# vram_arbiter

File: config.mk
export PLATFORM = sky130hd
export DESIGN_NAME = vram_arbiter
export DESIGN_NICKNAME = d
export VERILOG_FILES = /design/src/rtl/vram_arbiter.sv
export SDC_FILE = /design/constraint.sdc
export NUM_CORES = 1
export LEC_CHECK = 0
export CORE_ASPECT_RATIO = 0.9
export CORE_MARGIN = 2
export CORE_UTILIZATION = 43
export CTS_CLUSTER_DIAMETER = 200
export DETAILED_ROUTE_END_ITERATION = 16
export GPL_ROUTABILITY_DRIVEN = 1
export GPL_TIMING_DRIVEN = 1
export PLACE_DENSITY = 0.75
export SKIP_CTS_REPAIR_TIMING = 1
export SLEW_MARGIN = 20
export SYNTH_ARGS = -nofsm -noshare
export SYNTH_HDL_FRONTEND = slang
export SYNTH_SLANG_ARGS = --single-unit
File: constraint.sdc
create_clock -name clk -period 3.49 [get_ports clk]
set_input_delay 0.698 -clock clk [delete_from_list [all_inputs] [get_ports clk]]
set_output_delay 0.698 -clock clk [all_outputs]
set_load 0.05 [all_outputs]
File: src/rtl/vram_arbiter.sv
// Single-port VRAM arbiter: display scan-out reads have absolute priority with a
// fixed 3-cycle latency; CPU accesses wait in a one-entry holding register for a free slot.
module vram_arbiter #(
  parameter int ADDR_W = 17,
  parameter int DATA_W = 24,
  parameter int CNT_W  = 16
) (
  input  logic              clk,
  input  logic              rst_n,
  // display pixel fetch
  input  logic              disp_req,
  input  logic [ADDR_W-1:0] disp_addr,
  output logic              disp_rvalid,
  output logic [DATA_W-1:0] disp_rdata,
  // CPU peripheral bus
  input  logic              cpu_req,
  input  logic              cpu_we,
  input  logic [ADDR_W-1:0] cpu_addr,
  input  logic [DATA_W-1:0] cpu_wdata,
  output logic              cpu_ack,
  output logic              cpu_rvalid,
  output logic [DATA_W-1:0] cpu_rdata,
  // stall statistics
  input  logic              stall_clr,
  output logic [CNT_W-1:0]  stall_cnt,
  // VRAM macro
  output logic              ram_en,
  output logic              ram_we,
  output logic [ADDR_W-1:0] ram_addr,
  output logic [DATA_W-1:0] ram_wdata,
  input  logic [DATA_W-1:0] ram_rdata
);

  // RD_WAIT covers the RAM access cycle so that RD samples ram_rdata when it is valid.
  typedef enum logic [1:0] {
    S_IDLE,
    S_PEND,
    S_RD_WAIT,
    S_RD
  } state_e;

  state_e              state_q, state_d;
  logic                hold_we_q, hold_we_d;
  logic [ADDR_W-1:0]   hold_addr_q, hold_addr_d;
  logic [DATA_W-1:0]   hold_wdata_q, hold_wdata_d;
  logic                cpu_ack_q, cpu_ack_d;
  logic                cpu_rvalid_q, cpu_rvalid_d;
  logic [DATA_W-1:0]   cpu_rdata_q, cpu_rdata_d;
  logic [CNT_W-1:0]    stall_cnt_q, stall_cnt_d;
  logic                ram_en_q, ram_en_d;
  logic                ram_we_q, ram_we_d;
  logic [ADDR_W-1:0]   ram_addr_q, ram_addr_d;
  logic [DATA_W-1:0]   ram_wdata_q, ram_wdata_d;
  logic [1:0]          disp_pipe_q, disp_pipe_d;
  logic                disp_rvalid_q, disp_rvalid_d;
  logic [DATA_W-1:0]   disp_rdata_q, disp_rdata_d;
  logic                cpu_issue;
  logic                stall_inc;

  // NOTE: every signal written here gets a default first, so no path leaves it
  // unassigned and no latch is inferred.
  always_comb begin
    state_d      = state_q;
    hold_we_d    = hold_we_q;
    hold_addr_d  = hold_addr_q;
    hold_wdata_d = hold_wdata_q;
    cpu_ack_d    = 1'b0;
    cpu_rvalid_d = 1'b0;
    cpu_rdata_d  = cpu_rdata_q;
    stall_inc    = 1'b0;

    cpu_issue = (state_q == S_PEND) && !disp_req;

    unique case (state_q)
      S_IDLE: begin
        if (cpu_req) begin
          hold_we_d    = cpu_we;
          hold_addr_d  = cpu_addr;
          hold_wdata_d = cpu_wdata;
          cpu_ack_d    = 1'b1;
          state_d      = S_PEND;
        end
      end
      S_PEND: begin
        if (cpu_issue) state_d = hold_we_q ? S_IDLE : S_RD_WAIT;
        else           stall_inc = 1'b1;
      end
      S_RD_WAIT: state_d = S_RD;
      S_RD: begin
        cpu_rdata_d  = ram_rdata;
        cpu_rvalid_d = 1'b1;
        state_d      = S_IDLE;
      end
      default: state_d = S_IDLE;
    endcase

    // Slot decision: display first, then a pending CPU access; address/data hold when idle.
    ram_en_d    = 1'b0;
    ram_we_d    = 1'b0;
    ram_addr_d  = ram_addr_q;
    ram_wdata_d = ram_wdata_q;
    if (disp_req) begin
      ram_en_d   = 1'b1;
      ram_addr_d = disp_addr;
    end else if (cpu_issue) begin
      ram_en_d   = 1'b1;
      ram_we_d   = hold_we_q;
      ram_addr_d = hold_addr_q;
      if (hold_we_q) ram_wdata_d = hold_wdata_q;
    end

    if (stall_clr)                      stall_cnt_d = '0;
    else if (stall_inc && !(&stall_cnt_q)) stall_cnt_d = stall_cnt_q + {{(CNT_W-1){1'b0}}, 1'b1};
    else                                stall_cnt_d = stall_cnt_q;

    // Display pipeline: [0] = RAM access cycle, [1] = ram_rdata valid cycle.
    disp_pipe_d   = {disp_pipe_q[0], disp_req};
    disp_rvalid_d = disp_pipe_q[1];
    disp_rdata_d  = disp_pipe_q[1] ? ram_rdata : disp_rdata_q;
  end

  // NOTE: sequential state uses non-blocking assignments so every flop samples
  // the pre-edge value of every other flop.
  always_ff @(posedge clk or negedge rst_n) begin
    if (!rst_n) begin
      state_q       <= S_IDLE;
      hold_we_q     <= 1'b0;
      hold_addr_q   <= '0;
      hold_wdata_q  <= '0;
      cpu_ack_q     <= 1'b0;
      cpu_rvalid_q  <= 1'b0;
      cpu_rdata_q   <= '0;
      stall_cnt_q   <= '0;
      ram_en_q      <= 1'b0;
      ram_we_q      <= 1'b0;
      ram_addr_q    <= '0;
      ram_wdata_q   <= '0;
      disp_pipe_q   <= '0;
      disp_rvalid_q <= 1'b0;
      disp_rdata_q  <= '0;
    end else begin
      state_q       <= state_d;
      hold_we_q     <= hold_we_d;
      hold_addr_q   <= hold_addr_d;
      hold_wdata_q  <= hold_wdata_d;
      cpu_ack_q     <= cpu_ack_d;
      cpu_rvalid_q  <= cpu_rvalid_d;
      cpu_rdata_q   <= cpu_rdata_d;
      stall_cnt_q   <= stall_cnt_d;
      ram_en_q      <= ram_en_d;
      ram_we_q      <= ram_we_d;
      ram_addr_q    <= ram_addr_d;
      ram_wdata_q   <= ram_wdata_d;
      disp_pipe_q   <= disp_pipe_d;
      disp_rvalid_q <= disp_rvalid_d;
      disp_rdata_q  <= disp_rdata_d;
    end
  end

  assign disp_rvalid = disp_rvalid_q;
  assign disp_rdata  = disp_rdata_q;
  assign cpu_ack     = cpu_ack_q;
  assign cpu_rvalid  = cpu_rvalid_q;
  assign cpu_rdata   = cpu_rdata_q;
  assign stall_cnt   = stall_cnt_q;
  assign ram_en      = ram_en_q;
  assign ram_we      = ram_we_q;
  assign ram_addr    = ram_addr_q;
  assign ram_wdata   = ram_wdata_q;

endmodule
# asmd_start_sequencer

--- src/rtl/asmd_pkg.sv ---
`default_nettype none
// ============================================================================
//  Module      : asmd_pkg
//  Description : Shared constants for the ASMD start sequencer.
//  Revision    : 1.0
// ============================================================================
package asmd_pkg;

    localparam int unsigned A_W             = 4;
    localparam int unsigned DEF_DEB_CYCLES  = 16;
    localparam int unsigned DEF_TIMEOUT_CYC = 64;
    localparam int unsigned ST_W            = 3;

    localparam logic [ST_W-1:0] c_ST_IDLE      = 3'd0;
    localparam logic [ST_W-1:0] c_ST_ISSUE     = 3'd1;
    localparam logic [ST_W-1:0] c_ST_WAIT_CLR  = 3'd2;
    localparam logic [ST_W-1:0] c_ST_WAIT_DONE = 3'd3;
    localparam logic [ST_W-1:0] c_ST_CAPTURE   = 3'd4;

endpackage
`default_nettype wire

--- src/rtl/asmd_req_conditioner.sv ---
`default_nettype none
// ============================================================================
//  Module      : asmd_req_conditioner
//  Description : Synchronises, debounces and edge-detects the raw request.
//  Revision    : 1.0
// ============================================================================
module asmd_req_conditioner
    import asmd_pkg::*;
#(
    parameter int unsigned DEB_CYCLES = DEF_DEB_CYCLES
)(
    input  logic clock,
    input  logic reset_b,
    input  logic req_in,
    output logic req_rise
);

    localparam int unsigned c_CNT_W = (DEB_CYCLES > 1) ? $clog2(DEB_CYCLES) : 1;
    localparam logic [c_CNT_W-1:0] c_DEB_LAST = c_CNT_W'(DEB_CYCLES - 1);

    logic               r_sync1;
    logic               r_sync2;
    logic               r_level;
    logic               r_level_d;
    logic [c_CNT_W-1:0] r_cnt;

    always_ff @(posedge clock or negedge reset_b) begin
        if (!reset_b) begin
            r_sync1   <= 1'b0;
            r_sync2   <= 1'b0;
            r_level   <= 1'b0;
            r_level_d <= 1'b0;
            r_cnt     <= '0;
        end else begin
            r_sync1   <= req_in;
            r_sync2   <= r_sync1;
            r_level_d <= r_level;
            // Any return to the accepted level restarts the stability count.
            if (r_sync2 == r_level) begin
                r_cnt <= '0;
            end else if (r_cnt == c_DEB_LAST) begin
                r_level <= r_sync2;
                r_cnt   <= '0;
            end else begin
                r_cnt <= r_cnt + 1'b1;
            end
        end
    end

    assign req_rise = r_level & ~r_level_d;

endmodule
`default_nettype wire

--- src/rtl/asmd_start_sequencer.sv ---
`default_nettype none
// ============================================================================
//  Module      : asmd_start_sequencer
//  Description : Request front-end for the ASMD controller: issues Start,
//                waits for F, captures A/E and counts completed runs.
//                Optional watchdog enabled by macro SEQ_WATCHDOG_EN.
//  Revision    : 1.0
// ============================================================================
module asmd_start_sequencer
    import asmd_pkg::*;
#(
    parameter int unsigned DEB_CYCLES  = DEF_DEB_CYCLES,
    parameter int unsigned TIMEOUT_CYC = DEF_TIMEOUT_CYC,
    parameter int unsigned CNT_W       = 8
)(
    input  logic             clock,
    input  logic             reset_b,
    input  logic             req_in,
    input  logic             F,
    input  logic [A_W-1:0]   A,
    input  logic             E,
    output logic             Start,
    output logic             busy,
    output logic             done,
    output logic [A_W-1:0]   result_A,
    output logic             result_E,
    output logic [CNT_W-1:0] run_count,
    output logic             timeout_err
);

    logic             w_req_rise;
    logic [ST_W-1:0]  r_state;
    logic [ST_W-1:0]  w_next;
    logic             w_capture;
    logic             w_timeout;
    logic             r_start;
    logic             r_busy;
    logic             r_done;
    logic [A_W-1:0]   r_result_a;
    logic             r_result_e;
    logic [CNT_W-1:0] r_run_count;

    asmd_req_conditioner #(
        .DEB_CYCLES (DEB_CYCLES)
    ) u_cond (
        .clock    (clock),
        .reset_b  (reset_b),
        .req_in   (req_in),
        .req_rise (w_req_rise)
    );

`ifdef SEQ_WATCHDOG_EN
    localparam int unsigned c_WD_W = (TIMEOUT_CYC > 1) ? $clog2(TIMEOUT_CYC) : 1;
    localparam logic [c_WD_W-1:0] c_WD_LAST = c_WD_W'(TIMEOUT_CYC - 1);

    logic [c_WD_W-1:0] r_wd_cnt;
    logic              r_timeout_err;

    always_ff @(posedge clock or negedge reset_b) begin
        if (!reset_b) begin
            r_wd_cnt      <= '0;
            r_timeout_err <= 1'b0;
        end else begin
            if (r_state == c_ST_WAIT_DONE) begin
                r_wd_cnt <= r_wd_cnt + 1'b1;
            end else begin
                r_wd_cnt <= '0;
            end
            if (w_timeout) begin
                r_timeout_err <= 1'b1;
            end
        end
    end

    assign timeout_err = r_timeout_err;
`else
    logic w_unused_timeout;
    assign w_unused_timeout = (TIMEOUT_CYC == 0);
    assign timeout_err      = 1'b0;
`endif

    always_comb begin
        w_next    = r_state;
        w_capture = 1'b0;
        w_timeout = 1'b0;
        case (r_state)
            c_ST_IDLE: begin
                if (w_req_rise) begin
                    w_next = c_ST_ISSUE;
                end
            end
            c_ST_ISSUE: begin
                w_next = c_ST_WAIT_CLR;
            end
            // F can still be stale from the previous run here; never look at it.
            c_ST_WAIT_CLR: begin
                w_next = c_ST_WAIT_DONE;
            end
            c_ST_WAIT_DONE: begin
                if (F) begin
                    w_next    = c_ST_CAPTURE;
                    w_capture = 1'b1;
                end
`ifdef SEQ_WATCHDOG_EN
                else if (r_wd_cnt == c_WD_LAST) begin
                    w_next    = c_ST_IDLE;
                    w_timeout = 1'b1;
                end
`endif
            end
            c_ST_CAPTURE: begin
                w_next = c_ST_IDLE;
            end
            default: begin
                w_next = c_ST_IDLE;
            end
        endcase
    end

    // Outputs are decoded from the next state so they align with the state register.
    always_ff @(posedge clock or negedge reset_b) begin
        if (!reset_b) begin
            r_state     <= c_ST_IDLE;
            r_start     <= 1'b0;
            r_busy      <= 1'b0;
            r_done      <= 1'b0;
            r_result_a  <= '0;
            r_result_e  <= 1'b0;
            r_run_count <= '0;
        end else begin
            r_state <= w_next;
            r_start <= (w_next == c_ST_ISSUE);
            r_busy  <= (w_next != c_ST_IDLE);
            r_done  <= w_capture;
            if (w_capture) begin
                r_result_a  <= A;
                r_result_e  <= E;
                r_run_count <= r_run_count + 1'b1;
            end
        end
    end

    assign Start     = r_start;
    assign busy      = r_busy;
    assign done      = r_done;
    assign result_A  = r_result_a;
    assign result_E  = r_result_e;
    assign run_count = r_run_count;

endmodule
`default_nettype wire

--- config.mk ---
export PLATFORM = sky130hd
export DESIGN_NAME = asmd_start_sequencer
export DESIGN_NICKNAME = d
export VERILOG_FILES = /design/src/rtl/asmd_pkg.sv /design/src/rtl/asmd_req_conditioner.sv /design/src/rtl/asmd_start_sequencer.sv
export SDC_FILE = /design/constraint.sdc
export NUM_CORES = 1
export LEC_CHECK = 0
export CAP_MARGIN = 20
export CORE_MARGIN = 2
export CORE_UTILIZATION = 43
export DETAILED_ROUTE_END_ITERATION = 12
export PLACE_DENSITY = 0.78
export SLEW_MARGIN = 20
export SYNTH_ARGS = -nofsm -noshare
export SYNTH_HDL_FRONTEND = slang
export SYNTH_SLANG_ARGS = --single-unit
--- constraint.sdc ---
create_clock -name clock -period 1.3 [get_ports clock]
set_input_delay 0.195 -clock clock [delete_from_list [all_inputs] [get_ports clock]]
set_output_delay 0.195 -clock clock [all_outputs]
set_load 0.1 [all_outputs]
# uart_rx_frame

<file path="config.mk">
export PLATFORM = sky130hd
export DESIGN_NAME = uart_rx_frame
export DESIGN_NICKNAME = d
export VERILOG_FILES = /design/src/rtl/uart_rx_frame.sv
export SDC_FILE = /design/constraint.sdc
export NUM_CORES = 1
export LEC_CHECK = 0
export CAP_MARGIN = 20
export CORE_MARGIN = 4
export CORE_UTILIZATION = 40
export DETAILED_ROUTE_END_ITERATION = 12
export PLACE_DENSITY = 0.65
export SYNTH_ARGS = -nofsm -noshare
export SYNTH_HDL_FRONTEND = slang
export SYNTH_SLANG_ARGS = --single-unit
</file>
<file path="constraint.sdc">
create_clock -name clk -period 5 [get_ports clk]
set_input_delay 1 -clock clk [delete_from_list [all_inputs] [get_ports clk]]
set_output_delay 1 -clock clk [all_outputs]
set_load 0.005 [all_outputs]
</file>
<file path="src/rtl/uart_rx_frame.sv">
// uart_rx_frame: oversampling 8N1 receiver that collects fixed-length frames into a readable buffer
// Ports:
//   clk         receiver clock, OVS x baudrate
//   reset       asynchronous active-low reset
//   rx          serial line, idle high
//   rd_addr     frame buffer read address
//   rd_data     buffer[rd_addr], registered, 1-cycle latency
//   byte_valid  one-clock pulse, new byte stored
//   byte_data   last received byte, held until next byte
//   wptr        index of next byte slot in current frame
//   frame_done  one-clock pulse, BYTES bytes received
//   frame_cnt   completed frames, wraps 255->0
//   stop_err    one-clock pulse, stop bit sampled low
//   short_frame one-clock pulse, partial frame aborted by idle gap
module uart_rx_frame #(
  parameter int OVS   = 4,
  parameter int BYTES = 20,
  parameter int GAP   = 64
) (
  input  logic       clk,
  input  logic       reset,
  input  logic       rx,
  input  logic [4:0] rd_addr,
  output logic [7:0] rd_data,
  output logic       byte_valid,
  output logic [7:0] byte_data,
  output logic [4:0] wptr,
  output logic       frame_done,
  output logic [7:0] frame_cnt,
  output logic       stop_err,
  output logic       short_frame
);
  localparam int CW = $clog2(OVS);
  localparam int GW = $clog2(GAP);
  localparam logic [CW-1:0] HALF = CW'(OVS / 2 - 1);
  localparam logic [CW-1:0] LAST = CW'(OVS - 1);
  localparam logic [GW-1:0] GLAST = GW'(GAP - 1);
  localparam logic [4:0] LASTB = 5'(BYTES - 1);
  typedef enum logic [2:0] {IDLE, START, DATA, STOP, WAITHI} state_t;
  state_t state, nstate;
  logic [1:0] sync;
  logic rxs;
  logic [CW-1:0] cnt, ncnt;
  logic [2:0] bidx, nbidx;
  logic [7:0] shift;
  logic [GW-1:0] gap;
  logic [7:0] mem [32];
  logic shift_en, take, bad, abort, last;
  assign rxs   = sync[1];
  assign last  = wptr == LASTB;
  assign abort = state == IDLE && rxs && wptr != '0 && gap == GLAST;
  always_comb begin
    nstate   = state;
    ncnt     = cnt + 1'b1;
    nbidx    = bidx;
    shift_en = 1'b0;
    take     = 1'b0;
    bad      = 1'b0;
    case (state)
      IDLE: begin
        ncnt = '0;
        nstate = rxs ? IDLE : START;
      end
      START: if (cnt == HALF) begin
        ncnt = '0;
        nbidx = '0;
        nstate = rxs ? IDLE : DATA;
      end
      DATA: if (cnt == LAST) begin
        ncnt = '0;
        shift_en = 1'b1;
        nbidx = bidx + 1'b1;
        nstate = bidx == 3'd7 ? STOP : DATA;
      end
      STOP: if (cnt == LAST) begin
        ncnt = '0;
        take = rxs;
        bad = !rxs;
        nstate = rxs ? IDLE : WAITHI;
      end
      WAITHI: begin
        ncnt = '0;
        nstate = rxs ? IDLE : WAITHI;
      end
      default: nstate = IDLE;
    endcase
  end
  always_ff @(posedge clk or negedge reset)
    if (!reset) begin
      sync        <= 2'b11;
      state       <= IDLE;
      cnt         <= '0;
      bidx        <= '0;
      shift       <= '0;
      gap         <= '0;
      wptr        <= '0;
      frame_cnt   <= '0;
      byte_data   <= '0;
      rd_data     <= '0;
      byte_valid  <= 1'b0;
      frame_done  <= 1'b0;
      stop_err    <= 1'b0;
      short_frame <= 1'b0;
    end else begin
      sync        <= {sync[0], rx};
      state       <= nstate;
      cnt         <= ncnt;
      bidx        <= nbidx;
      rd_data     <= mem[rd_addr];
      byte_valid  <= take;
      frame_done  <= take && last;
      stop_err    <= bad;
      short_frame <= abort;
      if (shift_en) shift <= {rxs, shift[7:1]};
      if (take) begin
        byte_data <= shift;
        wptr      <= last ? '0 : wptr + 1'b1;
        if (last) frame_cnt <= frame_cnt + 1'b1;
      end else if (abort) wptr <= '0;
      gap <= (!rxs || wptr == '0 || abort) ? '0 : state == IDLE ? gap + 1'b1 : gap;
    end
  always_ff @(posedge clk)
    if (take) mem[wptr] <= shift;
endmodule

</file>
# demux_1_to_n_stream

$ cat src/rtl/demux_1_to_n_stream.sv
// demux_1_to_n_stream
//
// Registered 1-to-N stream demultiplexer. One valid/ready input stream carries
// a binary lane select with every beat; each accepted beat is delivered to
// exactly one of N output lanes. Every lane owns a one-entry output register
// with its own backpressure, so a stalled consumer only ever blocks beats
// aimed at its own lane. Beats whose select is not a real lane are discarded
// and counted.
//
// Parameters:
//   N   number of output lanes (N >= 1)
//   m   select width, m >= ceil(log2(N)), m >= 1
//   W   data width per beat
//   CW  width of the saturating drop counter
//
// Ports:
//   clk         clock, all state updates on the rising edge
//   rst_n       asynchronous active-low reset
//   flush       synchronous clear of all lane registers (beats accepted are lost)
//   in_valid    input beat valid
//   in_ready    input beat accepted this cycle when high together with in_valid
//   in_data     input beat payload
//   in_select   destination lane index, sampled with in_data
//   out_valid   per-lane beat valid, bit i = lane i
//   out_ready   per-lane consumer ready
//   out_data    lane i payload at bits [i*W +: W]
//   drop_pulse  one-cycle pulse: an out-of-range beat was discarded
//   drop_cnt    saturating count of discarded beats
//   busy        OR of out_valid

module demux_1_to_n_stream #(
    parameter int N  = 9,
    parameter int m  = 4,
    parameter int W  = 8,
    parameter int CW = 8
) (
    input  logic             clk,
    input  logic             rst_n,
    input  logic             flush,
    input  logic             in_valid,
    output logic             in_ready,
    input  logic [W-1:0]     in_data,
    input  logic [m-1:0]     in_select,
    output logic [N-1:0]     out_valid,
    input  logic [N-1:0]     out_ready,
    output logic [N*W-1:0]   out_data,
    output logic             drop_pulse,
    output logic [CW-1:0]    drop_cnt,
    output logic             busy
);

    logic [m-1:0]          sel;
    logic                  sel_in_range;
    logic [N-1:0]          lane_hit;
    logic                  lane_free;
    logic                  accept;
    logic [N-1:0]          load;
    logic [N-1:0][W-1:0]   lane_data;

    // With a single lane there is nothing to choose, so the select input is
    // ignored entirely and every beat goes to lane 0.
    assign sel          = (N == 1) ? '0 : in_select;
    assign sel_in_range = (32'(sel) < 32'(N));

    // Decode the select into a one-hot lane hit and find out whether the
    // addressed lane can take a beat this cycle. A lane can take a beat when
    // it is empty or when its consumer is draining it right now, which gives
    // full throughput into a single lane. in_valid is deliberately kept out
    // of this path so in_ready never depends on it.
    always_comb begin
        lane_hit  = '0;
        lane_free = 1'b0;
        for (int i = 0; i < N; i++) begin
            if (32'(sel) == 32'(i)) begin
                lane_hit[i] = 1'b1;
                lane_free   = !out_valid[i] || out_ready[i];
            end
        end
        if (flush) begin
            in_ready = 1'b0;
        end else if (!sel_in_range) begin
            in_ready = 1'b1;
        end else begin
            in_ready = lane_free;
        end
    end

    assign accept = in_valid && in_ready;
    assign load   = lane_hit & {N{accept}};

    // Lane registers. Flush wins over everything; otherwise a lane being
    // loaded takes the new beat (even while it is being drained, which is the
    // back-to-back case), and a lane drained without reload goes empty. Data
    // is left in place on drain since it is only meaningful while valid.
    always_ff @(posedge clk or negedge rst_n) begin
        if (!rst_n) begin
            out_valid <= '0;
            lane_data <= '0;
        end else if (flush) begin
            out_valid <= '0;
        end else begin
            for (int i = 0; i < N; i++) begin
                if (load[i]) begin
                    out_valid[i] <= 1'b1;
                    lane_data[i] <= in_data;
                end else if (out_ready[i]) begin
                    out_valid[i] <= 1'b0;
                end
            end
        end
    end

    // Out-of-range beats are accepted so the producer never stalls on them,
    // then thrown away. The counter sticks at all-ones rather than wrapping so
    // a large count is never mistaken for a small one. Flush leaves it alone.
    always_ff @(posedge clk or negedge rst_n) begin
        if (!rst_n) begin
            drop_pulse <= 1'b0;
            drop_cnt   <= '0;
        end else begin
            drop_pulse <= accept && !sel_in_range;
            if (accept && !sel_in_range && (drop_cnt != {CW{1'b1}})) begin
                drop_cnt <= drop_cnt + CW'(1);
            end
        end
    end

    assign out_data = lane_data;
    assign busy     = |out_valid;

endmodule

$ cat config.mk
export PLATFORM = sky130hd
export DESIGN_NAME = demux_1_to_n_stream
export DESIGN_NICKNAME = d
export VERILOG_FILES = /design/src/rtl/demux_1_to_n_stream.sv
export SDC_FILE = /design/constraint.sdc
export NUM_CORES = 1
export LEC_CHECK = 0
export ABC_AREA = 1
export CORE_MARGIN = 1
export CORE_UTILIZATION = 47
export CTS_CLUSTER_SIZE = 24
export DETAILED_ROUTE_END_ITERATION = 10
export PLACE_DENSITY = 0.77
export SLEW_MARGIN = 20
export SYNTH_ARGS = -nofsm -noshare
export SYNTH_HDL_FRONTEND = slang
export SYNTH_SLANG_ARGS = --single-unit
$ cat constraint.sdc
create_clock -name clk -period 2.3 [get_ports clk]
set_input_delay 0.46 -clock clk [delete_from_list [all_inputs] [get_ports clk]]
set_output_delay 0.46 -clock clk [all_outputs]
set_load 0.02 [all_outputs]
Figure 1. Metal 3 (uart_rx_frame).
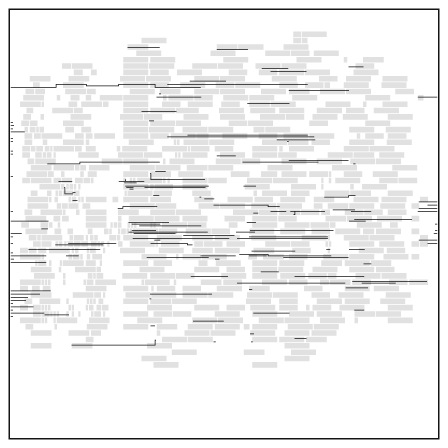
The layer holds 7.2% of the routed length. 92 nets have wire on it.
WL final: 25.28 mm
met3 Usage GRT: 0.02717
vias: 5,958

==> impl_metrics.env, uart_rx_frame <==
# flow metrics
export IMPL_ys_sh_mux=0.1651
export IMPL_skew_ns=0.01709
export IMPL_clock_tree_area_fraction=0.07206
export IMPL_logic_family="multiplexers"
export IMPL_fp_nets=637
export IMPL_die_size_y_um=183.1
export IMPL_die_w_um=183.1
export IMPL_ys_ff=313
export IMPL_yosysWarnings=0
export IMPL_status="completed"
export IMPL_yosys_area_top_type="edfxtp_1"
export IMPL_num_tap_cells=390
export IMPL_comb_cells=264
export IMPL_hold_violations=0
export IMPL_finalCriticalPeriod_ns=3.378
export IMPL_buffers_excl_clock=53
export IMPL_synthSimpleGateAreaFrac=0.04408
export IMPL_cp_slowest_cell="nor2_1"
export IMPL_gp_congestion=0.7980
[uart_rx_frame: sequential cells by signal (all words and copies together) (netlist names), 5 cells and up]
register   count
shift          8
gap            6
byte_data      8
frame_cnt      8
rd_data        8
mem          256
wptr           5
[uart_rx_frame: final timing paths]
check                      cells past startpoint                        to
min reg2reg                                    0         sync[1]$_DFF_PN1_
max in group asynchronous                      2      rd_data[7]$_DFF_PN0_
max                                            6      mem[30][4]$_DFFE_PP_
max reg2reg                                    6      mem[30][4]$_DFFE_PP_
min in group asynchronous                      2  frame_cnt[4]$_DFFE_PN0P_
min                                            0         sync[1]$_DFF_PN1_
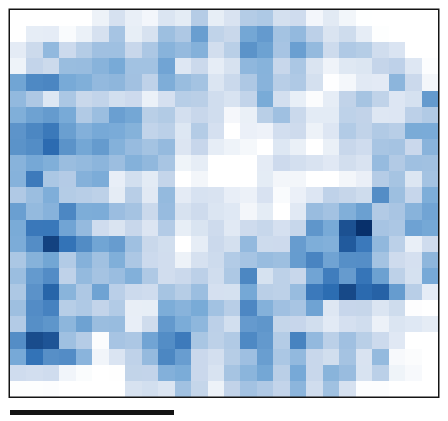
Figure 2: vram_arbiter, signal metal coverage by tile.
Bar = 50 µm. 26 x 24 tiles, from white (low) to dark blue (high), scaled to the fullest tile. Values are wire area over tile area, all layers added.
17% of the tiles are over half the peak. The fullest tile reaches 0.49. The densest ninth of the die: middle left. 9.0% of the tiles are nearly empty.
Total GRT Usage: 0.1904
drt wl/cell: 16.75 µm
vias: 4,247
WL final: 14.05 mm

==> impl_metrics.env, vram_arbiter <==
# flow metrics
export IMPL_drive_above_1_share=0.2523
export IMPL_status="completed"
export IMPL_num_tap_cells=193
export IMPL_clock_buffers=21
export IMPL_mostFrequentLayoutCells="196 x clkdlybuf4s50_1, 155 x dfrtp_1, 118 x mux2_2, 23 x nand2_1, 21 x o21ai_0"
export IMPL_fmax_ghz=0.4045
export IMPL_cts_root_buf="clkbuf_16"
export IMPL_drtPass1Iterations=4
export IMPL_rsz0062_at_grt="false"
export IMPL_crit_end="stall_cnt[7]"
export IMPL_hold_violations=0
export IMPL_slew_viol_final=0
export IMPL_dp_cells=808
export IMPL_dr_first_iter_drc_count=242
export IMPL_final_core_util=0.6394
export IMPL_relSlewSlack=0.4590
export IMPL_edf_count=0
export IMPL_non_clock_buffer_area_share=0.2251
export IMPL_clkTransAtPathRegs_ns=0.06
## vram_arbiter: per-layer routing
| metal | routed length, µm | share of wire | vias to the layer above | GRT usage |
|---|---|---|---|---|
| met5 | 0 | 0 | - | 0 |
| met4 | 140 | 0.010 | 0 | 0.05984 |
| met3 | 1490 | 0.11 | 12 | 0.09318 |
| met2 | 6912 | 0.49 | 149 | 0.3037 |
| met1 | 5510 | 0.39 | 2129 | 0.2258 |
| li1 | - | - | 1957 | - |
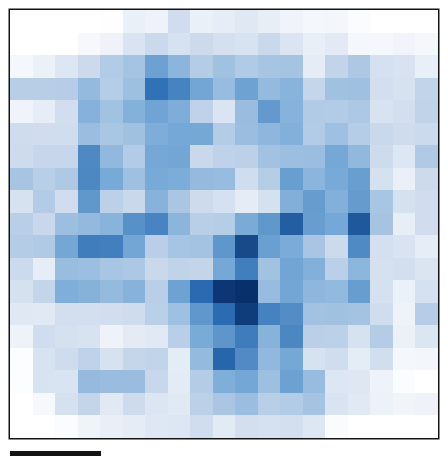
Figure 3: demux_1_to_n_stream, signal metal coverage by tile.
Bar = 20 µm. 19 x 19 tiles, from white (low) to dark blue (high), scaled to the fullest tile. Values are wire area over tile area, all layers added.
16% of the tiles are over half the peak. The fullest tile reaches 0.77. The mean over all tiles is 0.23. 6.1% of the tiles are nearly empty.

==> impl_metrics.env, demux_1_to_n_stream <==
# flow metrics
export IMPL_status="completed"
export IMPL_yosys_most_used_dff="dfrtp_1"
export IMPL_avgSynthCellArea_um2=8.903
export IMPL_met1_usage=0.3996
export IMPL_postCtsSetupRepairBufs=13
export IMPL_grt_use_total=0.2963
export IMPL_grt_overflow=0
export IMPL_non_clock_buffer_area_share=0.2648
export IMPL_ios=117
export IMPL_cts_root_buf="clkbuf_8"
export IMPL_startpoint="out_valid[1]$_DFFE_PN0P_"
export IMPL_buffers_excl_clock=168
export IMPL_edf_count=0
export IMPL_logic_family="simple AND/OR/NAND/NOR gates"
export IMPL_comb_cells=308
export IMPL_yosysSeqAreaShare=0.5621
export IMPL_r2r_cells=15
demux_1_to_n_stream: placed cells by master, fill, tap and decap left out, types with 4 or more instances in the layout:
cell | netlist | layout
nand2_1 | 172 | 168
clkdlybuf4s50_1 | 0 | 104
dfrtp_1 | 90 | 90
nand4_1 | 76 | 76
buf_4 | 0 | 50
inv_1 | 19 | 18
nand3_1 | 12 | 10
nand4_2 | 9 | 9
clkbuf_8 | 0 | 9
nor2_1 | 14 | 8
nand2_2 | 1 | 5
o21ai_0 | 7 | 5
nor2_4 | 0 | 4
inv_2 | 3 | 4
clkinv_1 | 4 | 4
xnor2_1 | 4 | 4
Figure 4. The clock network (asmd_start_sequencer).
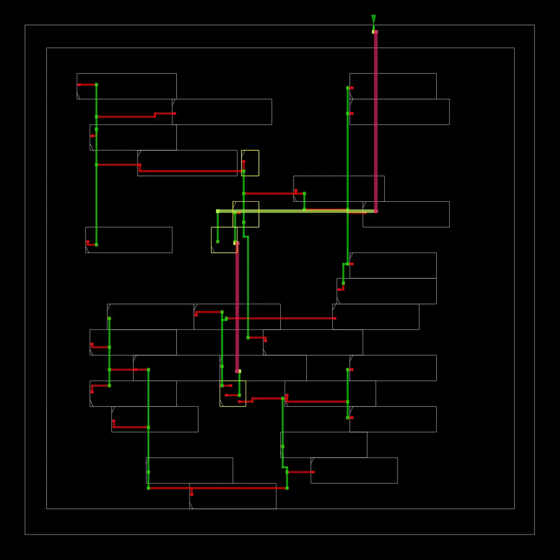
skew final: 0.001570 ns
clk latency late pin: 0.32 ns
clk sinks: 27
CLK BUF: 3

==> impl_metrics.env, asmd_start_sequencer <==
# flow metrics
export IMPL_status="completed"
export IMPL_slew_viol_final=0
export IMPL_logic_family="simple AND/OR/NAND/NOR gates"
export IMPL_ys_sh_aoi=0.03244
export IMPL_synth_cellmix_xorXnorShare=0.07300
export IMPL_num_vias=706
export IMPL_reg2reg_from="r_state[2]$_DFF_PN0_"
export IMPL_grt_overflow=0
export IMPL_drtPass1Iterations=3
export IMPL_synthTopCellsByCount="27 x dfrtp_1, 8 x xnor2_1, 5 x mux2_2"
export IMPL_worstPathRequired_ns=1.53
export IMPL_postCtsSetupRepairBufs=0
export IMPL_grt_use_total=0.1459
export IMPL_warning_count=27
export IMPL_cts_root_buf="clkbuf_4"
export IMPL_grtUsageMet3=0.02778
export IMPL_hp_class="in2async"
export IMPL_antenna_left=0
export IMPL_crit_buf_inv=1
export IMPL_setup_viol=0
export IMPL_grt_pass1_wl_mm=3.084
export IMPL_worst_path_max_fanout=8
## asmd_start_sequencer: sequential cells by signal, summed over array words and instances (netlist names)
name and flops:
Start 1, busy 1, done 1, r_state 3, result_A 4, result_E 1, run_count 8, u_cond.r_cnt 4
u_cond.r_level 1, u_cond.r_level_d 1, u_cond.r_sync1 1, u_cond.r_sync2 1
## asmd_start_sequencer: layout make-up
type	instances	area, µm²	share of cell area
flip-flops and latches	27	700.7	0.4328
repair buffers	31	460.4	0.2844
multi-input cells	46	385.4	0.2380
well taps	30	37.54	0.02318
clock buffers	3	22.52	0.01391
inverters	2	7.507	0.004637
clock inverters	1	5.005	0.003091

## Gallery

Close-up of the layout.
panel A
Window x 27 to 67, y 27 to 67 µm. Cells in grey, sequential cells in the stronger grey; small squares are vias.
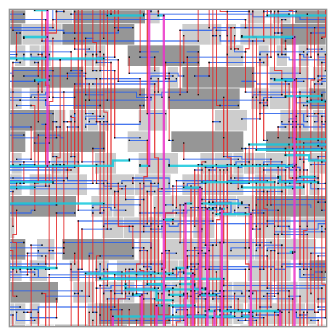
panel B
Window x 72 to 112, y 72 to 112 µm. Cells in grey, sequential cells in the stronger grey; small squares are vias.
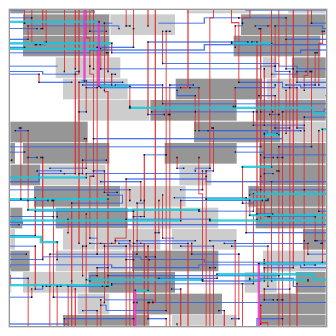
panel C
Window x 45 to 85, y 39 to 79 µm. Cells in grey, sequential cells in the stronger grey; small squares are vias.
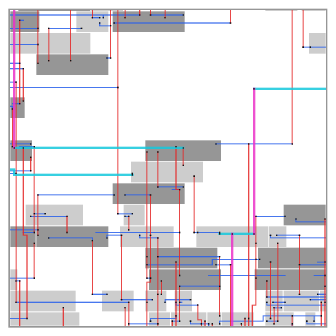
| picture | from |
|---|---|
| panel A | demux_1_to_n_stream |
| panel C | vram_arbiter |
| panel B | uart_rx_frame |


# traffic_phase_ctrl

Figure 5. Clock network drawn from the DEF (traffic_phase_ctrl).
Bar = 10 µm.
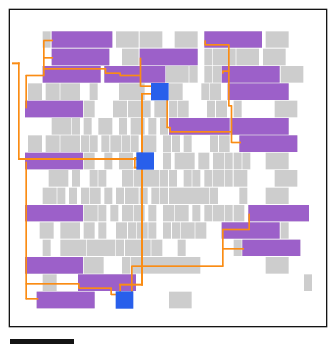

File: config.mk
export PLATFORM = sky130hd
export DESIGN_NAME = traffic_phase_ctrl
export DESIGN_NICKNAME = d
export VERILOG_FILES = /design/src/rtl/traffic_phase_ctrl.sv
export SDC_FILE = /design/constraint.sdc
export NUM_CORES = 1
export LEC_CHECK = 0
export ABC_AREA = 1
export CAP_MARGIN = 20
export CORE_MARGIN = 2
export CORE_UTILIZATION = 56
export CTS_CLUSTER_SIZE = 25
export DETAILED_ROUTE_END_ITERATION = 7
export PLACE_DENSITY = 0.94
export SYNTH_ARGS = -nofsm -noshare
export SYNTH_HDL_FRONTEND = slang
export SYNTH_SLANG_ARGS = --single-unit
File: constraint.sdc
create_clock -name Clk -period 3.25 [get_ports Clk]
set_clock_uncertainty 0.15 [all_clocks]
set_input_delay 0.4875 -clock Clk [delete_from_list [all_inputs] [get_ports Clk]]
set_output_delay 0.4875 -clock Clk [all_outputs]
set_load 0.005 [all_outputs]
File: src/rtl/traffic_phase_ctrl.sv
// traffic_phase_ctrl
// Phase sequencer for a two-road intersection (NS main road, EW side road).
// Steps through the signal phases on prescaled ticks, latches side-road and
// pedestrian requests, and drives the lamp register bank through a 6-bit
// pattern bus plus load/enable/clear strobes.
//
// Build option: TRAFFIC_PED_EN
//   defined   - pedestrian request latch and PED_WALK phase are present
//   undefined - ped_req ignored, PED_WALK unreachable, walk tied low
//
// Ports:
//   Clk       in   clock, rising edge
//   Clear_n   in   asynchronous active-low reset
//   tick      in   one-cycle timing pulse from the prescaler
//   car_ew    in   EW vehicle sensor (level)
//   ped_req   in   pedestrian button (level)
//   lamp      out  {ns_r,ns_y,ns_g,ew_r,ew_y,ew_g} to the register bank
//   reg_load  out  bank load strobe, first cycle of every state
//   reg_en    out  bank enable strobe, same timing as reg_load
//   reg_clear out  bank clear strobe, high while in reset
//   phase     out  current state code
//   walk      out  pedestrian walk lamp
//
// state      | meaning
// NS_GREEN   | main road green, holds until a request is latched
// NS_YELLOW  | main road yellow
// ALL_RED_1  | clearance after NS, decides EW or pedestrian service
// EW_GREEN   | side road green, fixed length
// EW_YELLOW  | side road yellow
// ALL_RED_2  | clearance after EW (also the reset state)
// PED_WALK   | all vehicles red, walk lamp on
module traffic_phase_ctrl #(
  parameter int GREEN_TICKS  = 20,
  parameter int YELLOW_TICKS = 4,
  parameter int ALLRED_TICKS = 2,
  parameter int PED_TICKS    = 10,
  parameter int TW           = 8
) (
  input  logic       Clk,
  input  logic       Clear_n,
  input  logic       tick,
  input  logic       car_ew,
  input  logic       ped_req,
  output logic [5:0] lamp,
  output logic       reg_load,
  output logic       reg_en,
  output logic       reg_clear,
  output logic [2:0] phase,
  output logic       walk
);

  typedef enum logic [2:0] {
    NS_GREEN  = 3'd0,
    NS_YELLOW = 3'd1,
    ALL_RED_1 = 3'd2,
    EW_GREEN  = 3'd3,
    EW_YELLOW = 3'd4,
    ALL_RED_2 = 3'd5,
    PED_WALK  = 3'd6
  } state_t;

  localparam logic [TW-1:0] GREEN_LAST  = TW'(GREEN_TICKS - 1);
  localparam logic [TW-1:0] YELLOW_LAST = TW'(YELLOW_TICKS - 1);
  localparam logic [TW-1:0] ALLRED_LAST = TW'(ALLRED_TICKS - 1);
  localparam logic [TW-1:0] PED_LAST    = TW'(PED_TICKS - 1);

  localparam logic [5:0] LAMP_NS_G = 6'b001100;
  localparam logic [5:0] LAMP_NS_Y = 6'b010100;
  localparam logic [5:0] LAMP_EW_G = 6'b100001;
  localparam logic [5:0] LAMP_EW_Y = 6'b100010;
  localparam logic [5:0] LAMP_RED  = 6'b100100;

  state_t        r_state;
  state_t        w_next;
  logic [TW-1:0] r_timer;
  logic [TW-1:0] w_timer_next;
  logic [TW-1:0] w_last;
  logic          w_at_last;
  logic          w_expire;
  logic          w_entering;
  logic          r_ew_pend;
  logic          w_ew_next;
  logic          w_ped_pend;
  logic [5:0]    r_lamp;
  logic [5:0]    w_lamp_next;
  logic          r_load;
  logic          r_clear;
  logic          r_init;

  always_comb begin
    w_last = ALLRED_LAST;
    case (r_state)
      NS_GREEN:  w_last = GREEN_LAST;
      NS_YELLOW: w_last = YELLOW_LAST;
      ALL_RED_1: w_last = ALLRED_LAST;
      EW_GREEN:  w_last = GREEN_LAST;
      EW_YELLOW: w_last = YELLOW_LAST;
      ALL_RED_2: w_last = ALLRED_LAST;
      PED_WALK:  w_last = PED_LAST;
      default:   w_last = ALLRED_LAST;
    endcase
  end

  assign w_at_last = (r_timer == w_last);
  assign w_expire  = tick && w_at_last;

  // Decisions use only the registered request latches, so a request arriving
  // on the expiry edge is left for the next decision.
  always_comb begin
    w_next = r_state;
    case (r_state)
      NS_GREEN:  if (w_expire && (r_ew_pend || w_ped_pend)) w_next = NS_YELLOW;
      NS_YELLOW: if (w_expire) w_next = ALL_RED_1;
      ALL_RED_1: begin
        if (w_expire) begin
          if (r_ew_pend) begin
            w_next = EW_GREEN;
          end else begin
`ifdef TRAFFIC_PED_EN
            w_next = PED_WALK;
`else
            w_next = NS_GREEN;
`endif
          end
        end
      end
      EW_GREEN:  if (w_expire) w_next = EW_YELLOW;
      EW_YELLOW: if (w_expire) w_next = ALL_RED_2;
      ALL_RED_2: begin
        if (w_expire) begin
          if (w_ped_pend) w_next = PED_WALK;
          else            w_next = NS_GREEN;
        end
      end
      PED_WALK:  if (w_expire) w_next = NS_GREEN;
      default:   w_next = ALL_RED_2;
    endcase
  end

  assign w_entering = (w_next != r_state);

  // Only NS_GREEN can sit at its last count with tick high, which gives the
  // saturating hold while no request is pending.
  always_comb begin
    w_timer_next = r_timer;
    if (w_entering)
      w_timer_next = '0;
    else if (tick && !w_at_last)
      w_timer_next = r_timer + TW'(1);
  end

  always_comb begin
    w_ew_next = r_ew_pend;
    if (car_ew && (r_state != EW_GREEN)) w_ew_next = 1'b1;
    if (w_entering && (w_next == EW_GREEN)) w_ew_next = 1'b0;
  end

  always_comb begin
    w_lamp_next = LAMP_RED;
    case (w_next)
      NS_GREEN:  w_lamp_next = LAMP_NS_G;
      NS_YELLOW: w_lamp_next = LAMP_NS_Y;
      EW_GREEN:  w_lamp_next = LAMP_EW_G;
      EW_YELLOW: w_lamp_next = LAMP_EW_Y;
      default:   w_lamp_next = LAMP_RED;
    endcase
  end

  always_ff @(posedge Clk or negedge Clear_n) begin
    if (!Clear_n) begin
      r_state <= ALL_RED_2;
      r_timer <= '0;
    end else begin
      r_state <= w_next;
      r_timer <= w_timer_next;
    end
  end

  // r_init makes the first edge after reset look like entry into ALL_RED_2,
  // so the bank is loaded with the all-red pattern once.
  always_ff @(posedge Clk or negedge Clear_n) begin
    if (!Clear_n) begin
      r_ew_pend <= 1'b0;
      r_lamp    <= LAMP_RED;
      r_load    <= 1'b0;
      r_clear   <= 1'b1;
      r_init    <= 1'b1;
    end else begin
      r_ew_pend <= w_ew_next;
      r_lamp    <= w_lamp_next;
      r_load    <= w_entering || r_init;
      r_clear   <= 1'b0;
      r_init    <= 1'b0;
    end
  end

`ifdef TRAFFIC_PED_EN
  logic r_ped_pend;
  logic w_ped_next;
  logic r_walk;

  always_comb begin
    w_ped_next = r_ped_pend;
    if (ped_req && (r_state != PED_WALK)) w_ped_next = 1'b1;
    if (w_entering && (w_next == PED_WALK)) w_ped_next = 1'b0;
  end

  always_ff @(posedge Clk or negedge Clear_n) begin
    if (!Clear_n) begin
      r_ped_pend <= 1'b0;
      r_walk     <= 1'b0;
    end else begin
      r_ped_pend <= w_ped_next;
      r_walk     <= (w_next == PED_WALK);
    end
  end

  assign w_ped_pend = r_ped_pend;
  assign walk       = r_walk;
`else
  logic w_ped_unused;
  assign w_ped_unused = ped_req;
  assign w_ped_pend   = 1'b0;
  assign walk         = 1'b0;
`endif

  assign lamp      = r_lamp;
  assign reg_load  = r_load;
  assign reg_en    = r_load;
  assign reg_clear = r_clear;
  assign phase     = r_state;

endmodule

# lsu

## config.mk

```make
export PLATFORM = sky130hd
export DESIGN_NAME = lsu
export DESIGN_NICKNAME = d
export VERILOG_FILES = /design/src/rtl/lsu_pkg.sv /design/src/rtl/lsu_align.sv /design/src/rtl/lsu.sv
export SDC_FILE = /design/constraint.sdc
export NUM_CORES = 1
export LEC_CHECK = 0
export ABC_AREA = 1
export CAP_MARGIN = 30
export CORE_ASPECT_RATIO = 0.8
export CORE_UTILIZATION = 47
export DETAILED_ROUTE_END_ITERATION = 8
export HOLD_SLACK_MARGIN = 0.05
export PLACE_DENSITY = 0.86
export SYNTH_ARGS = -nofsm -noshare
export SYNTH_HDL_FRONTEND = slang
export SYNTH_SLANG_ARGS = --single-unit
```

## constraint.sdc

```tcl
create_clock -name clk -period 2.6 [get_ports clk]
set_clock_uncertainty 0.15 [all_clocks]
set_input_delay 0.52 -clock clk [delete_from_list [all_inputs] [get_ports clk]]
set_output_delay 0.52 -clock clk [all_outputs]
set_load 0.1 [all_outputs]
```

## src/rtl/lsu_pkg.sv

```systemverilog
// Shared types and helpers for the load/store unit.
package lsu_pkg;

  typedef enum logic [1:0] {
    IDLE  = 2'd0,
    ADDR  = 2'd1,
    DATA  = 2'd2,
    FAULT = 2'd3
  } lsu_state_t;

  localparam logic [1:0] SZ_BYTE = 2'b00;
  localparam logic [1:0] SZ_HALF = 2'b01;
  localparam logic [1:0] SZ_WORD = 2'b10;

  // The reserved size encoding is reported as a misalignment fault.
  function automatic logic is_misaligned(input logic [1:0] size, input logic [1:0] addr_lo);
    logic bad;
    case (size)
      SZ_BYTE: bad = 1'b0;
      SZ_HALF: bad = addr_lo[0];
      SZ_WORD: bad = (addr_lo != 2'b00);
      default: bad = 1'b1;
    endcase
    return bad;
  endfunction

endpackage

```

## src/rtl/lsu_align.sv

```systemverilog
// Combinational lane handling: store data replication and load lane extract/extend.
module lsu_align
  import lsu_pkg::*;
(
  input  logic [1:0]  size,
  input  logic        is_unsigned,
  input  logic [1:0]  byte_off,
  input  logic [31:0] wd,
  input  logic [31:0] rd,
  output logic [31:0] store_data,
  output logic [31:0] load_data
);

  logic [7:0]  lane_byte;
  logic [15:0] lane_half;

  always_comb begin
    store_data = wd;
    case (size)
      SZ_BYTE: store_data = {4{wd[7:0]}};
      SZ_HALF: store_data = {2{wd[15:0]}};
      default: store_data = wd;
    endcase
  end

  always_comb begin
    lane_byte = rd[7:0];
    case (byte_off)
      2'd0:    lane_byte = rd[7:0];
      2'd1:    lane_byte = rd[15:8];
      2'd2:    lane_byte = rd[23:16];
      default: lane_byte = rd[31:24];
    endcase
  end

  assign lane_half = byte_off[1] ? rd[31:16] : rd[15:0];

  always_comb begin
    load_data = rd;
    case (size)
      SZ_BYTE: load_data = is_unsigned ? {24'd0, lane_byte} : {{24{lane_byte[7]}}, lane_byte};
      SZ_HALF: load_data = is_unsigned ? {16'd0, lane_half} : {{16{lane_half[15]}}, lane_half};
      default: load_data = rd;
    endcase
  end

endmodule

```

## src/rtl/lsu.sv

```systemverilog
// Load/store unit: one outstanding bus transfer, misalignment faults, load extension.
// Define LSU_RDATA_REG_EN to register the result one cycle after data_done.
module lsu
  import lsu_pkg::*;
(
  input  logic        clk,
  input  logic        rstn,
  input  logic        lsu_valid,
  output logic        lsu_ready,
  input  logic        lsu_w_rb,
  input  logic [1:0]  lsu_size,
  input  logic        lsu_unsigned,
  input  logic [31:0] lsu_addr,
  input  logic [31:0] lsu_wd,
  output logic        lsu_rvalid,
  output logic [31:0] lsu_rdata,
  output logic        lsu_err,
  output logic        lsu_misalign,
  output logic        data_req,
  output logic        data_w_rb,
  output logic [1:0]  data_size,
  output logic [31:0] data_addr,
  output logic [31:0] data_wd,
  input  logic [31:0] data_rd,
  input  logic        data_done,
  input  logic        data_err
);

  lsu_state_t  state;
  logic [1:0]  size_q;
  logic [1:0]  off_q;
  logic        w_rb_q;
  logic        uns_q;
  logic [31:0] wd_q;
  logic        ready_q;
  logic        req_q;
  logic        fault_q;
  logic [31:0] bus_addr_q;
  logic [1:0]  bus_size_q;
  logic        bus_w_rb_q;
  logic [31:0] bus_wd_q;
  logic [31:0] store_data;
  logic [31:0] load_data;
  logic        accept;
  logic        misaligned;
  logic        done_now;

  assign accept     = lsu_valid & ready_q;
  assign misaligned = is_misaligned(lsu_size, lsu_addr[1:0]);
  assign done_now   = (state == DATA) & data_done;

  lsu_align u_align (
    .size        (size_q),
    .is_unsigned (uns_q),
    .byte_off    (off_q),
    .wd          (wd_q),
    .rd          (data_rd),
    .store_data  (store_data),
    .load_data   (load_data)
  );

  always_ff @(posedge clk) begin
    if (!rstn) begin
      state      <= IDLE;
      size_q     <= '0;
      off_q      <= '0;
      w_rb_q     <= 1'b0;
      uns_q      <= 1'b0;
      wd_q       <= '0;
      ready_q    <= 1'b1;
      req_q      <= 1'b0;
      fault_q    <= 1'b0;
      bus_addr_q <= '0;
      bus_size_q <= '0;
      bus_w_rb_q <= 1'b0;
      bus_wd_q   <= '0;
    end else begin
      req_q   <= 1'b0;
      fault_q <= 1'b0;
      case (state)
        IDLE: begin
          if (accept) begin
            size_q  <= lsu_size;
            off_q   <= lsu_addr[1:0];
            w_rb_q  <= lsu_w_rb;
            uns_q   <= lsu_unsigned;
            wd_q    <= lsu_wd;
            ready_q <= 1'b0;
            if (misaligned) begin
              state   <= FAULT;
              fault_q <= 1'b1;
            end else begin
              state      <= ADDR;
              req_q      <= 1'b1;
              bus_addr_q <= lsu_addr;
              bus_size_q <= lsu_size;
              bus_w_rb_q <= lsu_w_rb;
            end
          end
        end
        ADDR: begin
          // Store data goes out on the lanes during DATA only; loads drive zero.
          state    <= DATA;
          bus_wd_q <= w_rb_q ? store_data : '0;
        end
        DATA: begin
          if (data_done) begin
            state      <= IDLE;
            ready_q    <= 1'b1;
            bus_addr_q <= '0;
            bus_size_q <= '0;
            bus_w_rb_q <= 1'b0;
            bus_wd_q   <= '0;
          end
        end
        FAULT: begin
          state   <= IDLE;
          ready_q <= 1'b1;
        end
        default: begin
          state   <= IDLE;
          ready_q <= 1'b1;
        end
      endcase
    end
  end

  assign lsu_ready    = ready_q;
  assign data_req     = req_q;
  assign data_addr    = bus_addr_q;
  assign data_size    = bus_size_q;
  assign data_w_rb    = bus_w_rb_q;
  assign data_wd      = bus_wd_q;
  assign lsu_misalign = fault_q;

`ifdef LSU_RDATA_REG_EN
  logic        rvalid_q;
  logic        err_q;
  logic [31:0] rdata_q;

  always_ff @(posedge clk) begin
    if (!rstn) begin
      rvalid_q <= 1'b0;
      err_q    <= 1'b0;
      rdata_q  <= '0;
    end else begin
      rvalid_q <= done_now;
      err_q    <= done_now & data_err;
      rdata_q  <= (done_now & ~data_err & ~w_rb_q) ? load_data : '0;
    end
  end

  assign lsu_rvalid = fault_q | rvalid_q;
  assign lsu_err    = err_q;
  assign lsu_rdata  = rdata_q;
`else
  assign lsu_rvalid = fault_q | done_now;
  assign lsu_err    = done_now & data_err;
  assign lsu_rdata  = (done_now & ~data_err & ~w_rb_q) ? load_data : '0;
`endif

endmodule

```

# riscv_dmem_track

File: config.mk
export PLATFORM = sky130hd
export DESIGN_NAME = riscv_dmem_track
export DESIGN_NICKNAME = d
export VERILOG_FILES = /design/src/rtl/riscv_dmem_track_pkg.sv /design/src/rtl/riscv_dmem_track_ldext.sv /design/src/rtl/riscv_dmem_track.sv
export SDC_FILE = /design/constraint.sdc
export NUM_CORES = 1
export LEC_CHECK = 0
export ABC_CLOCK_PERIOD_IN_PS = 8770
export CAP_MARGIN = 5
export CORE_UTILIZATION = 52
export DETAILED_ROUTE_END_ITERATION = 6
export GPL_TIMING_DRIVEN = 0
export PLACE_DENSITY_LB_ADDON = 0.3
export SLEW_MARGIN = 20
export SYNTH_ARGS = -nofsm -noshare
export SYNTH_HDL_FRONTEND = slang
export SYNTH_SLANG_ARGS = --single-unit
File: constraint.sdc
create_clock -name clk_i -period 8.77 [get_ports clk_i]
set_clock_uncertainty 0.2 [all_clocks]
set_input_delay 0.877 -clock clk_i [delete_from_list [all_inputs] [get_ports clk_i]]
set_output_delay 0.877 -clock clk_i [all_outputs]
set_load 0.005 [all_outputs]
File: src/rtl/riscv_dmem_track_pkg.sv
// Shared types for the data-memory request tracker: bus size encoding,
// RISC-V load/store funct3 codes and the funct3 -> bus size mapping.
package riscv_dmem_track_pkg;

    typedef enum logic [2:0] {
        BYTE  = 3'd0,
        HWORD = 3'd1,
        WORD  = 3'd2,
        DWORD = 3'd3
    } biu_size_t;

    localparam logic [2:0] F3_LB  = 3'b000;
    localparam logic [2:0] F3_LH  = 3'b001;
    localparam logic [2:0] F3_LW  = 3'b010;
    localparam logic [2:0] F3_LD  = 3'b011;
    localparam logic [2:0] F3_LBU = 3'b100;
    localparam logic [2:0] F3_LHU = 3'b101;
    localparam logic [2:0] F3_LWU = 3'b110;

    // On a 32-bit core a doubleword access degrades to a word access.
    function automatic biu_size_t size_from_funct3(input logic [2:0] f3, input logic wide);
        biu_size_t sz;
        case (f3[1:0])
            2'b00:   sz = BYTE;
            2'b01:   sz = HWORD;
            2'b10:   sz = WORD;
            default: sz = wide ? DWORD : WORD;
        endcase
        return sz;
    endfunction

endpackage

File: src/rtl/riscv_dmem_track_ldext.sv
// Load data extraction: picks the addressed lane out of the bus word and
// sign- or zero-extends it according to the load funct3.
module riscv_dmem_track_ldext
    import riscv_dmem_track_pkg::*;
#(
    parameter int XLEN = 32
) (
    input  logic [2:0]                  funct3_i,
    input  logic [$clog2(XLEN/8)-1:0]   lane_i,
    input  logic [XLEN-1:0]             q_i,
    output logic [XLEN-1:0]             r_o
);

    logic [XLEN-1:0] shifted;
    logic [XLEN-1:0] word_ext;
    logic            sx;

    assign shifted = q_i >> {lane_i, 3'b000};
    assign sx      = ~funct3_i[2];

    // A 32-bit word already fills a 32-bit register, so LWU acts like LW there.
    if (XLEN > 32) begin : g_word_wide
        assign word_ext = {{(XLEN-32){sx & shifted[31]}}, shifted[31:0]};
    end else begin : g_word_narrow
        assign word_ext = shifted;
    end

    always_comb begin
        r_o = shifted;
        case (funct3_i)
            F3_LB, F3_LBU: r_o = {{(XLEN-8){sx & shifted[7]}}, shifted[7:0]};
            F3_LH, F3_LHU: r_o = {{(XLEN-16){sx & shifted[15]}}, shifted[15:0]};
            F3_LW, F3_LWU: r_o = word_ext;
            F3_LD:         r_o = shifted;
            default:       r_o = shifted;
        endcase
    end

endmodule

File: src/rtl/riscv_dmem_track.sv
// In-order outstanding data-memory request tracker between MEM and WB:
// issues bus requests, queues their context, matches acks and retires to WB.
module riscv_dmem_track
    import riscv_dmem_track_pkg::*;
#(
    parameter int XLEN  = 32,
    parameter int DEPTH = 4
) (
    input  logic            clk_i,
    input  logic            rst_i,
    input  logic            req_valid_i,
    output logic            req_ready_o,
    input  logic            req_we_i,
    input  logic [2:0]      req_funct3_i,
    input  logic [XLEN-1:0] req_adr_i,
    input  logic [XLEN-1:0] req_d_i,
    input  logic [4:0]      req_dst_i,
    input  logic [XLEN-1:0] req_pc_i,
    input  logic            flush_i,
    output logic            dmem_req_o,
    output logic [XLEN-1:0] dmem_adr_o,
    output logic [XLEN-1:0] dmem_d_o,
    output logic            dmem_we_o,
    output logic [2:0]      dmem_size_o,
    input  logic            dmem_ack_i,
    input  logic            dmem_err_i,
    input  logic [XLEN-1:0] dmem_q_i,
    output logic            wb_valid_o,
    output logic            wb_we_o,
    output logic [4:0]      wb_dst_o,
    output logic [XLEN-1:0] wb_r_o,
    output logic [XLEN-1:0] wb_pc_o,
    output logic            wb_err_o,
    output logic [XLEN-1:0] wb_badaddr_o,
    output logic            busy_o
);

    localparam int PTR_W  = $clog2(DEPTH);
    localparam int LANE_W = $clog2(XLEN/8);

    typedef struct packed {
        logic            we;
        logic [2:0]      funct3;
        logic [XLEN-1:0] adr;
        logic [4:0]      dst;
        logic [XLEN-1:0] pc;
    } entry_t;

    entry_t            mem_q [DEPTH];
    entry_t            mem_d [DEPTH];
    logic [DEPTH-1:0]  kill_q, kill_d;
    logic [PTR_W-1:0]  wr_ptr_q, wr_ptr_d, rd_ptr_q, rd_ptr_d;
    logic [PTR_W:0]    count_q, count_d;

    logic              wb_valid_q, wb_valid_d, wb_we_q, wb_we_d, wb_err_q, wb_err_d;
    logic [4:0]        wb_dst_q, wb_dst_d;
    logic [XLEN-1:0]   wb_r_q, wb_r_d, wb_pc_q, wb_pc_d, wb_badaddr_q, wb_badaddr_d;

    logic              issue, ack_take, retire, head_kill;
    entry_t            head;
    logic [XLEN-1:0]   ext_r;

    // count never exceeds DEPTH (a power of two), so its MSB alone flags "full".
    assign req_ready_o = ~count_q[PTR_W] & ~flush_i;
    assign issue       = req_valid_i & req_ready_o;
    assign dmem_req_o  = issue;
    assign dmem_adr_o  = req_adr_i;
    assign dmem_d_o    = req_d_i;
    assign dmem_we_o   = req_we_i;
    assign dmem_size_o = size_from_funct3(req_funct3_i, XLEN == 64);
    assign busy_o      = count_q != '0;

    assign head      = mem_q[rd_ptr_q];
    assign ack_take  = dmem_ack_i & (count_q != '0);
    // An ack landing in the flush cycle belongs to a killed entry as well.
    assign head_kill = kill_q[rd_ptr_q] | flush_i;
    assign retire    = ack_take & ~head_kill;

    riscv_dmem_track_ldext #(.XLEN(XLEN)) u_ldext (
        .funct3_i (head.funct3),
        .lane_i   (head.adr[LANE_W-1:0]),
        .q_i      (dmem_q_i),
        .r_o      (ext_r)
    );

    always_comb begin
        mem_d    = mem_q;
        kill_d   = flush_i ? {DEPTH{1'b1}} : kill_q;
        wr_ptr_d = wr_ptr_q + PTR_W'(issue);
        rd_ptr_d = rd_ptr_q + PTR_W'(ack_take);
        count_d  = count_q + (PTR_W+1)'(issue) - (PTR_W+1)'(ack_take);
        if (issue) begin
            mem_d[wr_ptr_q]  = '{we: req_we_i, funct3: req_funct3_i, adr: req_adr_i,
                                 dst: req_dst_i, pc: req_pc_i};
            kill_d[wr_ptr_q] = 1'b0;
        end
    end

    always_comb begin
        wb_valid_d   = retire;
        wb_we_d      = retire & ~dmem_err_i & ~head.we & (head.dst != 5'd0);
        wb_err_d     = retire & dmem_err_i;
        wb_dst_d     = retire ? head.dst : wb_dst_q;
        wb_pc_d      = retire ? head.pc : wb_pc_q;
        wb_r_d       = wb_r_q;
        wb_badaddr_d = wb_badaddr_q;
        if (retire) begin
            wb_r_d = (head.we | dmem_err_i) ? '0 : ext_r;
            if (dmem_err_i) wb_badaddr_d = head.adr;
        end
    end

    always_ff @(posedge clk_i) begin
        mem_q <= mem_d;
    end

    always_ff @(posedge clk_i or posedge rst_i) begin
        if (rst_i) begin
            kill_q       <= '0;
            wr_ptr_q     <= '0;
            rd_ptr_q     <= '0;
            count_q      <= '0;
            wb_valid_q   <= 1'b0;
            wb_we_q      <= 1'b0;
            wb_err_q     <= 1'b0;
            wb_dst_q     <= '0;
            wb_r_q       <= '0;
            wb_pc_q      <= '0;
            wb_badaddr_q <= '0;
        end else begin
            kill_q       <= kill_d;
            wr_ptr_q     <= wr_ptr_d;
            rd_ptr_q     <= rd_ptr_d;
            count_q      <= count_d;
            wb_valid_q   <= wb_valid_d;
            wb_we_q      <= wb_we_d;
            wb_err_q     <= wb_err_d;
            wb_dst_q     <= wb_dst_d;
            wb_r_q       <= wb_r_d;
            wb_pc_q      <= wb_pc_d;
            wb_badaddr_q <= wb_badaddr_d;
        end
    end

    assign wb_valid_o   = wb_valid_q;
    assign wb_we_o      = wb_we_q;
    assign wb_err_o     = wb_err_q;
    assign wb_dst_o     = wb_dst_q;
    assign wb_r_o       = wb_r_q;
    assign wb_pc_o      = wb_pc_q;
    assign wb_badaddr_o = wb_badaddr_q;

endmodule

# mem_4_3_arbiter

$ cat config.mk
export PLATFORM = sky130hd
export DESIGN_NAME = mem_4_3_arbiter
export DESIGN_NICKNAME = d
export VERILOG_FILES = /design/src/rtl/mem_4_3_pkg.sv /design/src/rtl/rr_arb2.sv /design/src/rtl/mem_4_3_arbiter.sv
export SDC_FILE = /design/constraint.sdc
export NUM_CORES = 1
export LEC_CHECK = 0
export ABC_AREA = 0
export CAP_MARGIN = 20
export CORE_MARGIN = 10
export CORE_UTILIZATION = 44
export CTS_BUF_LIST = sky130_fd_sc_hd__clkbuf_4 sky130_fd_sc_hd__clkbuf_8
export CTS_CLUSTER_SIZE = 14
export DETAILED_ROUTE_END_ITERATION = 10
export HOLD_SLACK_MARGIN = 0.1
export PLACE_DENSITY_LB_ADDON = 0.2
export SETUP_SLACK_MARGIN = 0.15
export SYNTH_ARGS = -nofsm -noshare
export SYNTH_HDL_FRONTEND = slang
export SYNTH_HIERARCHICAL = 1
export SYNTH_SLANG_ARGS = --single-unit
$ cat constraint.sdc
create_clock -name clk -period 2.12 [get_ports clk]
set_input_delay 0.424 -clock clk [delete_from_list [all_inputs] [get_ports clk]]
set_output_delay 0.424 -clock clk [all_outputs]
set_load 0.05 [all_outputs]
$ cat src/rtl/mem_4_3_pkg.sv
// Shared constants for the two-requester memory arbiter: width defaults,
// FSM state encoding and the reset value of the round-robin pointer.
package mem_4_3_pkg;

  localparam int DW_DEF = 3;
  localparam int AW_DEF = 2;

  typedef enum logic [1:0] {
    ST_IDLE   = 2'd0,
    ST_SETUP  = 2'd1,
    ST_ACCESS = 2'd2,
    ST_DONE   = 2'd3
  } state_t;

  // Last-served pointer starts at requester 1 so requester 0 wins the first tie.
  localparam logic PTR_RST = 1'b1;

endpackage

$ cat src/rtl/rr_arb2.sv
// Two-way round-robin grant: ptr names the requester served last, which
// loses a tie; a lone request is granted regardless of the pointer.
module rr_arb2 (
  input  logic req0,
  input  logic req1,
  input  logic ptr,
  output logic gnt0,
  output logic gnt1
);

  // One-hot grant selection.
  always_comb begin
    gnt0 = 1'b0;
    gnt1 = 1'b0;
    if (req0 && req1) begin
      if (ptr) begin
        gnt0 = 1'b1;
      end else begin
        gnt1 = 1'b1;
      end
    end else if (req0) begin
      gnt0 = 1'b1;
    end else if (req1) begin
      gnt1 = 1'b1;
    end else begin
      gnt0 = 1'b0;
      gnt1 = 1'b0;
    end
  end

endmodule

$ cat src/rtl/mem_4_3_arbiter.sv
// Arbitrates two requesters onto one memory port with a four-state
// IDLE/SETUP/ACCESS/DONE sequence; all outputs come straight from flops.
module mem_4_3_arbiter
  import mem_4_3_pkg::*;
#(
  parameter int DW = DW_DEF,
  parameter int AW = AW_DEF
) (
  input  logic          clk,
  input  logic          rst_n,
  input  logic          req0,
  input  logic          req1,
  input  logic          we0,
  input  logic          we1,
  input  logic [AW-1:0] addr0,
  input  logic [AW-1:0] addr1,
  input  logic [DW-1:0] wdata0,
  input  logic [DW-1:0] wdata1,
  output logic          ack0,
  output logic          ack1,
  output logic [DW-1:0] rdata,
  output logic          busy,
  output logic [DW-1:0] mem_i,
  output logic [AW-1:0] mem_a,
  output logic          mem_cs,
  output logic          mem_rd,
  output logic          mem_oe,
  input  logic [DW-1:0] mem_o
);

  state_t        state_r, next_state_s;
  logic          arb_req0_s, arb_req1_s;
  logic          gnt0_s, gnt1_s, grant_s;
  logic          ptr_r, gid_r, we_r;
  logic [AW-1:0] addr_r;
  logic [DW-1:0] wdata_r, rdata_r;
  logic          ack0_s, ack1_s, busy_s, cs_s, rd_s, oe_s;
  logic          ack0_r, ack1_r, busy_r, cs_r, rd_r, oe_r;

  // Requests are only looked at in IDLE, so a granted requester is ignored mid-transaction.
  assign arb_req0_s = req0 && (state_r == ST_IDLE);
  assign arb_req1_s = req1 && (state_r == ST_IDLE);

  rr_arb2 u_arb (
    .req0 (arb_req0_s),
    .req1 (arb_req1_s),
    .ptr  (ptr_r),
    .gnt0 (gnt0_s),
    .gnt1 (gnt1_s)
  );

  assign grant_s = gnt0_s | gnt1_s;

  // FSM state register.
  always_ff @(posedge clk or negedge rst_n) begin
    if (!rst_n) begin
      state_r <= ST_IDLE;
    end else begin
      state_r <= next_state_s;
    end
  end

  // FSM next-state logic.
  always_comb begin
    next_state_s = ST_IDLE;
    case (state_r)
      ST_IDLE: begin
        if (grant_s) begin
          next_state_s = ST_SETUP;
        end else begin
          next_state_s = ST_IDLE;
        end
      end
      ST_SETUP:  next_state_s = ST_ACCESS;
      ST_ACCESS: next_state_s = ST_DONE;
      ST_DONE:   next_state_s = ST_IDLE;
      default:   next_state_s = ST_IDLE;
    endcase
  end

  // FSM outputs, computed for the state being entered so the flops below line up with it.
  always_comb begin
    busy_s = 1'b0;
    cs_s   = 1'b0;
    rd_s   = 1'b0;
    oe_s   = 1'b0;
    ack0_s = 1'b0;
    ack1_s = 1'b0;
    case (next_state_s)
      ST_IDLE: begin
        busy_s = 1'b0;
      end
      ST_SETUP: begin
        busy_s = 1'b1;
      end
      ST_ACCESS: begin
        busy_s = 1'b1;
        cs_s   = 1'b1;
        rd_s   = ~we_r;
        oe_s   = ~we_r;
      end
      ST_DONE: begin
        busy_s = 1'b1;
        ack0_s = ~gid_r;
        ack1_s = gid_r;
      end
      default: begin
        busy_s = 1'b0;
      end
    endcase
  end

  // Output flops.
  always_ff @(posedge clk or negedge rst_n) begin
    if (!rst_n) begin
      busy_r <= 1'b0;
      cs_r   <= 1'b0;
      rd_r   <= 1'b0;
      oe_r   <= 1'b0;
      ack0_r <= 1'b0;
      ack1_r <= 1'b0;
    end else begin
      busy_r <= busy_s;
      cs_r   <= cs_s;
      rd_r   <= rd_s;
      oe_r   <= oe_s;
      ack0_r <= ack0_s;
      ack1_r <= ack1_s;
    end
  end

  // Grant-time capture of the winner's command; held stable until the next grant.
  always_ff @(posedge clk or negedge rst_n) begin
    if (!rst_n) begin
      ptr_r   <= PTR_RST;
      gid_r   <= 1'b0;
      we_r    <= 1'b0;
      addr_r  <= {AW{1'b0}};
      wdata_r <= {DW{1'b0}};
    end else if (grant_s) begin
      ptr_r   <= gnt1_s;
      gid_r   <= gnt1_s;
      we_r    <= gnt1_s ? we1 : we0;
      addr_r  <= gnt1_s ? addr1 : addr0;
      wdata_r <= gnt1_s ? wdata1 : wdata0;
    end else begin
      ptr_r   <= ptr_r;
      gid_r   <= gid_r;
      we_r    <= we_r;
      addr_r  <= addr_r;
      wdata_r <= wdata_r;
    end
  end

  // Read data is sampled at the end of ACCESS and otherwise held.
  always_ff @(posedge clk or negedge rst_n) begin
    if (!rst_n) begin
      rdata_r <= {DW{1'b0}};
    end else if ((state_r == ST_ACCESS) && !we_r) begin
      rdata_r <= mem_o;
    end else begin
      rdata_r <= rdata_r;
    end
  end

  assign ack0   = ack0_r;
  assign ack1   = ack1_r;
  assign busy   = busy_r;
  assign mem_cs = cs_r;
  assign mem_rd = rd_r;
  assign mem_oe = oe_r;
  assign mem_a  = addr_r;
  assign mem_i  = wdata_r;
  assign rdata  = rdata_r;

endmodule

Figure 6. Metal 3 (traffic_phase_ctrl).
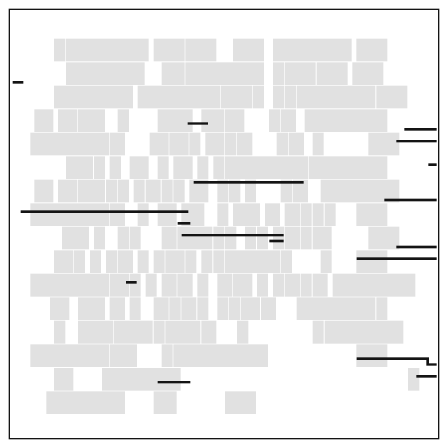
14 nets have wire on it. The longest straight run is 19.1 µm. The layer carries 92.2 µm of wire.

About Figure 5:
Purple stands for flip-flops, count 20. Blue stands for cells driving clock nets, count 3. Orange stands for clock wires, length 232 µm.
There are 4 routed clock nets.
clk latency late pin: 0.31 ns
clock network fraction of total power: 0.208
Power Clock: 202 µW

==> impl_metrics.env, traffic_phase_ctrl <==
# flow metrics
export IMPL_stdcell_area_mm2=0.001374
export IMPL_top_cell="nand2_1"
export IMPL_yosys_area_top_type="dfrtp_1"
export IMPL_ys_ff=20
export IMPL_crit_chain="nand2_2 > clkinv_1 > nand2_2 > nand2_1 > nand2_1 > nand2_2 > nand3_4 > a21oi_2 > nand3_1 > nand2_1 > nand2_1 > nand2_2 > nand2_4 > nor2_2"
export IMPL_synth_top_cell_area_share=0.3236
export IMPL_htree_levels=1
export IMPL_cts_root_buf="clkbuf_4"
export IMPL_status="completed"
export IMPL_n_all_inverters=21
export IMPL_post_dp_hpwl_mm=1.636
export IMPL_clockBufferDepth=2
export IMPL_yosysWarnings=0
export IMPL_synth_area_mm2=0.001160
export IMPL_post_cts_resized=0
export IMPL_path_class="reg2reg"
export IMPL_layout_area_comb_um2=551.8
export IMPL_n_fill_cell=181
export IMPL_cts_tree="built"
export IMPL_grt_overflow=0
export IMPL_fin_hold_ws_ns=0.3984
export IMPL_via_per_inst=5.153
[traffic_phase_ctrl: per-stage QoR]
step	instances	util
detailed placement	185	0.6735
CTS	189	0.7003
global route	189	0.7003
global placement	185	0.6735
floorplan	146	-
finish	189	0.7003
[traffic_phase_ctrl: routing by layer]
layer / up-vias / part of all wire / global-route usage
met4: 0 / 0.021 / 0.09722
met5: - / 0 / 0
met3: 5 / 0.044 / 0.03333
li1: 497 / - / -
met2: 21 / 0.51 / 0.3378
met1: 451 / 0.43 / 0.2372
Figure 7. The clock network (riscv_dmem_track).
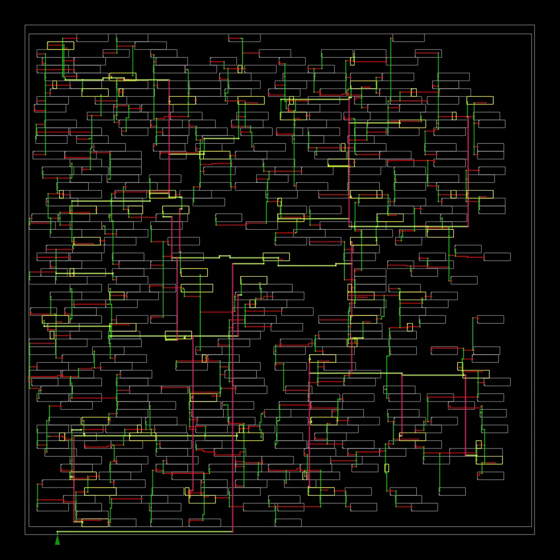
cts bufs inserted: 42
Power Clock: 1.66 mW

==> impl_metrics.env, riscv_dmem_track <==
# flow metrics
export IMPL_r2r_slack_ns=5.34
export IMPL_ys_types=44
export IMPL_postCtsSetupRepairBufs=0
export IMPL_ys_sh_mux=0.1452
export IMPL_p_comb_frac=0.298
export IMPL_worst_setup_path_start_kind="input port"
export IMPL_powerComb_mw=1.79
export IMPL_worst_pin_slew_ns=1.067
export IMPL_startpoint="flush_i"
export IMPL_p_per_area_mw_per_mm2=287.6
export IMPL_cp_slowest_cell="clkdlybuf4s50_1"
export IMPL_status="completed"
export IMPL_avgSynthCellArea_um2=17.75
export IMPL_hold_violations=0
export IMPL_dp_cells=1592
export IMPL_n_fill_cell=1996
export IMPL_use_met2=0.4009
export IMPL_relSlewSlack=0.2831
export IMPL_crit_buf_inv=2
export IMPL_worstPathRequired_ns=7.69
export IMPL_crit_chain="clkdlybuf4s50_1 > nor2_1 > and2_0 > clkdlybuf4s50_1"
export IMPL_p_clk_frac=0.276
export IMPL_cp_arrival_ns=2.46
riscv_dmem_track: area by class of cell:
| class | instances | area, µm² | area share |
|---|---|---|---|
| tap | 390 | 488.0 | 0.02332 |
| buffer | 113 | 699.4 | 0.03343 |
| antenna | 1 | 2.502 | 0.0001196 |
| clock inverter | 17 | 131.4 | 0.006279 |
| clock buffer | 58 | 1152 | 0.05507 |
| sequential | 407 | 11650 | 0.5566 |
| multi-input combinational | 374 | 3620 | 0.1730 |
| timing repair buffer | 303 | 3158 | 0.1509 |
| inverter | 5 | 26.28 | 0.001256 |
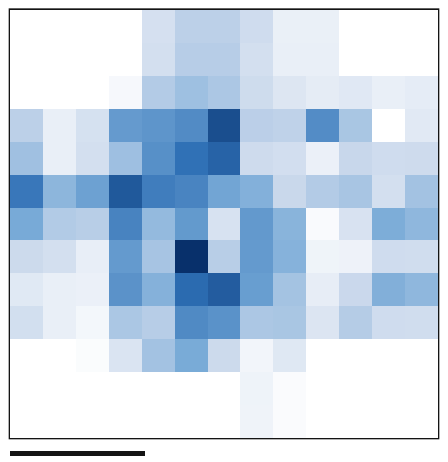
Figure 8: mem_4_3_arbiter, signal metal coverage by tile.
Bar = 20 µm. 13 x 13 tiles, from white (low) to dark blue (high), scaled to the fullest tile. Values are wire area over tile area, all layers added.
The densest ninth of the die: centre. The fullest tile reaches 0.29. 16% of the tiles are over half the peak. The mean over all tiles is 0.067.

Figure 9. Metal 3 (mem_4_3_arbiter).
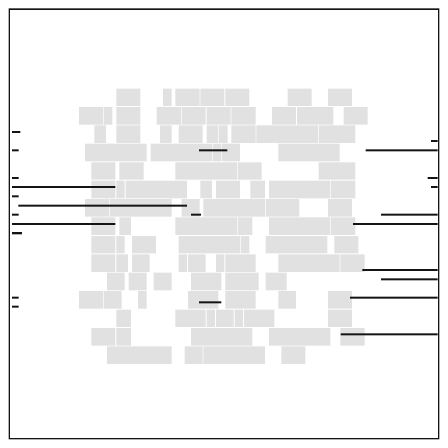
The layer carries 147 µm of wire. 21 nets have wire on it. The wires run mostly horizontal. The layer holds 9.0% of the routed length. The longest straight run is 24.6 µm.

==> impl_metrics.env, mem_4_3_arbiter <==
# flow metrics
export IMPL_status="completed"
export IMPL_crit_path_max_incr_delay_ns=0.81
export IMPL_cts_root_buf="clkbuf_4"
export IMPL_powerComb_mw=1.19
export IMPL_initCoreUtil=0.4710
export IMPL_n_fill_cell=144
export IMPL_synthSimpleGateAreaFrac=0.1096
export IMPL_n_all_inverters=4
export IMPL_yosysSeqAreaShare=0.5495
export IMPL_p_seq_frac=0.302
export IMPL_die_w_um=63.23
export IMPL_num_tap_cells=25
export IMPL_crit_end="mem_i[2]"
export IMPL_pg_seq_uw=606
export IMPL_grtUsageMet3=0.04064
export IMPL_cp_slowest_cell="clkdlybuf4s50_1"
export IMPL_cp_arrival_ns=1.47
export IMPL_p_clk_frac=0.105
[mem_4_3_arbiter: per-layer routing]
metal | up-vias | part of all wire
met3 | 5 | 0.090
met1 | 273 | 0.41
li1 | 285 | -
met2 | 23 | 0.48
met5 | - | 0
met4 | 0 | 0.020
[mem_4_3_arbiter: per-stage QoR]
stage	instances	hold slack [ns]	cell area, µm²
CTS	126	0.4360	1202
floorplan	65	0.1284	822.0
detailed placement	122	0.4554	1166
global route	126	0.4370	1202
global placement	122	0.4322	1166
finish	126	0.4208	1202
Figure 10. The clock network (lsu).
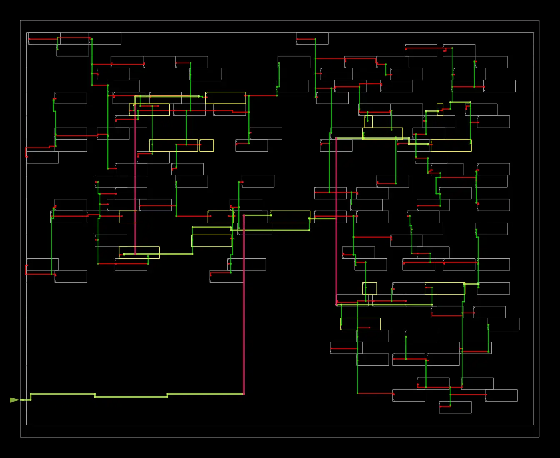
clk latency late pin: 0.35 ns
clk sinks: 110
cts bufs inserted: 9
Power Clock: 1.41 mW
CLK BUF: 10

Figure 11. Metal 3 (lsu).
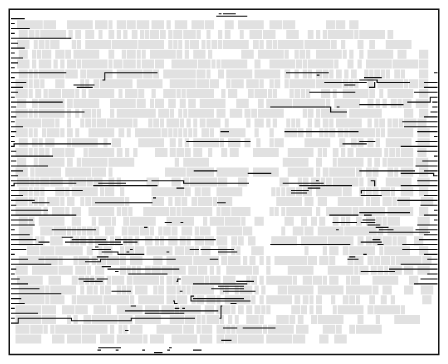
The longest straight run is 37.5 µm. The wires run mostly horizontal. 185 nets have wire on it. The layer holds 8.8% of the routed length. The layer carries 1,470 µm of wire.

==> impl_metrics.env, lsu <==
# flow metrics
export IMPL_wl_met2_mm=7.670
export IMPL_setup_tns_final_ns=0
export IMPL_wl_met1_mm=6.922
export IMPL_drc=0
export IMPL_internal_power_mw=3.347
export IMPL_p_seq_frac=0.343
export IMPL_via_per_inst=5.301
export IMPL_crit_end="lsu_rdata[23]"
export IMPL_crit_chain="clkdlybuf4s50_1 > o21ai_2 > nand2_2 > nand3_4 > nand3_4 > nand2_8 > nor2_4 > buf_12"
export IMPL_grt_pass1_vias=5410
export IMPL_met1_usage=0.3616
export IMPL_status="completed"
export IMPL_clockBufferDepth=2
export IMPL_crit_path_max_incr_delay_ns=0.50
export IMPL_seq_area_frac=0.2714
-- lsu: registers in the layout (all words and copies together) (netlist names) --
signal / count
off_q: 2
wd_q: 32
data_addr: 32
data_size: 2
data_req: 1
data_wd: 32
size_q: 2
uns_q: 1
data_w_rb: 1
lsu_ready: 1
lsu_misalign: 1
w_rb_q: 1
state: 2
-- lsu: logic make-up (layout without fill, tap and decap cells) --
family / after synthesis / count (layout) / share of synthesized area
compound gates: 208 / 208 / 0.2238
buf+inv: 101 / 309 / 0.08456
flops: 110 / 110 / 0.4314
simple gates: 330 / 331 / 0.2603

## Gallery

Clock network drawn from the DEF.
shot_01.png
Bar = 20 µm.
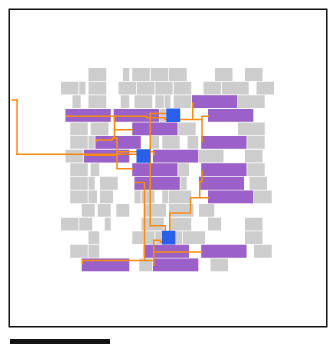
shot_02.png
Bar = 50 µm.
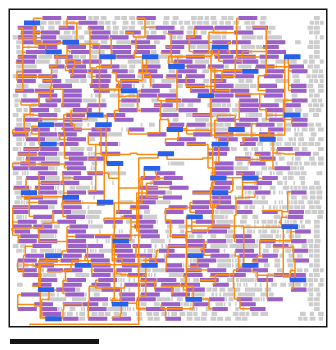
shot_03.png
Bar = 20 µm.
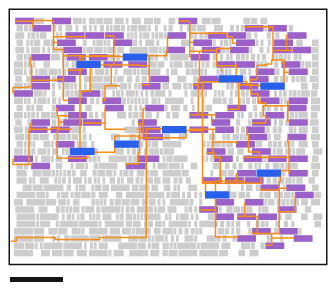
shot_01.png comes from mem_4_3_arbiter.
shot_03.png comes from lsu.
shot_02.png comes from riscv_dmem_track.
Of these, most sequential cells: shot_02.png
Of these, smallest die: shot_01.png

Key to shot_03.png:
Blue stands for cells driving clock nets, count 9. Purple stands for flip-flops, count 110. Orange stands for clock wires, length 1,190 µm.
There are 10 routed clock nets. Position of the flops: spread over the die.


# beamforming_scheduler

Figure 12. Metal 3 (beamforming_scheduler).
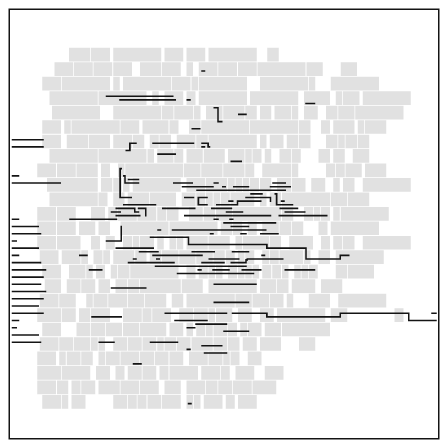

--- config.mk ---
export PLATFORM = sky130hd
export DESIGN_NAME = beamforming_scheduler
export DESIGN_NICKNAME = d
export VERILOG_FILES = /design/src/rtl/beamforming_pkg.sv /design/src/rtl/sample_level_detect.sv /design/src/rtl/beamforming_scheduler.sv
export SDC_FILE = /design/constraint.sdc
export NUM_CORES = 1
export LEC_CHECK = 0
export CAP_MARGIN = 20
export CORE_MARGIN = 5
export CORE_UTILIZATION = 51
export DETAILED_ROUTE_END_ITERATION = 10
export PLACE_DENSITY = 0.93
export SLEW_MARGIN = 20
export SYNTH_ARGS = -nofsm -noshare
export SYNTH_HDL_FRONTEND = slang
export SYNTH_SLANG_ARGS = --single-unit
--- constraint.sdc ---
create_clock -name i_clk -period 3 [get_ports i_clk]
set_input_delay 0.9 -clock i_clk [delete_from_list [all_inputs] [get_ports i_clk]]
set_output_delay 0.9 -clock i_clk [all_outputs]
set_load 0.02 [all_outputs]
--- src/rtl/beamforming_pkg.sv ---
// Shared types and constants for the beamforming scheduler.
//   bf_state_e : scheduler FSM encoding (3 bits)
//   LED_WIDTH  : width of the engine LED direction pattern
//   fits_width : true when a value is representable in an unsigned field of the given width
package beamforming_pkg;

  localparam int unsigned LED_WIDTH = 8;

  typedef enum logic [2:0] {
    StIdle    = 3'd0,
    StClear   = 3'd1,
    StFill    = 3'd2,
    StArm     = 3'd3,
    StCompute = 3'd4,
    StHold    = 3'd5
  } bf_state_e;

  function automatic bit fits_width(input int unsigned value, input int unsigned width);
    return (width >= 32) || (value < (32'd1 << width));
  endfunction

endpackage

--- src/rtl/sample_level_detect.sv ---
// Combinational sound-level detector for both I2S channels.
//   i_left_data / i_right_data : two's complement samples
//   o_hit                      : |left| >= THRESHOLD or |right| >= THRESHOLD
// Magnitude is formed one bit wider than the sample so the most negative value is exact.
module sample_level_detect #(
  parameter int unsigned DATA_WIDTH = 16,
  parameter int unsigned THRESHOLD  = 1024
) (
  input  logic [DATA_WIDTH-1:0] i_left_data,
  input  logic [DATA_WIDTH-1:0] i_right_data,
  output logic                  o_hit
);

  localparam logic [DATA_WIDTH:0] THR = (DATA_WIDTH + 1)'(THRESHOLD);

  function automatic logic [DATA_WIDTH:0] abs_ext(input logic [DATA_WIDTH-1:0] x);
    logic [DATA_WIDTH:0] s;
    s = {x[DATA_WIDTH-1], x};
    return x[DATA_WIDTH-1] ? (~s + 1'b1) : s;
  endfunction

  logic [DATA_WIDTH:0] w_mag_left;
  logic [DATA_WIDTH:0] w_mag_right;

  assign w_mag_left  = abs_ext(i_left_data);
  assign w_mag_right = abs_ext(i_right_data);
  assign o_hit       = (w_mag_left >= THR) || (w_mag_right >= THR);

endmodule

--- src/rtl/beamforming_scheduler.sv ---
// Sequences one beamforming engine: clear, wait for history fill, arm on loud sound,
// trigger, wait for the engine result (with timeout), latch and hold the LED pattern.
//   i_clk, i_rst_n (async, active-low), i_enable        : control
//   i_left_data, i_right_data                            : I2S samples (shared with engine)
//   i_bf_valid, i_bf_led_pattern                         : engine result
//   o_bf_reset, o_bf_trigger                             : engine control (registered)
//   o_led_out, o_result_valid, o_busy, o_timeout_err     : status (registered)
module beamforming_scheduler
  import beamforming_pkg::*;
#(
  parameter int unsigned DATA_WIDTH     = 16,
  parameter int unsigned CNT_WIDTH      = 24,
  parameter int unsigned RESET_CYCLES   = 4,
  parameter int unsigned FILL_CYCLES    = 90,
  parameter int unsigned THRESHOLD      = 1024,
  parameter int unsigned TIMEOUT_CYCLES = 256,
  parameter int unsigned HOLD_CYCLES    = 1000000
) (
  input  logic                  i_clk,
  input  logic                  i_rst_n,
  input  logic                  i_enable,
  input  logic [DATA_WIDTH-1:0] i_left_data,
  input  logic [DATA_WIDTH-1:0] i_right_data,
  input  logic                  i_bf_valid,
  input  logic [LED_WIDTH-1:0]  i_bf_led_pattern,
  output logic                  o_bf_reset,
  output logic                  o_bf_trigger,
  output logic [LED_WIDTH-1:0]  o_led_out,
  output logic                  o_result_valid,
  output logic                  o_busy,
  output logic                  o_timeout_err
);

  if (!fits_width(RESET_CYCLES, CNT_WIDTH) || !fits_width(FILL_CYCLES, CNT_WIDTH) ||
      !fits_width(TIMEOUT_CYCLES, CNT_WIDTH) || !fits_width(HOLD_CYCLES, CNT_WIDTH) ||
      RESET_CYCLES == 0 || FILL_CYCLES == 0 || TIMEOUT_CYCLES == 0 || HOLD_CYCLES == 0)
  begin : g_param_check
    $error("beamforming_scheduler: cycle parameter zero or wider than CNT_WIDTH");
  end

  // Last counter value of each timed state; the state exits on that cycle.
  localparam logic [CNT_WIDTH-1:0] RESET_LAST   = CNT_WIDTH'(RESET_CYCLES - 1);
  localparam logic [CNT_WIDTH-1:0] FILL_LAST    = CNT_WIDTH'(FILL_CYCLES - 1);
  localparam logic [CNT_WIDTH-1:0] TIMEOUT_LAST = CNT_WIDTH'(TIMEOUT_CYCLES - 1);
  localparam logic [CNT_WIDTH-1:0] HOLD_LAST    = CNT_WIDTH'(HOLD_CYCLES - 1);

  bf_state_e              r_state, w_state_d;
  logic [CNT_WIDTH-1:0]   r_cnt, w_cnt_d, w_cnt_inc;
  logic                   r_bf_reset, r_bf_trigger, r_result_valid, r_busy, r_timeout_err;
  logic [LED_WIDTH-1:0]   r_led_out, w_led_d;
  logic                   w_result_valid_d, w_timeout_err_d;
  logic                   w_hit;

  sample_level_detect #(
    .DATA_WIDTH (DATA_WIDTH),
    .THRESHOLD  (THRESHOLD)
  ) u_level (
    .i_left_data  (i_left_data),
    .i_right_data (i_right_data),
    .o_hit        (w_hit)
  );

  // Saturating increment: the counter never wraps.
  assign w_cnt_inc = (&r_cnt) ? r_cnt : r_cnt + 1'b1;

  always_comb begin
    w_state_d        = r_state;
    w_cnt_d          = w_cnt_inc;
    w_led_d          = r_led_out;
    w_result_valid_d = 1'b0;
    w_timeout_err_d  = r_timeout_err;
    unique case (r_state)
      StIdle: begin
        w_cnt_d = '0;
        if (i_enable) w_state_d = StClear;
      end
      StClear: begin
        if (!i_enable) begin
          w_state_d = StIdle;
        end else if (r_cnt >= RESET_LAST) begin
          w_state_d = StFill;
          w_cnt_d   = '0;
        end
      end
      StFill: begin
        if (!i_enable) begin
          w_state_d = StIdle;
        end else if (r_cnt >= FILL_LAST) begin
          w_state_d = StArm;
          w_cnt_d   = '0;
        end
      end
      StArm: begin
        if (!i_enable) begin
          w_state_d = StIdle;
        end else if (w_hit) begin
          w_state_d = StCompute;
          w_cnt_d   = '0;
        end
      end
      StCompute: begin
        // A result on the final allowed cycle still wins over the timeout.
        if (i_bf_valid) begin
          w_state_d        = StHold;
          w_cnt_d          = '0;
          w_led_d          = i_bf_led_pattern;
          w_result_valid_d = 1'b1;
        end else if (r_cnt >= TIMEOUT_LAST) begin
          w_state_d       = StClear;
          w_cnt_d         = '0;
          w_timeout_err_d = 1'b1;
        end
      end
      StHold: begin
        if (r_cnt >= HOLD_LAST) begin
          w_state_d = i_enable ? StClear : StIdle;
          w_cnt_d   = '0;
        end
      end
      default: begin
        w_state_d = StIdle;
        w_cnt_d   = '0;
      end
    endcase
  end

  // Outputs are registered alongside the state they belong to.
  always_ff @(posedge i_clk or negedge i_rst_n) begin
    if (!i_rst_n) begin
      r_state        <= StIdle;
      r_cnt          <= '0;
      r_bf_reset     <= 1'b1;
      r_bf_trigger   <= 1'b0;
      r_led_out      <= '0;
      r_result_valid <= 1'b0;
      r_busy         <= 1'b0;
      r_timeout_err  <= 1'b0;
    end else begin
      r_state        <= w_state_d;
      r_cnt          <= w_cnt_d;
      r_bf_reset     <= (w_state_d == StIdle) || (w_state_d == StClear);
      r_bf_trigger   <= (w_state_d == StCompute);
      r_led_out      <= w_led_d;
      r_result_valid <= w_result_valid_d;
      r_busy         <= (w_state_d != StIdle);
      r_timeout_err  <= w_timeout_err_d;
    end
  end

  assign o_bf_reset     = r_bf_reset;
  assign o_bf_trigger   = r_bf_trigger;
  assign o_led_out      = r_led_out;
  assign o_result_valid = r_result_valid;
  assign o_busy         = r_busy;
  assign o_timeout_err  = r_timeout_err;

endmodule

# alu_share_arbiter

$ cat src/rtl/alu_pkg.sv
// ALU control encodings and datapath width shared by the ALU arbiter slice.
package alu_pkg;
  localparam int XLEN = 32;

  localparam logic [2:0] ALU_AND  = 3'b000;
  localparam logic [2:0] ALU_OR   = 3'b001;
  localparam logic [2:0] ALU_ADD  = 3'b010;
  localparam logic [2:0] ALU_XOR  = 3'b011;
  localparam logic [2:0] ALU_SLT  = 3'b100;
  localparam logic [2:0] ALU_SUB  = 3'b110;
  localparam logic [2:0] ALU_SLTU = 3'b111;
endpackage

$ cat src/rtl/rr_arbiter.sv
// Combinational round-robin picker: first requester at or after ptr wins,
// grant asserted only when en is high.
module rr_arbiter #(
  parameter int NREQ = 2,
  parameter int IDW  = (NREQ > 1) ? $clog2(NREQ) : 1
) (
  input  logic [NREQ-1:0] req,
  input  logic [IDW-1:0]  ptr,
  input  logic            en,
  output logic [NREQ-1:0] grant,
  output logic [IDW-1:0]  idx,
  output logic            any
);
  logic [IDW:0] pos;

  assign any = |req;

  // scan high-to-low so the entry closest to ptr is written last
  always_comb begin
    idx = '0;
    pos = '0;
    for (int k = NREQ - 1; k >= 0; k--) begin
      pos = {1'b0, ptr} + (IDW + 1)'(k);
      if (pos >= (IDW + 1)'(NREQ))
        pos = pos - (IDW + 1)'(NREQ);
      if (req[pos[IDW-1:0]])
        idx = pos[IDW-1:0];
    end
  end

  always_comb begin
    grant = '0;
    if (en && any)
      grant[idx] = 1'b1;
  end
endmodule

$ cat src/rtl/alu_share_arbiter.sv
// One ALU shared by NREQ requesters with a registered, tagged response.
// Define ALU_ARB_PERF_EN to build the grant/stall performance counters.
module alu_share_arbiter
  import alu_pkg::*;
#(
  parameter int NREQ = 2,
  parameter int IDW  = (NREQ > 1) ? $clog2(NREQ) : 1
) (
  input  logic                 clk,
  input  logic                 rst_n,
  input  logic [NREQ-1:0]      req_valid,
  output logic [NREQ-1:0]      req_ready,
  input  logic [NREQ*XLEN-1:0] req_a,
  input  logic [NREQ*XLEN-1:0] req_b,
  input  logic [NREQ*3-1:0]    req_ctrl,
  output logic [XLEN-1:0]      alu_a,
  output logic [XLEN-1:0]      alu_b,
  output logic [2:0]           alu_ctrl,
  input  logic [XLEN-1:0]      alu_res,
  input  logic                 alu_zero,
  output logic                 resp_valid,
  input  logic                 resp_ready,
  output logic [XLEN-1:0]      resp_data,
  output logic                 resp_zero,
  output logic [IDW-1:0]       resp_id,
  output logic [NREQ*XLEN-1:0] grant_cnt,
  output logic [XLEN-1:0]      stall_cnt
);
  logic            can_issue;
  logic            accept;
  logic            any;
  logic [IDW-1:0]  ptr;
  logic [IDW-1:0]  win;
  logic [IDW-1:0]  ptr_next;
  logic [NREQ-1:0] grant;

  // output register drains in the same cycle it refills
  assign can_issue = !resp_valid || resp_ready;
  assign accept    = can_issue && any;
  assign req_ready = grant;

  rr_arbiter #(.NREQ(NREQ), .IDW(IDW)) u_arb (
    .req   (req_valid),
    .ptr   (ptr),
    .en    (can_issue),
    .grant (grant),
    .idx   (win),
    .any   (any)
  );

  assign alu_a    = accept ? req_a[XLEN*win +: XLEN] : '0;
  assign alu_b    = accept ? req_b[XLEN*win +: XLEN] : '0;
  assign alu_ctrl = accept ? req_ctrl[3*win +: 3] : 3'b000;

  assign ptr_next = (win == IDW'(NREQ - 1)) ? '0 : win + 1'b1;

  always_ff @(posedge clk or negedge rst_n) begin
    if (!rst_n) begin
      resp_valid <= 1'b0;
      resp_data  <= '0;
      resp_zero  <= 1'b0;
      resp_id    <= '0;
      ptr        <= '0;
    end else if (accept) begin
      resp_valid <= 1'b1;
      resp_data  <= alu_res;
      resp_zero  <= alu_zero;
      resp_id    <= win;
      ptr        <= ptr_next;
    end else if (resp_ready) begin
      resp_valid <= 1'b0;
    end
  end

`ifdef ALU_ARB_PERF_EN
  for (genvar i = 0; i < NREQ; i++) begin : g_gcnt
    logic [XLEN-1:0] cnt;
    always_ff @(posedge clk or negedge rst_n) begin
      if (!rst_n)
        cnt <= '0;
      else if (grant[i] && cnt != '1)
        cnt <= cnt + 1'b1;
    end
    assign grant_cnt[XLEN*i +: XLEN] = cnt;
  end

  always_ff @(posedge clk or negedge rst_n) begin
    if (!rst_n)
      stall_cnt <= '0;
    else if (any && !can_issue && stall_cnt != '1)
      stall_cnt <= stall_cnt + 1'b1;
  end
`else
  assign grant_cnt = '0;
  assign stall_cnt = '0;
`endif
endmodule
$ cat config.mk
export PLATFORM = sky130hd
export DESIGN_NAME = alu_share_arbiter
export DESIGN_NICKNAME = d
export VERILOG_FILES = /design/src/rtl/alu_pkg.sv /design/src/rtl/rr_arbiter.sv /design/src/rtl/alu_share_arbiter.sv
export SDC_FILE = /design/constraint.sdc
export NUM_CORES = 1
export LEC_CHECK = 0
export CAP_MARGIN = 20
export CELL_PAD_IN_SITES_DETAIL_PLACEMENT = 1
export CELL_PAD_IN_SITES_GLOBAL_PLACEMENT = 1
export CORE_ASPECT_RATIO = 0.8
export CORE_MARGIN = 8
export CORE_UTILIZATION = 18
export DETAILED_ROUTE_END_ITERATION = 12
export GPL_TIMING_DRIVEN = 0
export PLACE_DENSITY_LB_ADDON = 0.08
export SLEW_MARGIN = 20
export SYNTH_ARGS = -nofsm -noshare
export SYNTH_HDL_FRONTEND = slang
export SYNTH_HIERARCHICAL = 1
export SYNTH_SLANG_ARGS = --single-unit
$ cat constraint.sdc
create_clock -name clk -period 2.9 [get_ports clk]
set_input_delay 0.87 -clock clk [delete_from_list [all_inputs] [get_ports clk]]
set_output_delay 0.87 -clock clk [all_outputs]
set_load 0.1 [all_outputs]
# tlc_lamp_guard

File: src/rtl/tlc_pkg.sv
`default_nettype none
// ============================================================================
//  Module      : tlc_pkg
//  Description : Shared constants, types and pattern helpers for the traffic
//                light lamp guard.
//  Revision    : 1.0 - initial release
// ============================================================================
package tlc_pkg;

    localparam logic [1:0] RED     = 2'b00;
    localparam logic [1:0] AMBER   = 2'b01;
    localparam logic [1:0] GREEN   = 2'b10;
    localparam logic [1:0] ILLEGAL = 2'b11;

    localparam int OFF_N = 0;
    localparam int OFF_E = 2;
    localparam int OFF_S = 4;
    localparam int OFF_W = 6;

    localparam logic [1:0] FC_NONE     = 2'b00;
    localparam logic [1:0] FC_ILLEGAL  = 2'b01;
    localparam logic [1:0] FC_CONFLICT = 2'b10;
    localparam logic [1:0] FC_SKIP     = 2'b11;

    typedef enum logic [1:0] {
        ST_INIT    = 2'd0,
        ST_NORMAL  = 2'd1,
        ST_FLASH   = 2'd2,
        ST_RECOVER = 2'd3
    } state_t;

    typedef struct packed {
        logic [3:0] r;
        logic [3:0] y;
        logic [3:0] g;
    } lamps_t;

    localparam lamps_t LAMPS_ALL_RED = '{r: 4'hF, y: 4'h0, g: 4'h0};

    function automatic logic [1:0] approach(input logic [7:0] pat, input int off);
        return pat[off +: 2];
    endfunction

    function automatic lamps_t decode(input logic [7:0] pat);
        lamps_t     l;
        logic [1:0] code;
        l = '0;
        for (int i = 0; i < 4; i++) begin
            code   = pat[2*i +: 2];
            l.r[i] = (code == RED);
            l.y[i] = (code == AMBER);
            l.g[i] = (code == GREEN);
        end
        return l;
    endfunction

    // Fault classification of a new pattern against the last legal one,
    // highest-priority fault wins.
    function automatic logic [1:0] check_pattern(input logic [7:0] prev, input logic [7:0] cur);
        logic       illegal;
        logic       skip;
        logic       ns_go;
        logic       ew_go;
        logic [1:0] c;
        logic [1:0] p;
        illegal = 1'b0;
        skip    = 1'b0;
        for (int i = 0; i < 4; i++) begin
            c = cur[2*i +: 2];
            p = prev[2*i +: 2];
            if (c == ILLEGAL) illegal = 1'b1;
            if ((p == GREEN) && (c == RED)) skip = 1'b1;
        end
        ns_go = (approach(cur, OFF_N) != RED) || (approach(cur, OFF_S) != RED);
        ew_go = (approach(cur, OFF_E) != RED) || (approach(cur, OFF_W) != RED);
        if (illegal)             return FC_ILLEGAL;
        else if (ns_go && ew_go) return FC_CONFLICT;
        else if (skip)           return FC_SKIP;
        else                     return FC_NONE;
    endfunction

endpackage
`default_nettype wire

File: src/rtl/tlc_stable_filter.sv
`default_nettype none
// ============================================================================
//  Module      : tlc_stable_filter
//  Description : Registers the light input and accepts it once it has been
//                stable for STABLE_CYC consecutive samples.
//  Revision    : 1.0 - initial release
// ============================================================================
module tlc_stable_filter #(
    parameter int STABLE_CYC = 3
) (
    input  logic       clk,
    input  logic       reset,
    input  logic [7:0] light,
    output logic [7:0] cand,
    output logic [7:0] acc_pat,
    output logic       acc_stb
);
    localparam int              CW       = $clog2(STABLE_CYC + 1);
    localparam logic [CW-1:0]   c_stable = CW'(STABLE_CYC);

    logic [7:0]    cand_q, cand_d;
    logic [7:0]    pat_q, pat_d;
    logic [CW-1:0] cnt_q, cnt_d;
    logic          stb_q, stb_d;

    always_comb begin
        cand_d = light;
        if (light != cand_q)
            cnt_d = CW'(1);
        else if (cnt_q == c_stable)
            cnt_d = cnt_q;
        else
            cnt_d = cnt_q + 1'b1;
        // Fire once per stable run; a saturated count only re-fires on a fresh run.
        stb_d = (cnt_d == c_stable) && ((light != cand_q) || (cnt_q != c_stable));
        pat_d = stb_d ? light : pat_q;
    end

    always_ff @(posedge clk) begin
        if (reset) begin
            cand_q <= 8'h00;
            pat_q  <= 8'h00;
            cnt_q  <= '0;
            stb_q  <= 1'b0;
        end else begin
            cand_q <= cand_d;
            pat_q  <= pat_d;
            cnt_q  <= cnt_d;
            stb_q  <= stb_d;
        end
    end

    assign cand    = cand_q;
    assign acc_pat = pat_q;
    assign acc_stb = stb_q;

endmodule
`default_nettype wire

File: src/rtl/tlc_lamp_guard.sv
`default_nettype none
// ============================================================================
//  Module      : tlc_lamp_guard
//  Description : Filters controller light patterns, blocks unsafe patterns and
//                falls back to amber flash until the controller shows all red.
//  Revision    : 1.0 - initial release
// ============================================================================
module tlc_lamp_guard
    import tlc_pkg::*;
#(
    parameter int STABLE_CYC  = 3,
    parameter int FLASH_DIV   = 10,
    parameter int RECOVER_CYC = 20,
    parameter int INIT_CYC    = 4
) (
    input  logic       clk,
    input  logic       reset,
    input  logic [7:0] light,
    output logic [3:0] lamp_r,
    output logic [3:0] lamp_y,
    output logic [3:0] lamp_g,
    output logic       fault,
    output logic [1:0] fault_code
);
    localparam int IW = $clog2(INIT_CYC + 1);
    localparam int FW = $clog2(FLASH_DIV + 1);
    localparam int RW = $clog2(RECOVER_CYC + 1);

    localparam logic [IW-1:0] c_init_last  = IW'(INIT_CYC - 1);
    localparam logic [FW-1:0] c_flash_last = FW'(FLASH_DIV - 1);
    localparam logic [RW-1:0] c_recover    = RW'(RECOVER_CYC);

    logic [7:0] w_cand;
    logic [7:0] w_acc_pat;
    logic       w_acc_stb;
    logic [1:0] w_hit_code;
    logic       w_hit;
    logic [7:0] w_good_next;
    logic       w_enter_flash;

    state_t        state_q, state_d;
    lamps_t        lamps_q, lamps_d;
    logic          fault_q, fault_d;
    logic [1:0]    code_q, code_d;
    logic [7:0]    good_q, good_d;
    logic [IW-1:0] init_cnt_q, init_cnt_d;
    logic [FW-1:0] flash_cnt_q, flash_cnt_d;
    logic          flash_on_q, flash_on_d;
    logic [RW-1:0] rec_cnt_q, rec_cnt_d;

    tlc_stable_filter #(
        .STABLE_CYC (STABLE_CYC)
    ) u_filter (
        .clk     (clk),
        .reset   (reset),
        .light   (light),
        .cand    (w_cand),
        .acc_pat (w_acc_pat),
        .acc_stb (w_acc_stb)
    );

    assign w_hit_code  = w_acc_stb ? check_pattern(good_q, w_acc_pat) : FC_NONE;
    assign w_hit       = (w_hit_code != FC_NONE);
    assign w_good_next = (w_acc_stb && !w_hit) ? w_acc_pat : good_q;

    always_comb begin
        state_d       = state_q;
        lamps_d       = lamps_q;
        fault_d       = fault_q;
        code_d        = code_q;
        good_d        = good_q;
        init_cnt_d    = init_cnt_q;
        flash_cnt_d   = flash_cnt_q;
        flash_on_d    = flash_on_q;
        rec_cnt_d     = rec_cnt_q;
        w_enter_flash = 1'b0;

        case (state_q)
            ST_INIT: begin
                good_d = w_good_next;
                if (w_hit)
                    w_enter_flash = 1'b1;
                else if (init_cnt_q == c_init_last) begin
                    state_d = ST_NORMAL;
                    lamps_d = decode(w_good_next);
                end else
                    init_cnt_d = init_cnt_q + 1'b1;
            end
            ST_NORMAL: begin
                good_d = w_good_next;
                if (w_hit)
                    w_enter_flash = 1'b1;
                else
                    lamps_d = decode(w_good_next);
            end
            ST_FLASH: begin
                if (flash_cnt_q == c_flash_last) begin
                    flash_cnt_d = '0;
                    flash_on_d  = ~flash_on_q;
                end else
                    flash_cnt_d = flash_cnt_q + 1'b1;
                rec_cnt_d = (w_cand == 8'h00) ? rec_cnt_q + 1'b1 : '0;
                if (rec_cnt_d == c_recover) begin
                    state_d   = ST_RECOVER;
                    lamps_d   = LAMPS_ALL_RED;
                    fault_d   = 1'b0;
                    code_d    = FC_NONE;
                    good_d    = 8'h00;
                    rec_cnt_d = '0;
                end else begin
                    lamps_d.r = 4'h0;
                    lamps_d.y = {4{flash_on_d}};
                    lamps_d.g = 4'h0;
                end
            end
            ST_RECOVER: begin
                good_d = w_good_next;
                if (w_hit)
                    w_enter_flash = 1'b1;
                else begin
                    state_d = ST_NORMAL;
                    lamps_d = LAMPS_ALL_RED;
                end
            end
            default: state_d = ST_INIT;
        endcase

        // The offending pattern never reaches the lamps: flash starts on the hit edge.
        if (w_enter_flash) begin
            state_d     = ST_FLASH;
            fault_d     = 1'b1;
            code_d      = w_hit_code;
            flash_cnt_d = '0;
            flash_on_d  = 1'b1;
            rec_cnt_d   = '0;
            lamps_d.r   = 4'h0;
            lamps_d.y   = 4'hF;
            lamps_d.g   = 4'h0;
        end
    end

    always_ff @(posedge clk) begin
        if (reset) begin
            state_q     <= ST_INIT;
            lamps_q     <= LAMPS_ALL_RED;
            fault_q     <= 1'b0;
            code_q      <= FC_NONE;
            good_q      <= 8'h00;
            init_cnt_q  <= '0;
            flash_cnt_q <= '0;
            flash_on_q  <= 1'b0;
            rec_cnt_q   <= '0;
        end else begin
            state_q     <= state_d;
            lamps_q     <= lamps_d;
            fault_q     <= fault_d;
            code_q      <= code_d;
            good_q      <= good_d;
            init_cnt_q  <= init_cnt_d;
            flash_cnt_q <= flash_cnt_d;
            flash_on_q  <= flash_on_d;
            rec_cnt_q   <= rec_cnt_d;
        end
    end

    assign lamp_r     = lamps_q.r;
    assign lamp_y     = lamps_q.y;
    assign lamp_g     = lamps_q.g;
    assign fault      = fault_q;
    assign fault_code = code_q;

endmodule
`default_nettype wire
File: config.mk
export PLATFORM = sky130hd
export DESIGN_NAME = tlc_lamp_guard
export DESIGN_NICKNAME = d
export VERILOG_FILES = /design/src/rtl/tlc_pkg.sv /design/src/rtl/tlc_stable_filter.sv /design/src/rtl/tlc_lamp_guard.sv
export SDC_FILE = /design/constraint.sdc
export NUM_CORES = 1
export LEC_CHECK = 0
export CAP_MARGIN = 5
export CORE_ASPECT_RATIO = 1.5
export CORE_MARGIN = 8
export CORE_UTILIZATION = 60
export CTS_BUF_LIST = sky130_fd_sc_hd__clkbuf_8
export DETAILED_ROUTE_END_ITERATION = 10
export MAX_ROUTING_LAYER = met4
export PLACE_DENSITY_LB_ADDON = 0.12
export SETUP_SLACK_MARGIN = 0.1
export SLEW_MARGIN = 20
export SYNTH_ARGS = -nofsm -noshare
export SYNTH_HDL_FRONTEND = slang
export SYNTH_HIERARCHICAL = 1
export SYNTH_SLANG_ARGS = --single-unit
File: constraint.sdc
create_clock -name clk -period 2.7 [get_ports clk]
set_input_delay 0.27 -clock clk [delete_from_list [all_inputs] [get_ports clk]]
set_output_delay 0.27 -clock clk [all_outputs]
set_load 0.01 [all_outputs]

==> gallery <==
Close-up of the layout.
(a)
Window x 62 to 102, y 48 to 88 µm. Cells in grey, sequential cells in the stronger grey; small squares are vias.
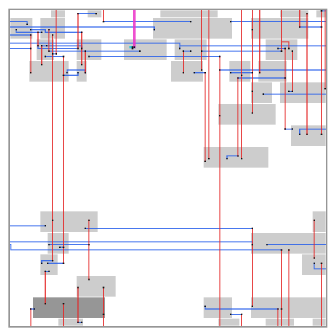
(b)
Window x 20 to 60, y 20 to 60 µm. Cells in grey, sequential cells in the stronger grey; small squares are vias.
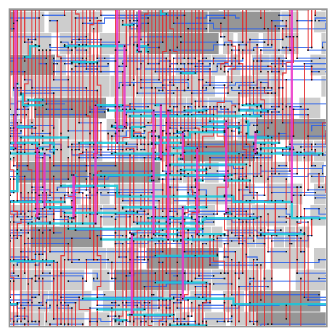
(c)
Window x 16 to 56, y 31 to 71 µm. Cells in grey, sequential cells in the stronger grey; small squares are vias.
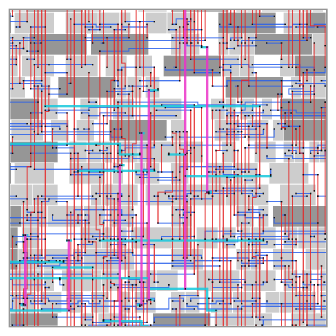
| from | picture |
|---|---|
| tlc_lamp_guard | (c) |
| alu_share_arbiter | (a) |
| beamforming_scheduler | (b) |

Figure 13. Metal 3 (tlc_lamp_guard).
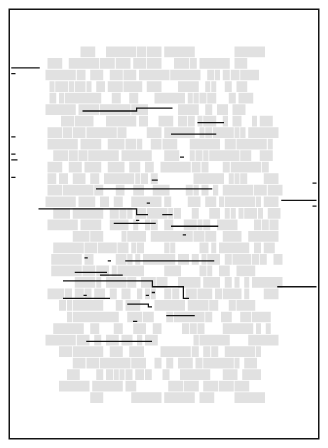
The wires run mostly horizontal. 26 nets have wire on it. The layer holds 3.7% of the routed length.
met3 Usage GRT: 0.04880
WL final: 6.863 mm
vias: 2,449

==> impl_metrics.env, tlc_lamp_guard <==
# flow metrics
export IMPL_cts_hold_buf=0
export IMPL_wl_met1_mm=2.772
export IMPL_worst_setup_path_start_kind="flop"
export IMPL_final_core_util=0.7261
export IMPL_cp_arrival_ns=2.42
export IMPL_critPathTopFamily="AND-OR/OR-AND gates"
export IMPL_status="completed"
export IMPL_die_w_um=72.68
export IMPL_synthTopCellsByCount="57 x dfxtp_1, 29 x nor2_1, 26 x nand2_1"
export IMPL_final_common_cell="dfxtp_1"
export IMPL_path_common_cell="nor2_1"
export IMPL_clock_tree_area_fraction=0.05681
export IMPL_maxPowerGroup="sequential cells"
export IMPL_cp_slowest_cell="o21ai_1"
export IMPL_gp_congestion=0.8849
export IMPL_wl_met2_mm=3.655
export IMPL_min_path_cells=2
[tlc_lamp_guard: cells by family after synthesis]
| family | count (synthesis) | share of synthesized area |
|---|---|---|
| AOI/OAI and AO/OA | 78 | 0.1856 |
| xor gates and xnor gates | 14 | 0.04241 |
| adders and majority gates | 8 | 0.03462 |
| buffers and inverters | 16 | 0.02726 |
| DFF | 57 | 0.3946 |
| muxes | 11 | 0.04327 |
| and+or+nand+nor | 132 | 0.2722 |
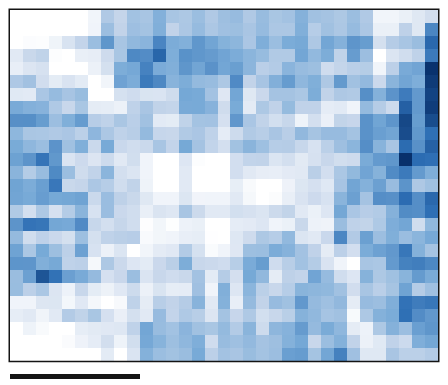
Figure 14: alu_share_arbiter, signal metal coverage by tile.
Bar = 50 µm. 33 x 27 tiles, from white (low) to dark blue (high), scaled to the fullest tile. Values are wire area over tile area, all layers added.
The mean over all tiles is 0.13. The fullest tile reaches 0.42. The emptiest ninth of the die: centre. 18% of the tiles are over half the peak.

==> impl_metrics.env, alu_share_arbiter <==
# flow metrics
export IMPL_status="finished with violations"
export IMPL_regMostFlops="resp_data"
export IMPL_violations="setup timing"
export IMPL_yosysChipArea_mm2=0.003187
export IMPL_setup_ws_ns=-0.06653
export IMPL_initCoreUtil=0.1840
export IMPL_fmax_ghz=0.3371
export IMPL_clkTransAtPathRegs_ns=0.05
export IMPL_p_seq_frac=0.134
export IMPL_largestClassByArea="buffers"
export IMPL_seq_area_frac=0.1021
export IMPL_busiest_layer="met2"
export IMPL_cts_hold_buf=0
export IMPL_layout_area_comb_mm2=0.002625
export IMPL_ys_ff=36
export IMPL_grt_pass1_wl_mm=26.46
export IMPL_die_w_um=164.8
export IMPL_fa_ha_area_frac=0
export IMPL_pg_seq_uw=610
export IMPL_setup_viol=57
==> alu_share_arbiter: repair_timing <==
action,4_1_cts,5_1_grt
gates cloned,8,0
resized,735,20
pin swaps,54,5
setup buffers,16,0
endpoints found under the setup margin,69,67
==> alu_share_arbiter: stage by stage <==
| step | setup TNS, ns | util |
|---|---|---|
| finish | -1.433 | 0.5092 |
| floorplan | -4.640 | - |
| CTS | -2.489 | 0.5047 |
| detailed placement | -98.18 | 0.4076 |
| global route | -5.225 | 0.5092 |
| global placement | -96.09 | 0.4063 |
Figure 15. Signal metal coverage by tile (beamforming_scheduler).
Bar = 20 µm. 16 x 16 tiles, from white (low) to dark blue (high), scaled to the fullest tile. Values are wire area over tile area, all layers added.
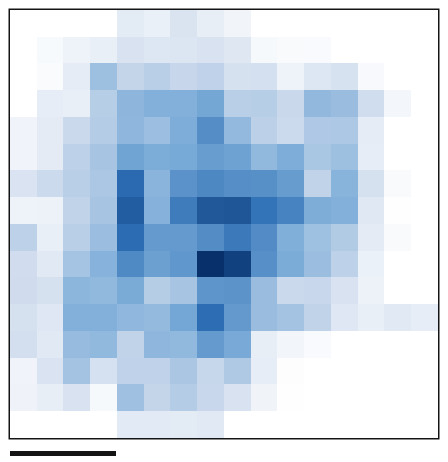
The emptiest ninth of the die: lower right. The densest ninth of the die: centre. 24% of the tiles are nearly empty.
vias: 2,811
drt wl/cell: 18.02 µm

## Picture notes: Figure 12
89 nets have wire on it. The layer carries 597 µm of wire. The wires run mostly horizontal. The layer holds 7.4% of the routed length. The longest straight run is 17.5 µm.
met3 Usage GRT: 0.04372
WL final: 8.055 mm

==> impl_metrics.env, beamforming_scheduler <==
# flow metrics
export IMPL_p_seq_frac=0.329
export IMPL_grt_pass1_vias=2869
export IMPL_critPathTopFamily="simple AND/OR/NAND/NOR gates"
export IMPL_synthCells=290
export IMPL_status="finished with violations"
export IMPL_synth_top_cell_area_share=0.3852
export IMPL_ios=57
export IMPL_warning_count=32
export IMPL_pre_cts_slack_ns=-0.5281
export IMPL_comb_cells=230
export IMPL_violations="setup timing"
export IMPL_relSlewSlack=0.4107
export IMPL_non_clock_buffer_area_share=0.2239
export IMPL_p_per_area_mw_per_mm2=612.0
export IMPL_cp_slowest_cell="or4b_4"
export IMPL_rsz0062_at_grt="true"
export IMPL_yosysSeqAreaShare=0.3956
export IMPL_startpoint="i_right_data[11]"
export IMPL_numCtsBuffers=5
export IMPL_worst_pin_slew_ns=0.8840
export IMPL_rr_endpoint="r_cnt[14]$_DFF_PN0_"
export IMPL_p_comb_frac=0.470
export IMPL_p_switching_uw=855.3
export IMPL_skew_ns=0.008634
export IMPL_worst_setup_path_start_kind="input port"
export IMPL_synthArstFlopShare=1.000
export IMPL_setup_ws_ns=-0.1475
export IMPL_p_leak_nw=1.582
export IMPL_setup_viol=17
export IMPL_slew_viol_final=0
[beamforming_scheduler: logic make-up after synthesis]
kind of cell    Yosys count  share of synthesized area
simple gates            151                     0.3166
compound gates           48                     0.1319
flops                    40                     0.3956
buf+inv                  21                    0.03704
xor+xnor                 17                    0.05876
mux                       8                    0.03556
fa+ha+maj                 5                    0.02469
[beamforming_scheduler: layer usage]
metal  track usage  routed length (µm)  up-vias
li1              -                   -     1248
met1        0.2987                3101     1341
met2        0.4536                4128      183
met3       0.04372                 597       39
met4       0.09966                 228        0
met5             0                   0        -

# pc_sequencer

Figure 16. Close-up of the layout (pc_sequencer).
Window x 44 to 84, y 44 to 84 µm. Cells in grey, sequential cells in the stronger grey; small squares are vias.
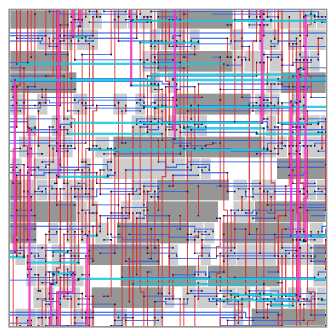
Figure 17. Clock network drawn from the DEF (pc_sequencer).
Bar = 50 µm.
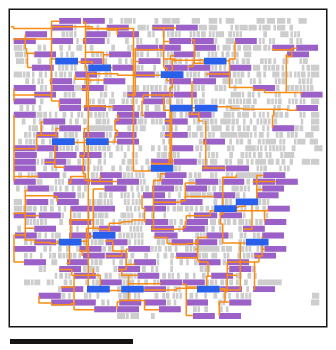
Figure 18. Signal metal coverage by tile (pc_sequencer).
Bar = 50 µm. 26 x 26 tiles, from white (low) to dark blue (high), scaled to the fullest tile. Values are wire area over tile area, all layers added.
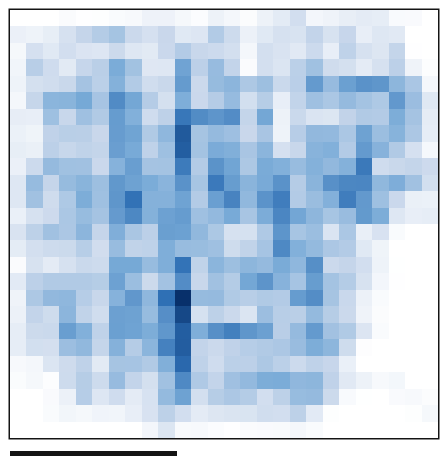
===== src/rtl/pc_sequencer.sv =====
// Program-counter sequencer: IDLE/RUN/HALT control with a 16-entry offset table
// supporting sequential, PC-relative and absolute branch updates.
module pc_sequencer #(
  parameter int PC_width = 10
) (
  input  logic                clk,
  input  logic                reset,
  input  logic                cfg_valid,
  input  logic [3:0]          cfg_idx,
  input  logic [PC_width-1:0] cfg_data,
  output logic                cfg_ready,
  input  logic                start,
  input  logic [PC_width-1:0] start_addr,
  input  logic                advance,
  input  logic                branch,
  input  logic [3:0]          br_idx,
  input  logic                br_abs,
  input  logic                halt_req,
  output logic [PC_width-1:0] pc,
  output logic                running,
  output logic                done
);

  typedef enum logic [1:0] {
    IDLE = 2'd0,
    RUN  = 2'd1,
    HALT = 2'd2
  } state_t;

  state_t              state, state_nxt;
  logic [PC_width-1:0] pc_nxt;
  logic                done_nxt;
  logic [PC_width-1:0] offset_tbl [16];

  assign cfg_ready = (state != RUN);
  assign running   = (state == RUN);

  // NOTE: every output of this block gets a default before the case, so no
  // path leaves a signal unassigned and no latch is inferred.
  always_comb begin
    state_nxt = state;
    pc_nxt    = pc;
    done_nxt  = 1'b0;
    case (state)
      IDLE, HALT: begin
        if (start) begin
          pc_nxt    = start_addr;
          state_nxt = RUN;
        end
      end
      RUN: begin
        if (advance) begin
          if (!branch)
            pc_nxt = pc + PC_width'(1);
          else if (br_abs)
            pc_nxt = offset_tbl[br_idx];
          else
            pc_nxt = pc + offset_tbl[br_idx];  // two's-complement add wraps naturally
        end
        // The PC update above still lands on the halting edge.
        if (halt_req) begin
          state_nxt = HALT;
          done_nxt  = 1'b1;
        end
      end
      default: state_nxt = IDLE;
    endcase
  end

  // NOTE: sequential state uses non-blocking assignments so every register
  // samples pre-edge values regardless of statement order.
  always_ff @(posedge clk or posedge reset) begin
    if (reset) begin
      state <= IDLE;
      pc    <= '0;
      done  <= 1'b0;
    end else begin
      state <= state_nxt;
      pc    <= pc_nxt;
      done  <= done_nxt;
    end
  end

  // NOTE: the table is built from resettable flops rather than a RAM because
  // every entry must read back as 1 immediately after reset.
  always_ff @(posedge clk or posedge reset) begin
    if (reset) begin
      for (int i = 0; i < 16; i++)
        offset_tbl[i] <= PC_width'(1);
    end else if (cfg_valid && cfg_ready) begin
      offset_tbl[cfg_idx] <= cfg_data;
    end
  end

endmodule


===== config.mk =====
export PLATFORM = sky130hd
export DESIGN_NAME = pc_sequencer
export DESIGN_NICKNAME = d
export VERILOG_FILES = /design/src/rtl/pc_sequencer.sv
export SDC_FILE = /design/constraint.sdc
export NUM_CORES = 1
export LEC_CHECK = 0
export ABC_AREA = 1
export CAP_MARGIN = 20
export CORE_UTILIZATION = 55
export DETAILED_ROUTE_END_ITERATION = 8
export PLACE_DENSITY_LB_ADDON = 0.25
export SYNTH_ARGS = -nofsm -noshare
export SYNTH_HDL_FRONTEND = slang
export SYNTH_SLANG_ARGS = --single-unit

===== constraint.sdc =====
create_clock -name clk -period 11 [get_ports clk]
set_clock_uncertainty 0.2 [all_clocks]
set_input_delay 2.75 -clock clk [delete_from_list [all_inputs] [get_ports clk]]
set_output_delay 2.75 -clock clk [all_outputs]
set_load 0.01 [all_outputs]

==> impl_metrics.env <==
# flow metrics
export IMPL_worst_setup_path_start_kind="input port"
export IMPL_avgSynthCellArea_um2=7.634
export IMPL_logic_family="simple AND/OR/NAND/NOR gates"
export IMPL_cp_arrival_ns=5.97
export IMPL_top_layer_used="met4"
export IMPL_p_clk_frac=0.285
export IMPL_synthTopCellsByCount="301 x nand2_1, 237 x o21ai_0, 157 x dfrtp_1"
export IMPL_r2r_cells=6
export IMPL_ios=49
export IMPL_largest_reg_flops=160
export IMPL_cts_sinks=173
export IMPL_dp_cells=1333
export IMPL_postCtsSetupRepairBufs=0
export IMPL_rr_endpoint="pc[0]$_DFFE_PP0P_"
export IMPL_antenna_left=0
export IMPL_final_common_cell="nand2_1"
export IMPL_nets=1189
export IMPL_crit_end="pc[4]$_DFFE_PP0P_"
export IMPL_synthToLayoutAreaGrowth_pct=12.10
export IMPL_worstPathRequired_ns=11.13
export IMPL_status="completed"
export IMPL_use_met2=0.4776
export IMPL_fmax_ghz=0.1711
export IMPL_warning_count=27
export IMPL_yosysWarnings=0
export IMPL_internal_power_mw=1.448
export IMPL_area_leaders="dfrtp_1 45%, o21ai_0 14%, nand2_1 13%"
export IMPL_wl_met3_mm=1.409
export IMPL_clock_latency_ns=0.44
export IMPL_dr_first_iter_drc_count=748
About Figure 16:
Blue stands for met1. Magenta stands for met4. Cyan stands for met3. Red stands for met2.
Sequential cells in the window: 21. Most frequent: nand2_1 (42), o21ai_0 (35), nor2_1 (28). 154 logic cells have their middle in the window. Netlist names of flops here include offset_tbl (21).

About Figure 17:
Blue stands for cells driving clock nets, count 17. Purple stands for flip-flops, count 173. Orange stands for clock wires, length 2,000 µm.
Position of the flops: spread over the die.

About Figure 18:
The densest ninth of the die: centre. The fullest tile reaches 0.80. 11% of the tiles are nearly empty. The mean over all tiles is 0.23.
WL final: 22.61 mm
Total GRT Usage: 0.2972

## power by group through the flow
stage	sequential [mW]	clock [mW]	combinational (mW)
final	0.973	0.617	0.570
after global routing	0.996	0.642	0.665
after detailed placement	0.977	0	0.565
after global placement	0.974	0	0.546
after floorplan	0.951	0	0.412
after CTS	0.970	0.622	0.567
## critical path, delay by kind of cell
kind                       cells  cell delay [ns]
and+or+nand+nor                9             1.00
buffers and inverters          2             1.42
adders and majority gates      2             0.64
xor gates and xnor gates       1             0.16


==> screenshots <==
Clock network drawn from the DEF.
picture 1
Bar = 50 µm.
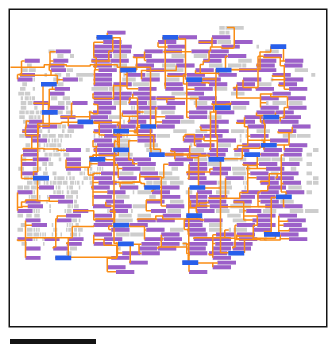
picture 2
Bar = 50 µm.
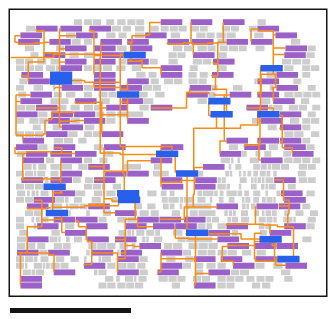
picture 3
Bar = 20 µm.
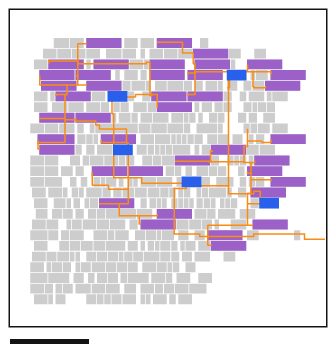
picture 4
Bar = 20 µm.
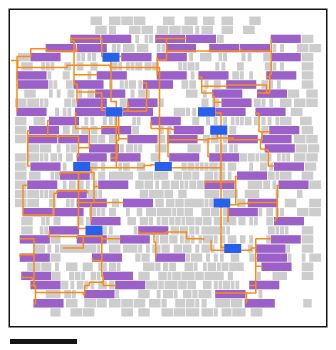
picture 5
Bar = 20 µm.
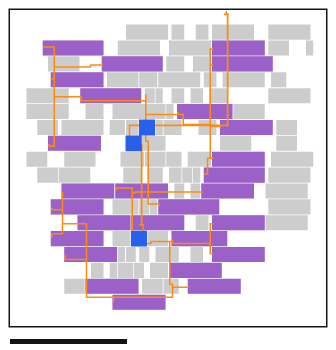
picture 6
Bar = 50 µm.
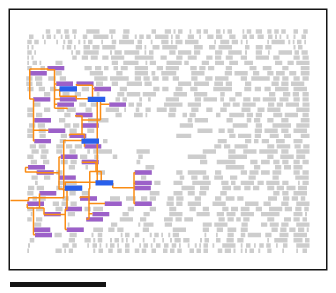
| from | picture |
|---|---|
| vram_arbiter | picture 2 |
| alu_share_arbiter | picture 6 |
| asmd_start_sequencer | picture 5 |
| demux_1_to_n_stream | picture 4 |
| uart_rx_frame | picture 1 |
| beamforming_scheduler | picture 3 |


==> screenshots <==
The clock network.
Plate I
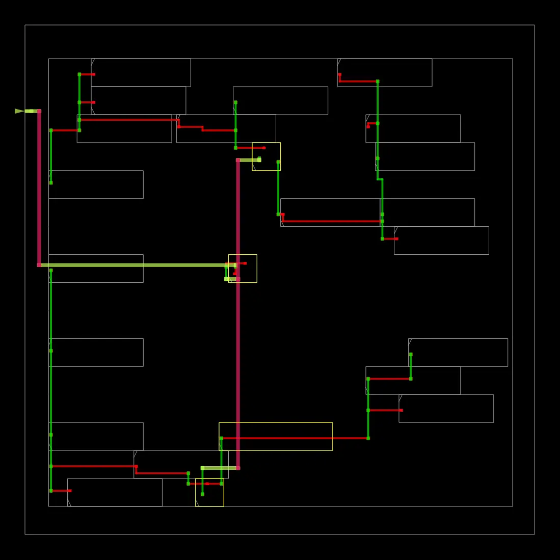
Plate II
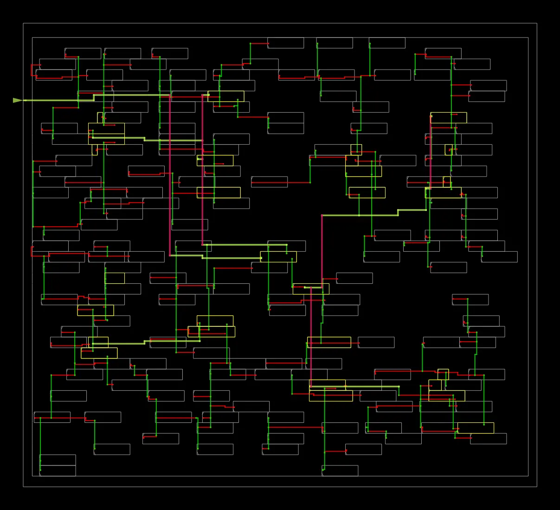
Plate III
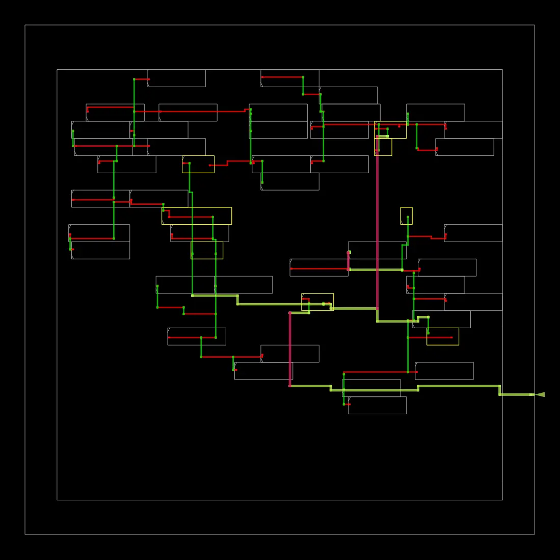
Plate IV
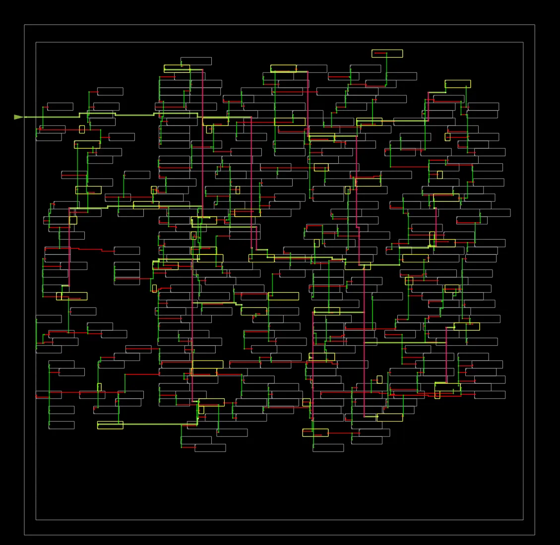
Plate V
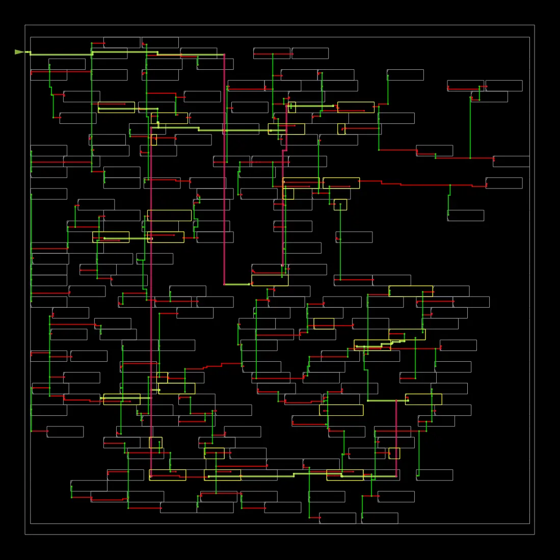
Plate VI
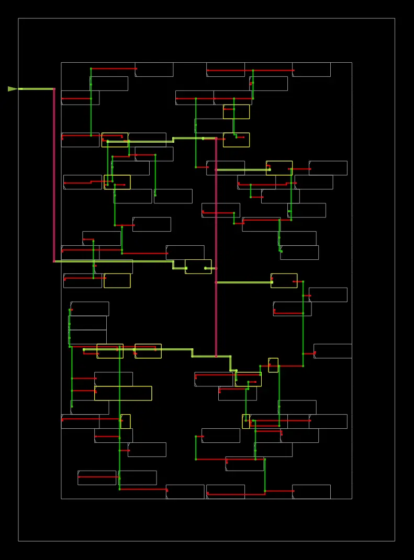
The one with the most clock buffers is Plate IV.
traffic_phase_ctrl -> Plate I
beamforming_scheduler -> Plate III
uart_rx_frame -> Plate IV
vram_arbiter -> Plate II
pc_sequencer -> Plate V
tlc_lamp_guard -> Plate VI

Power is estimated from default activity; no workload was simulated.
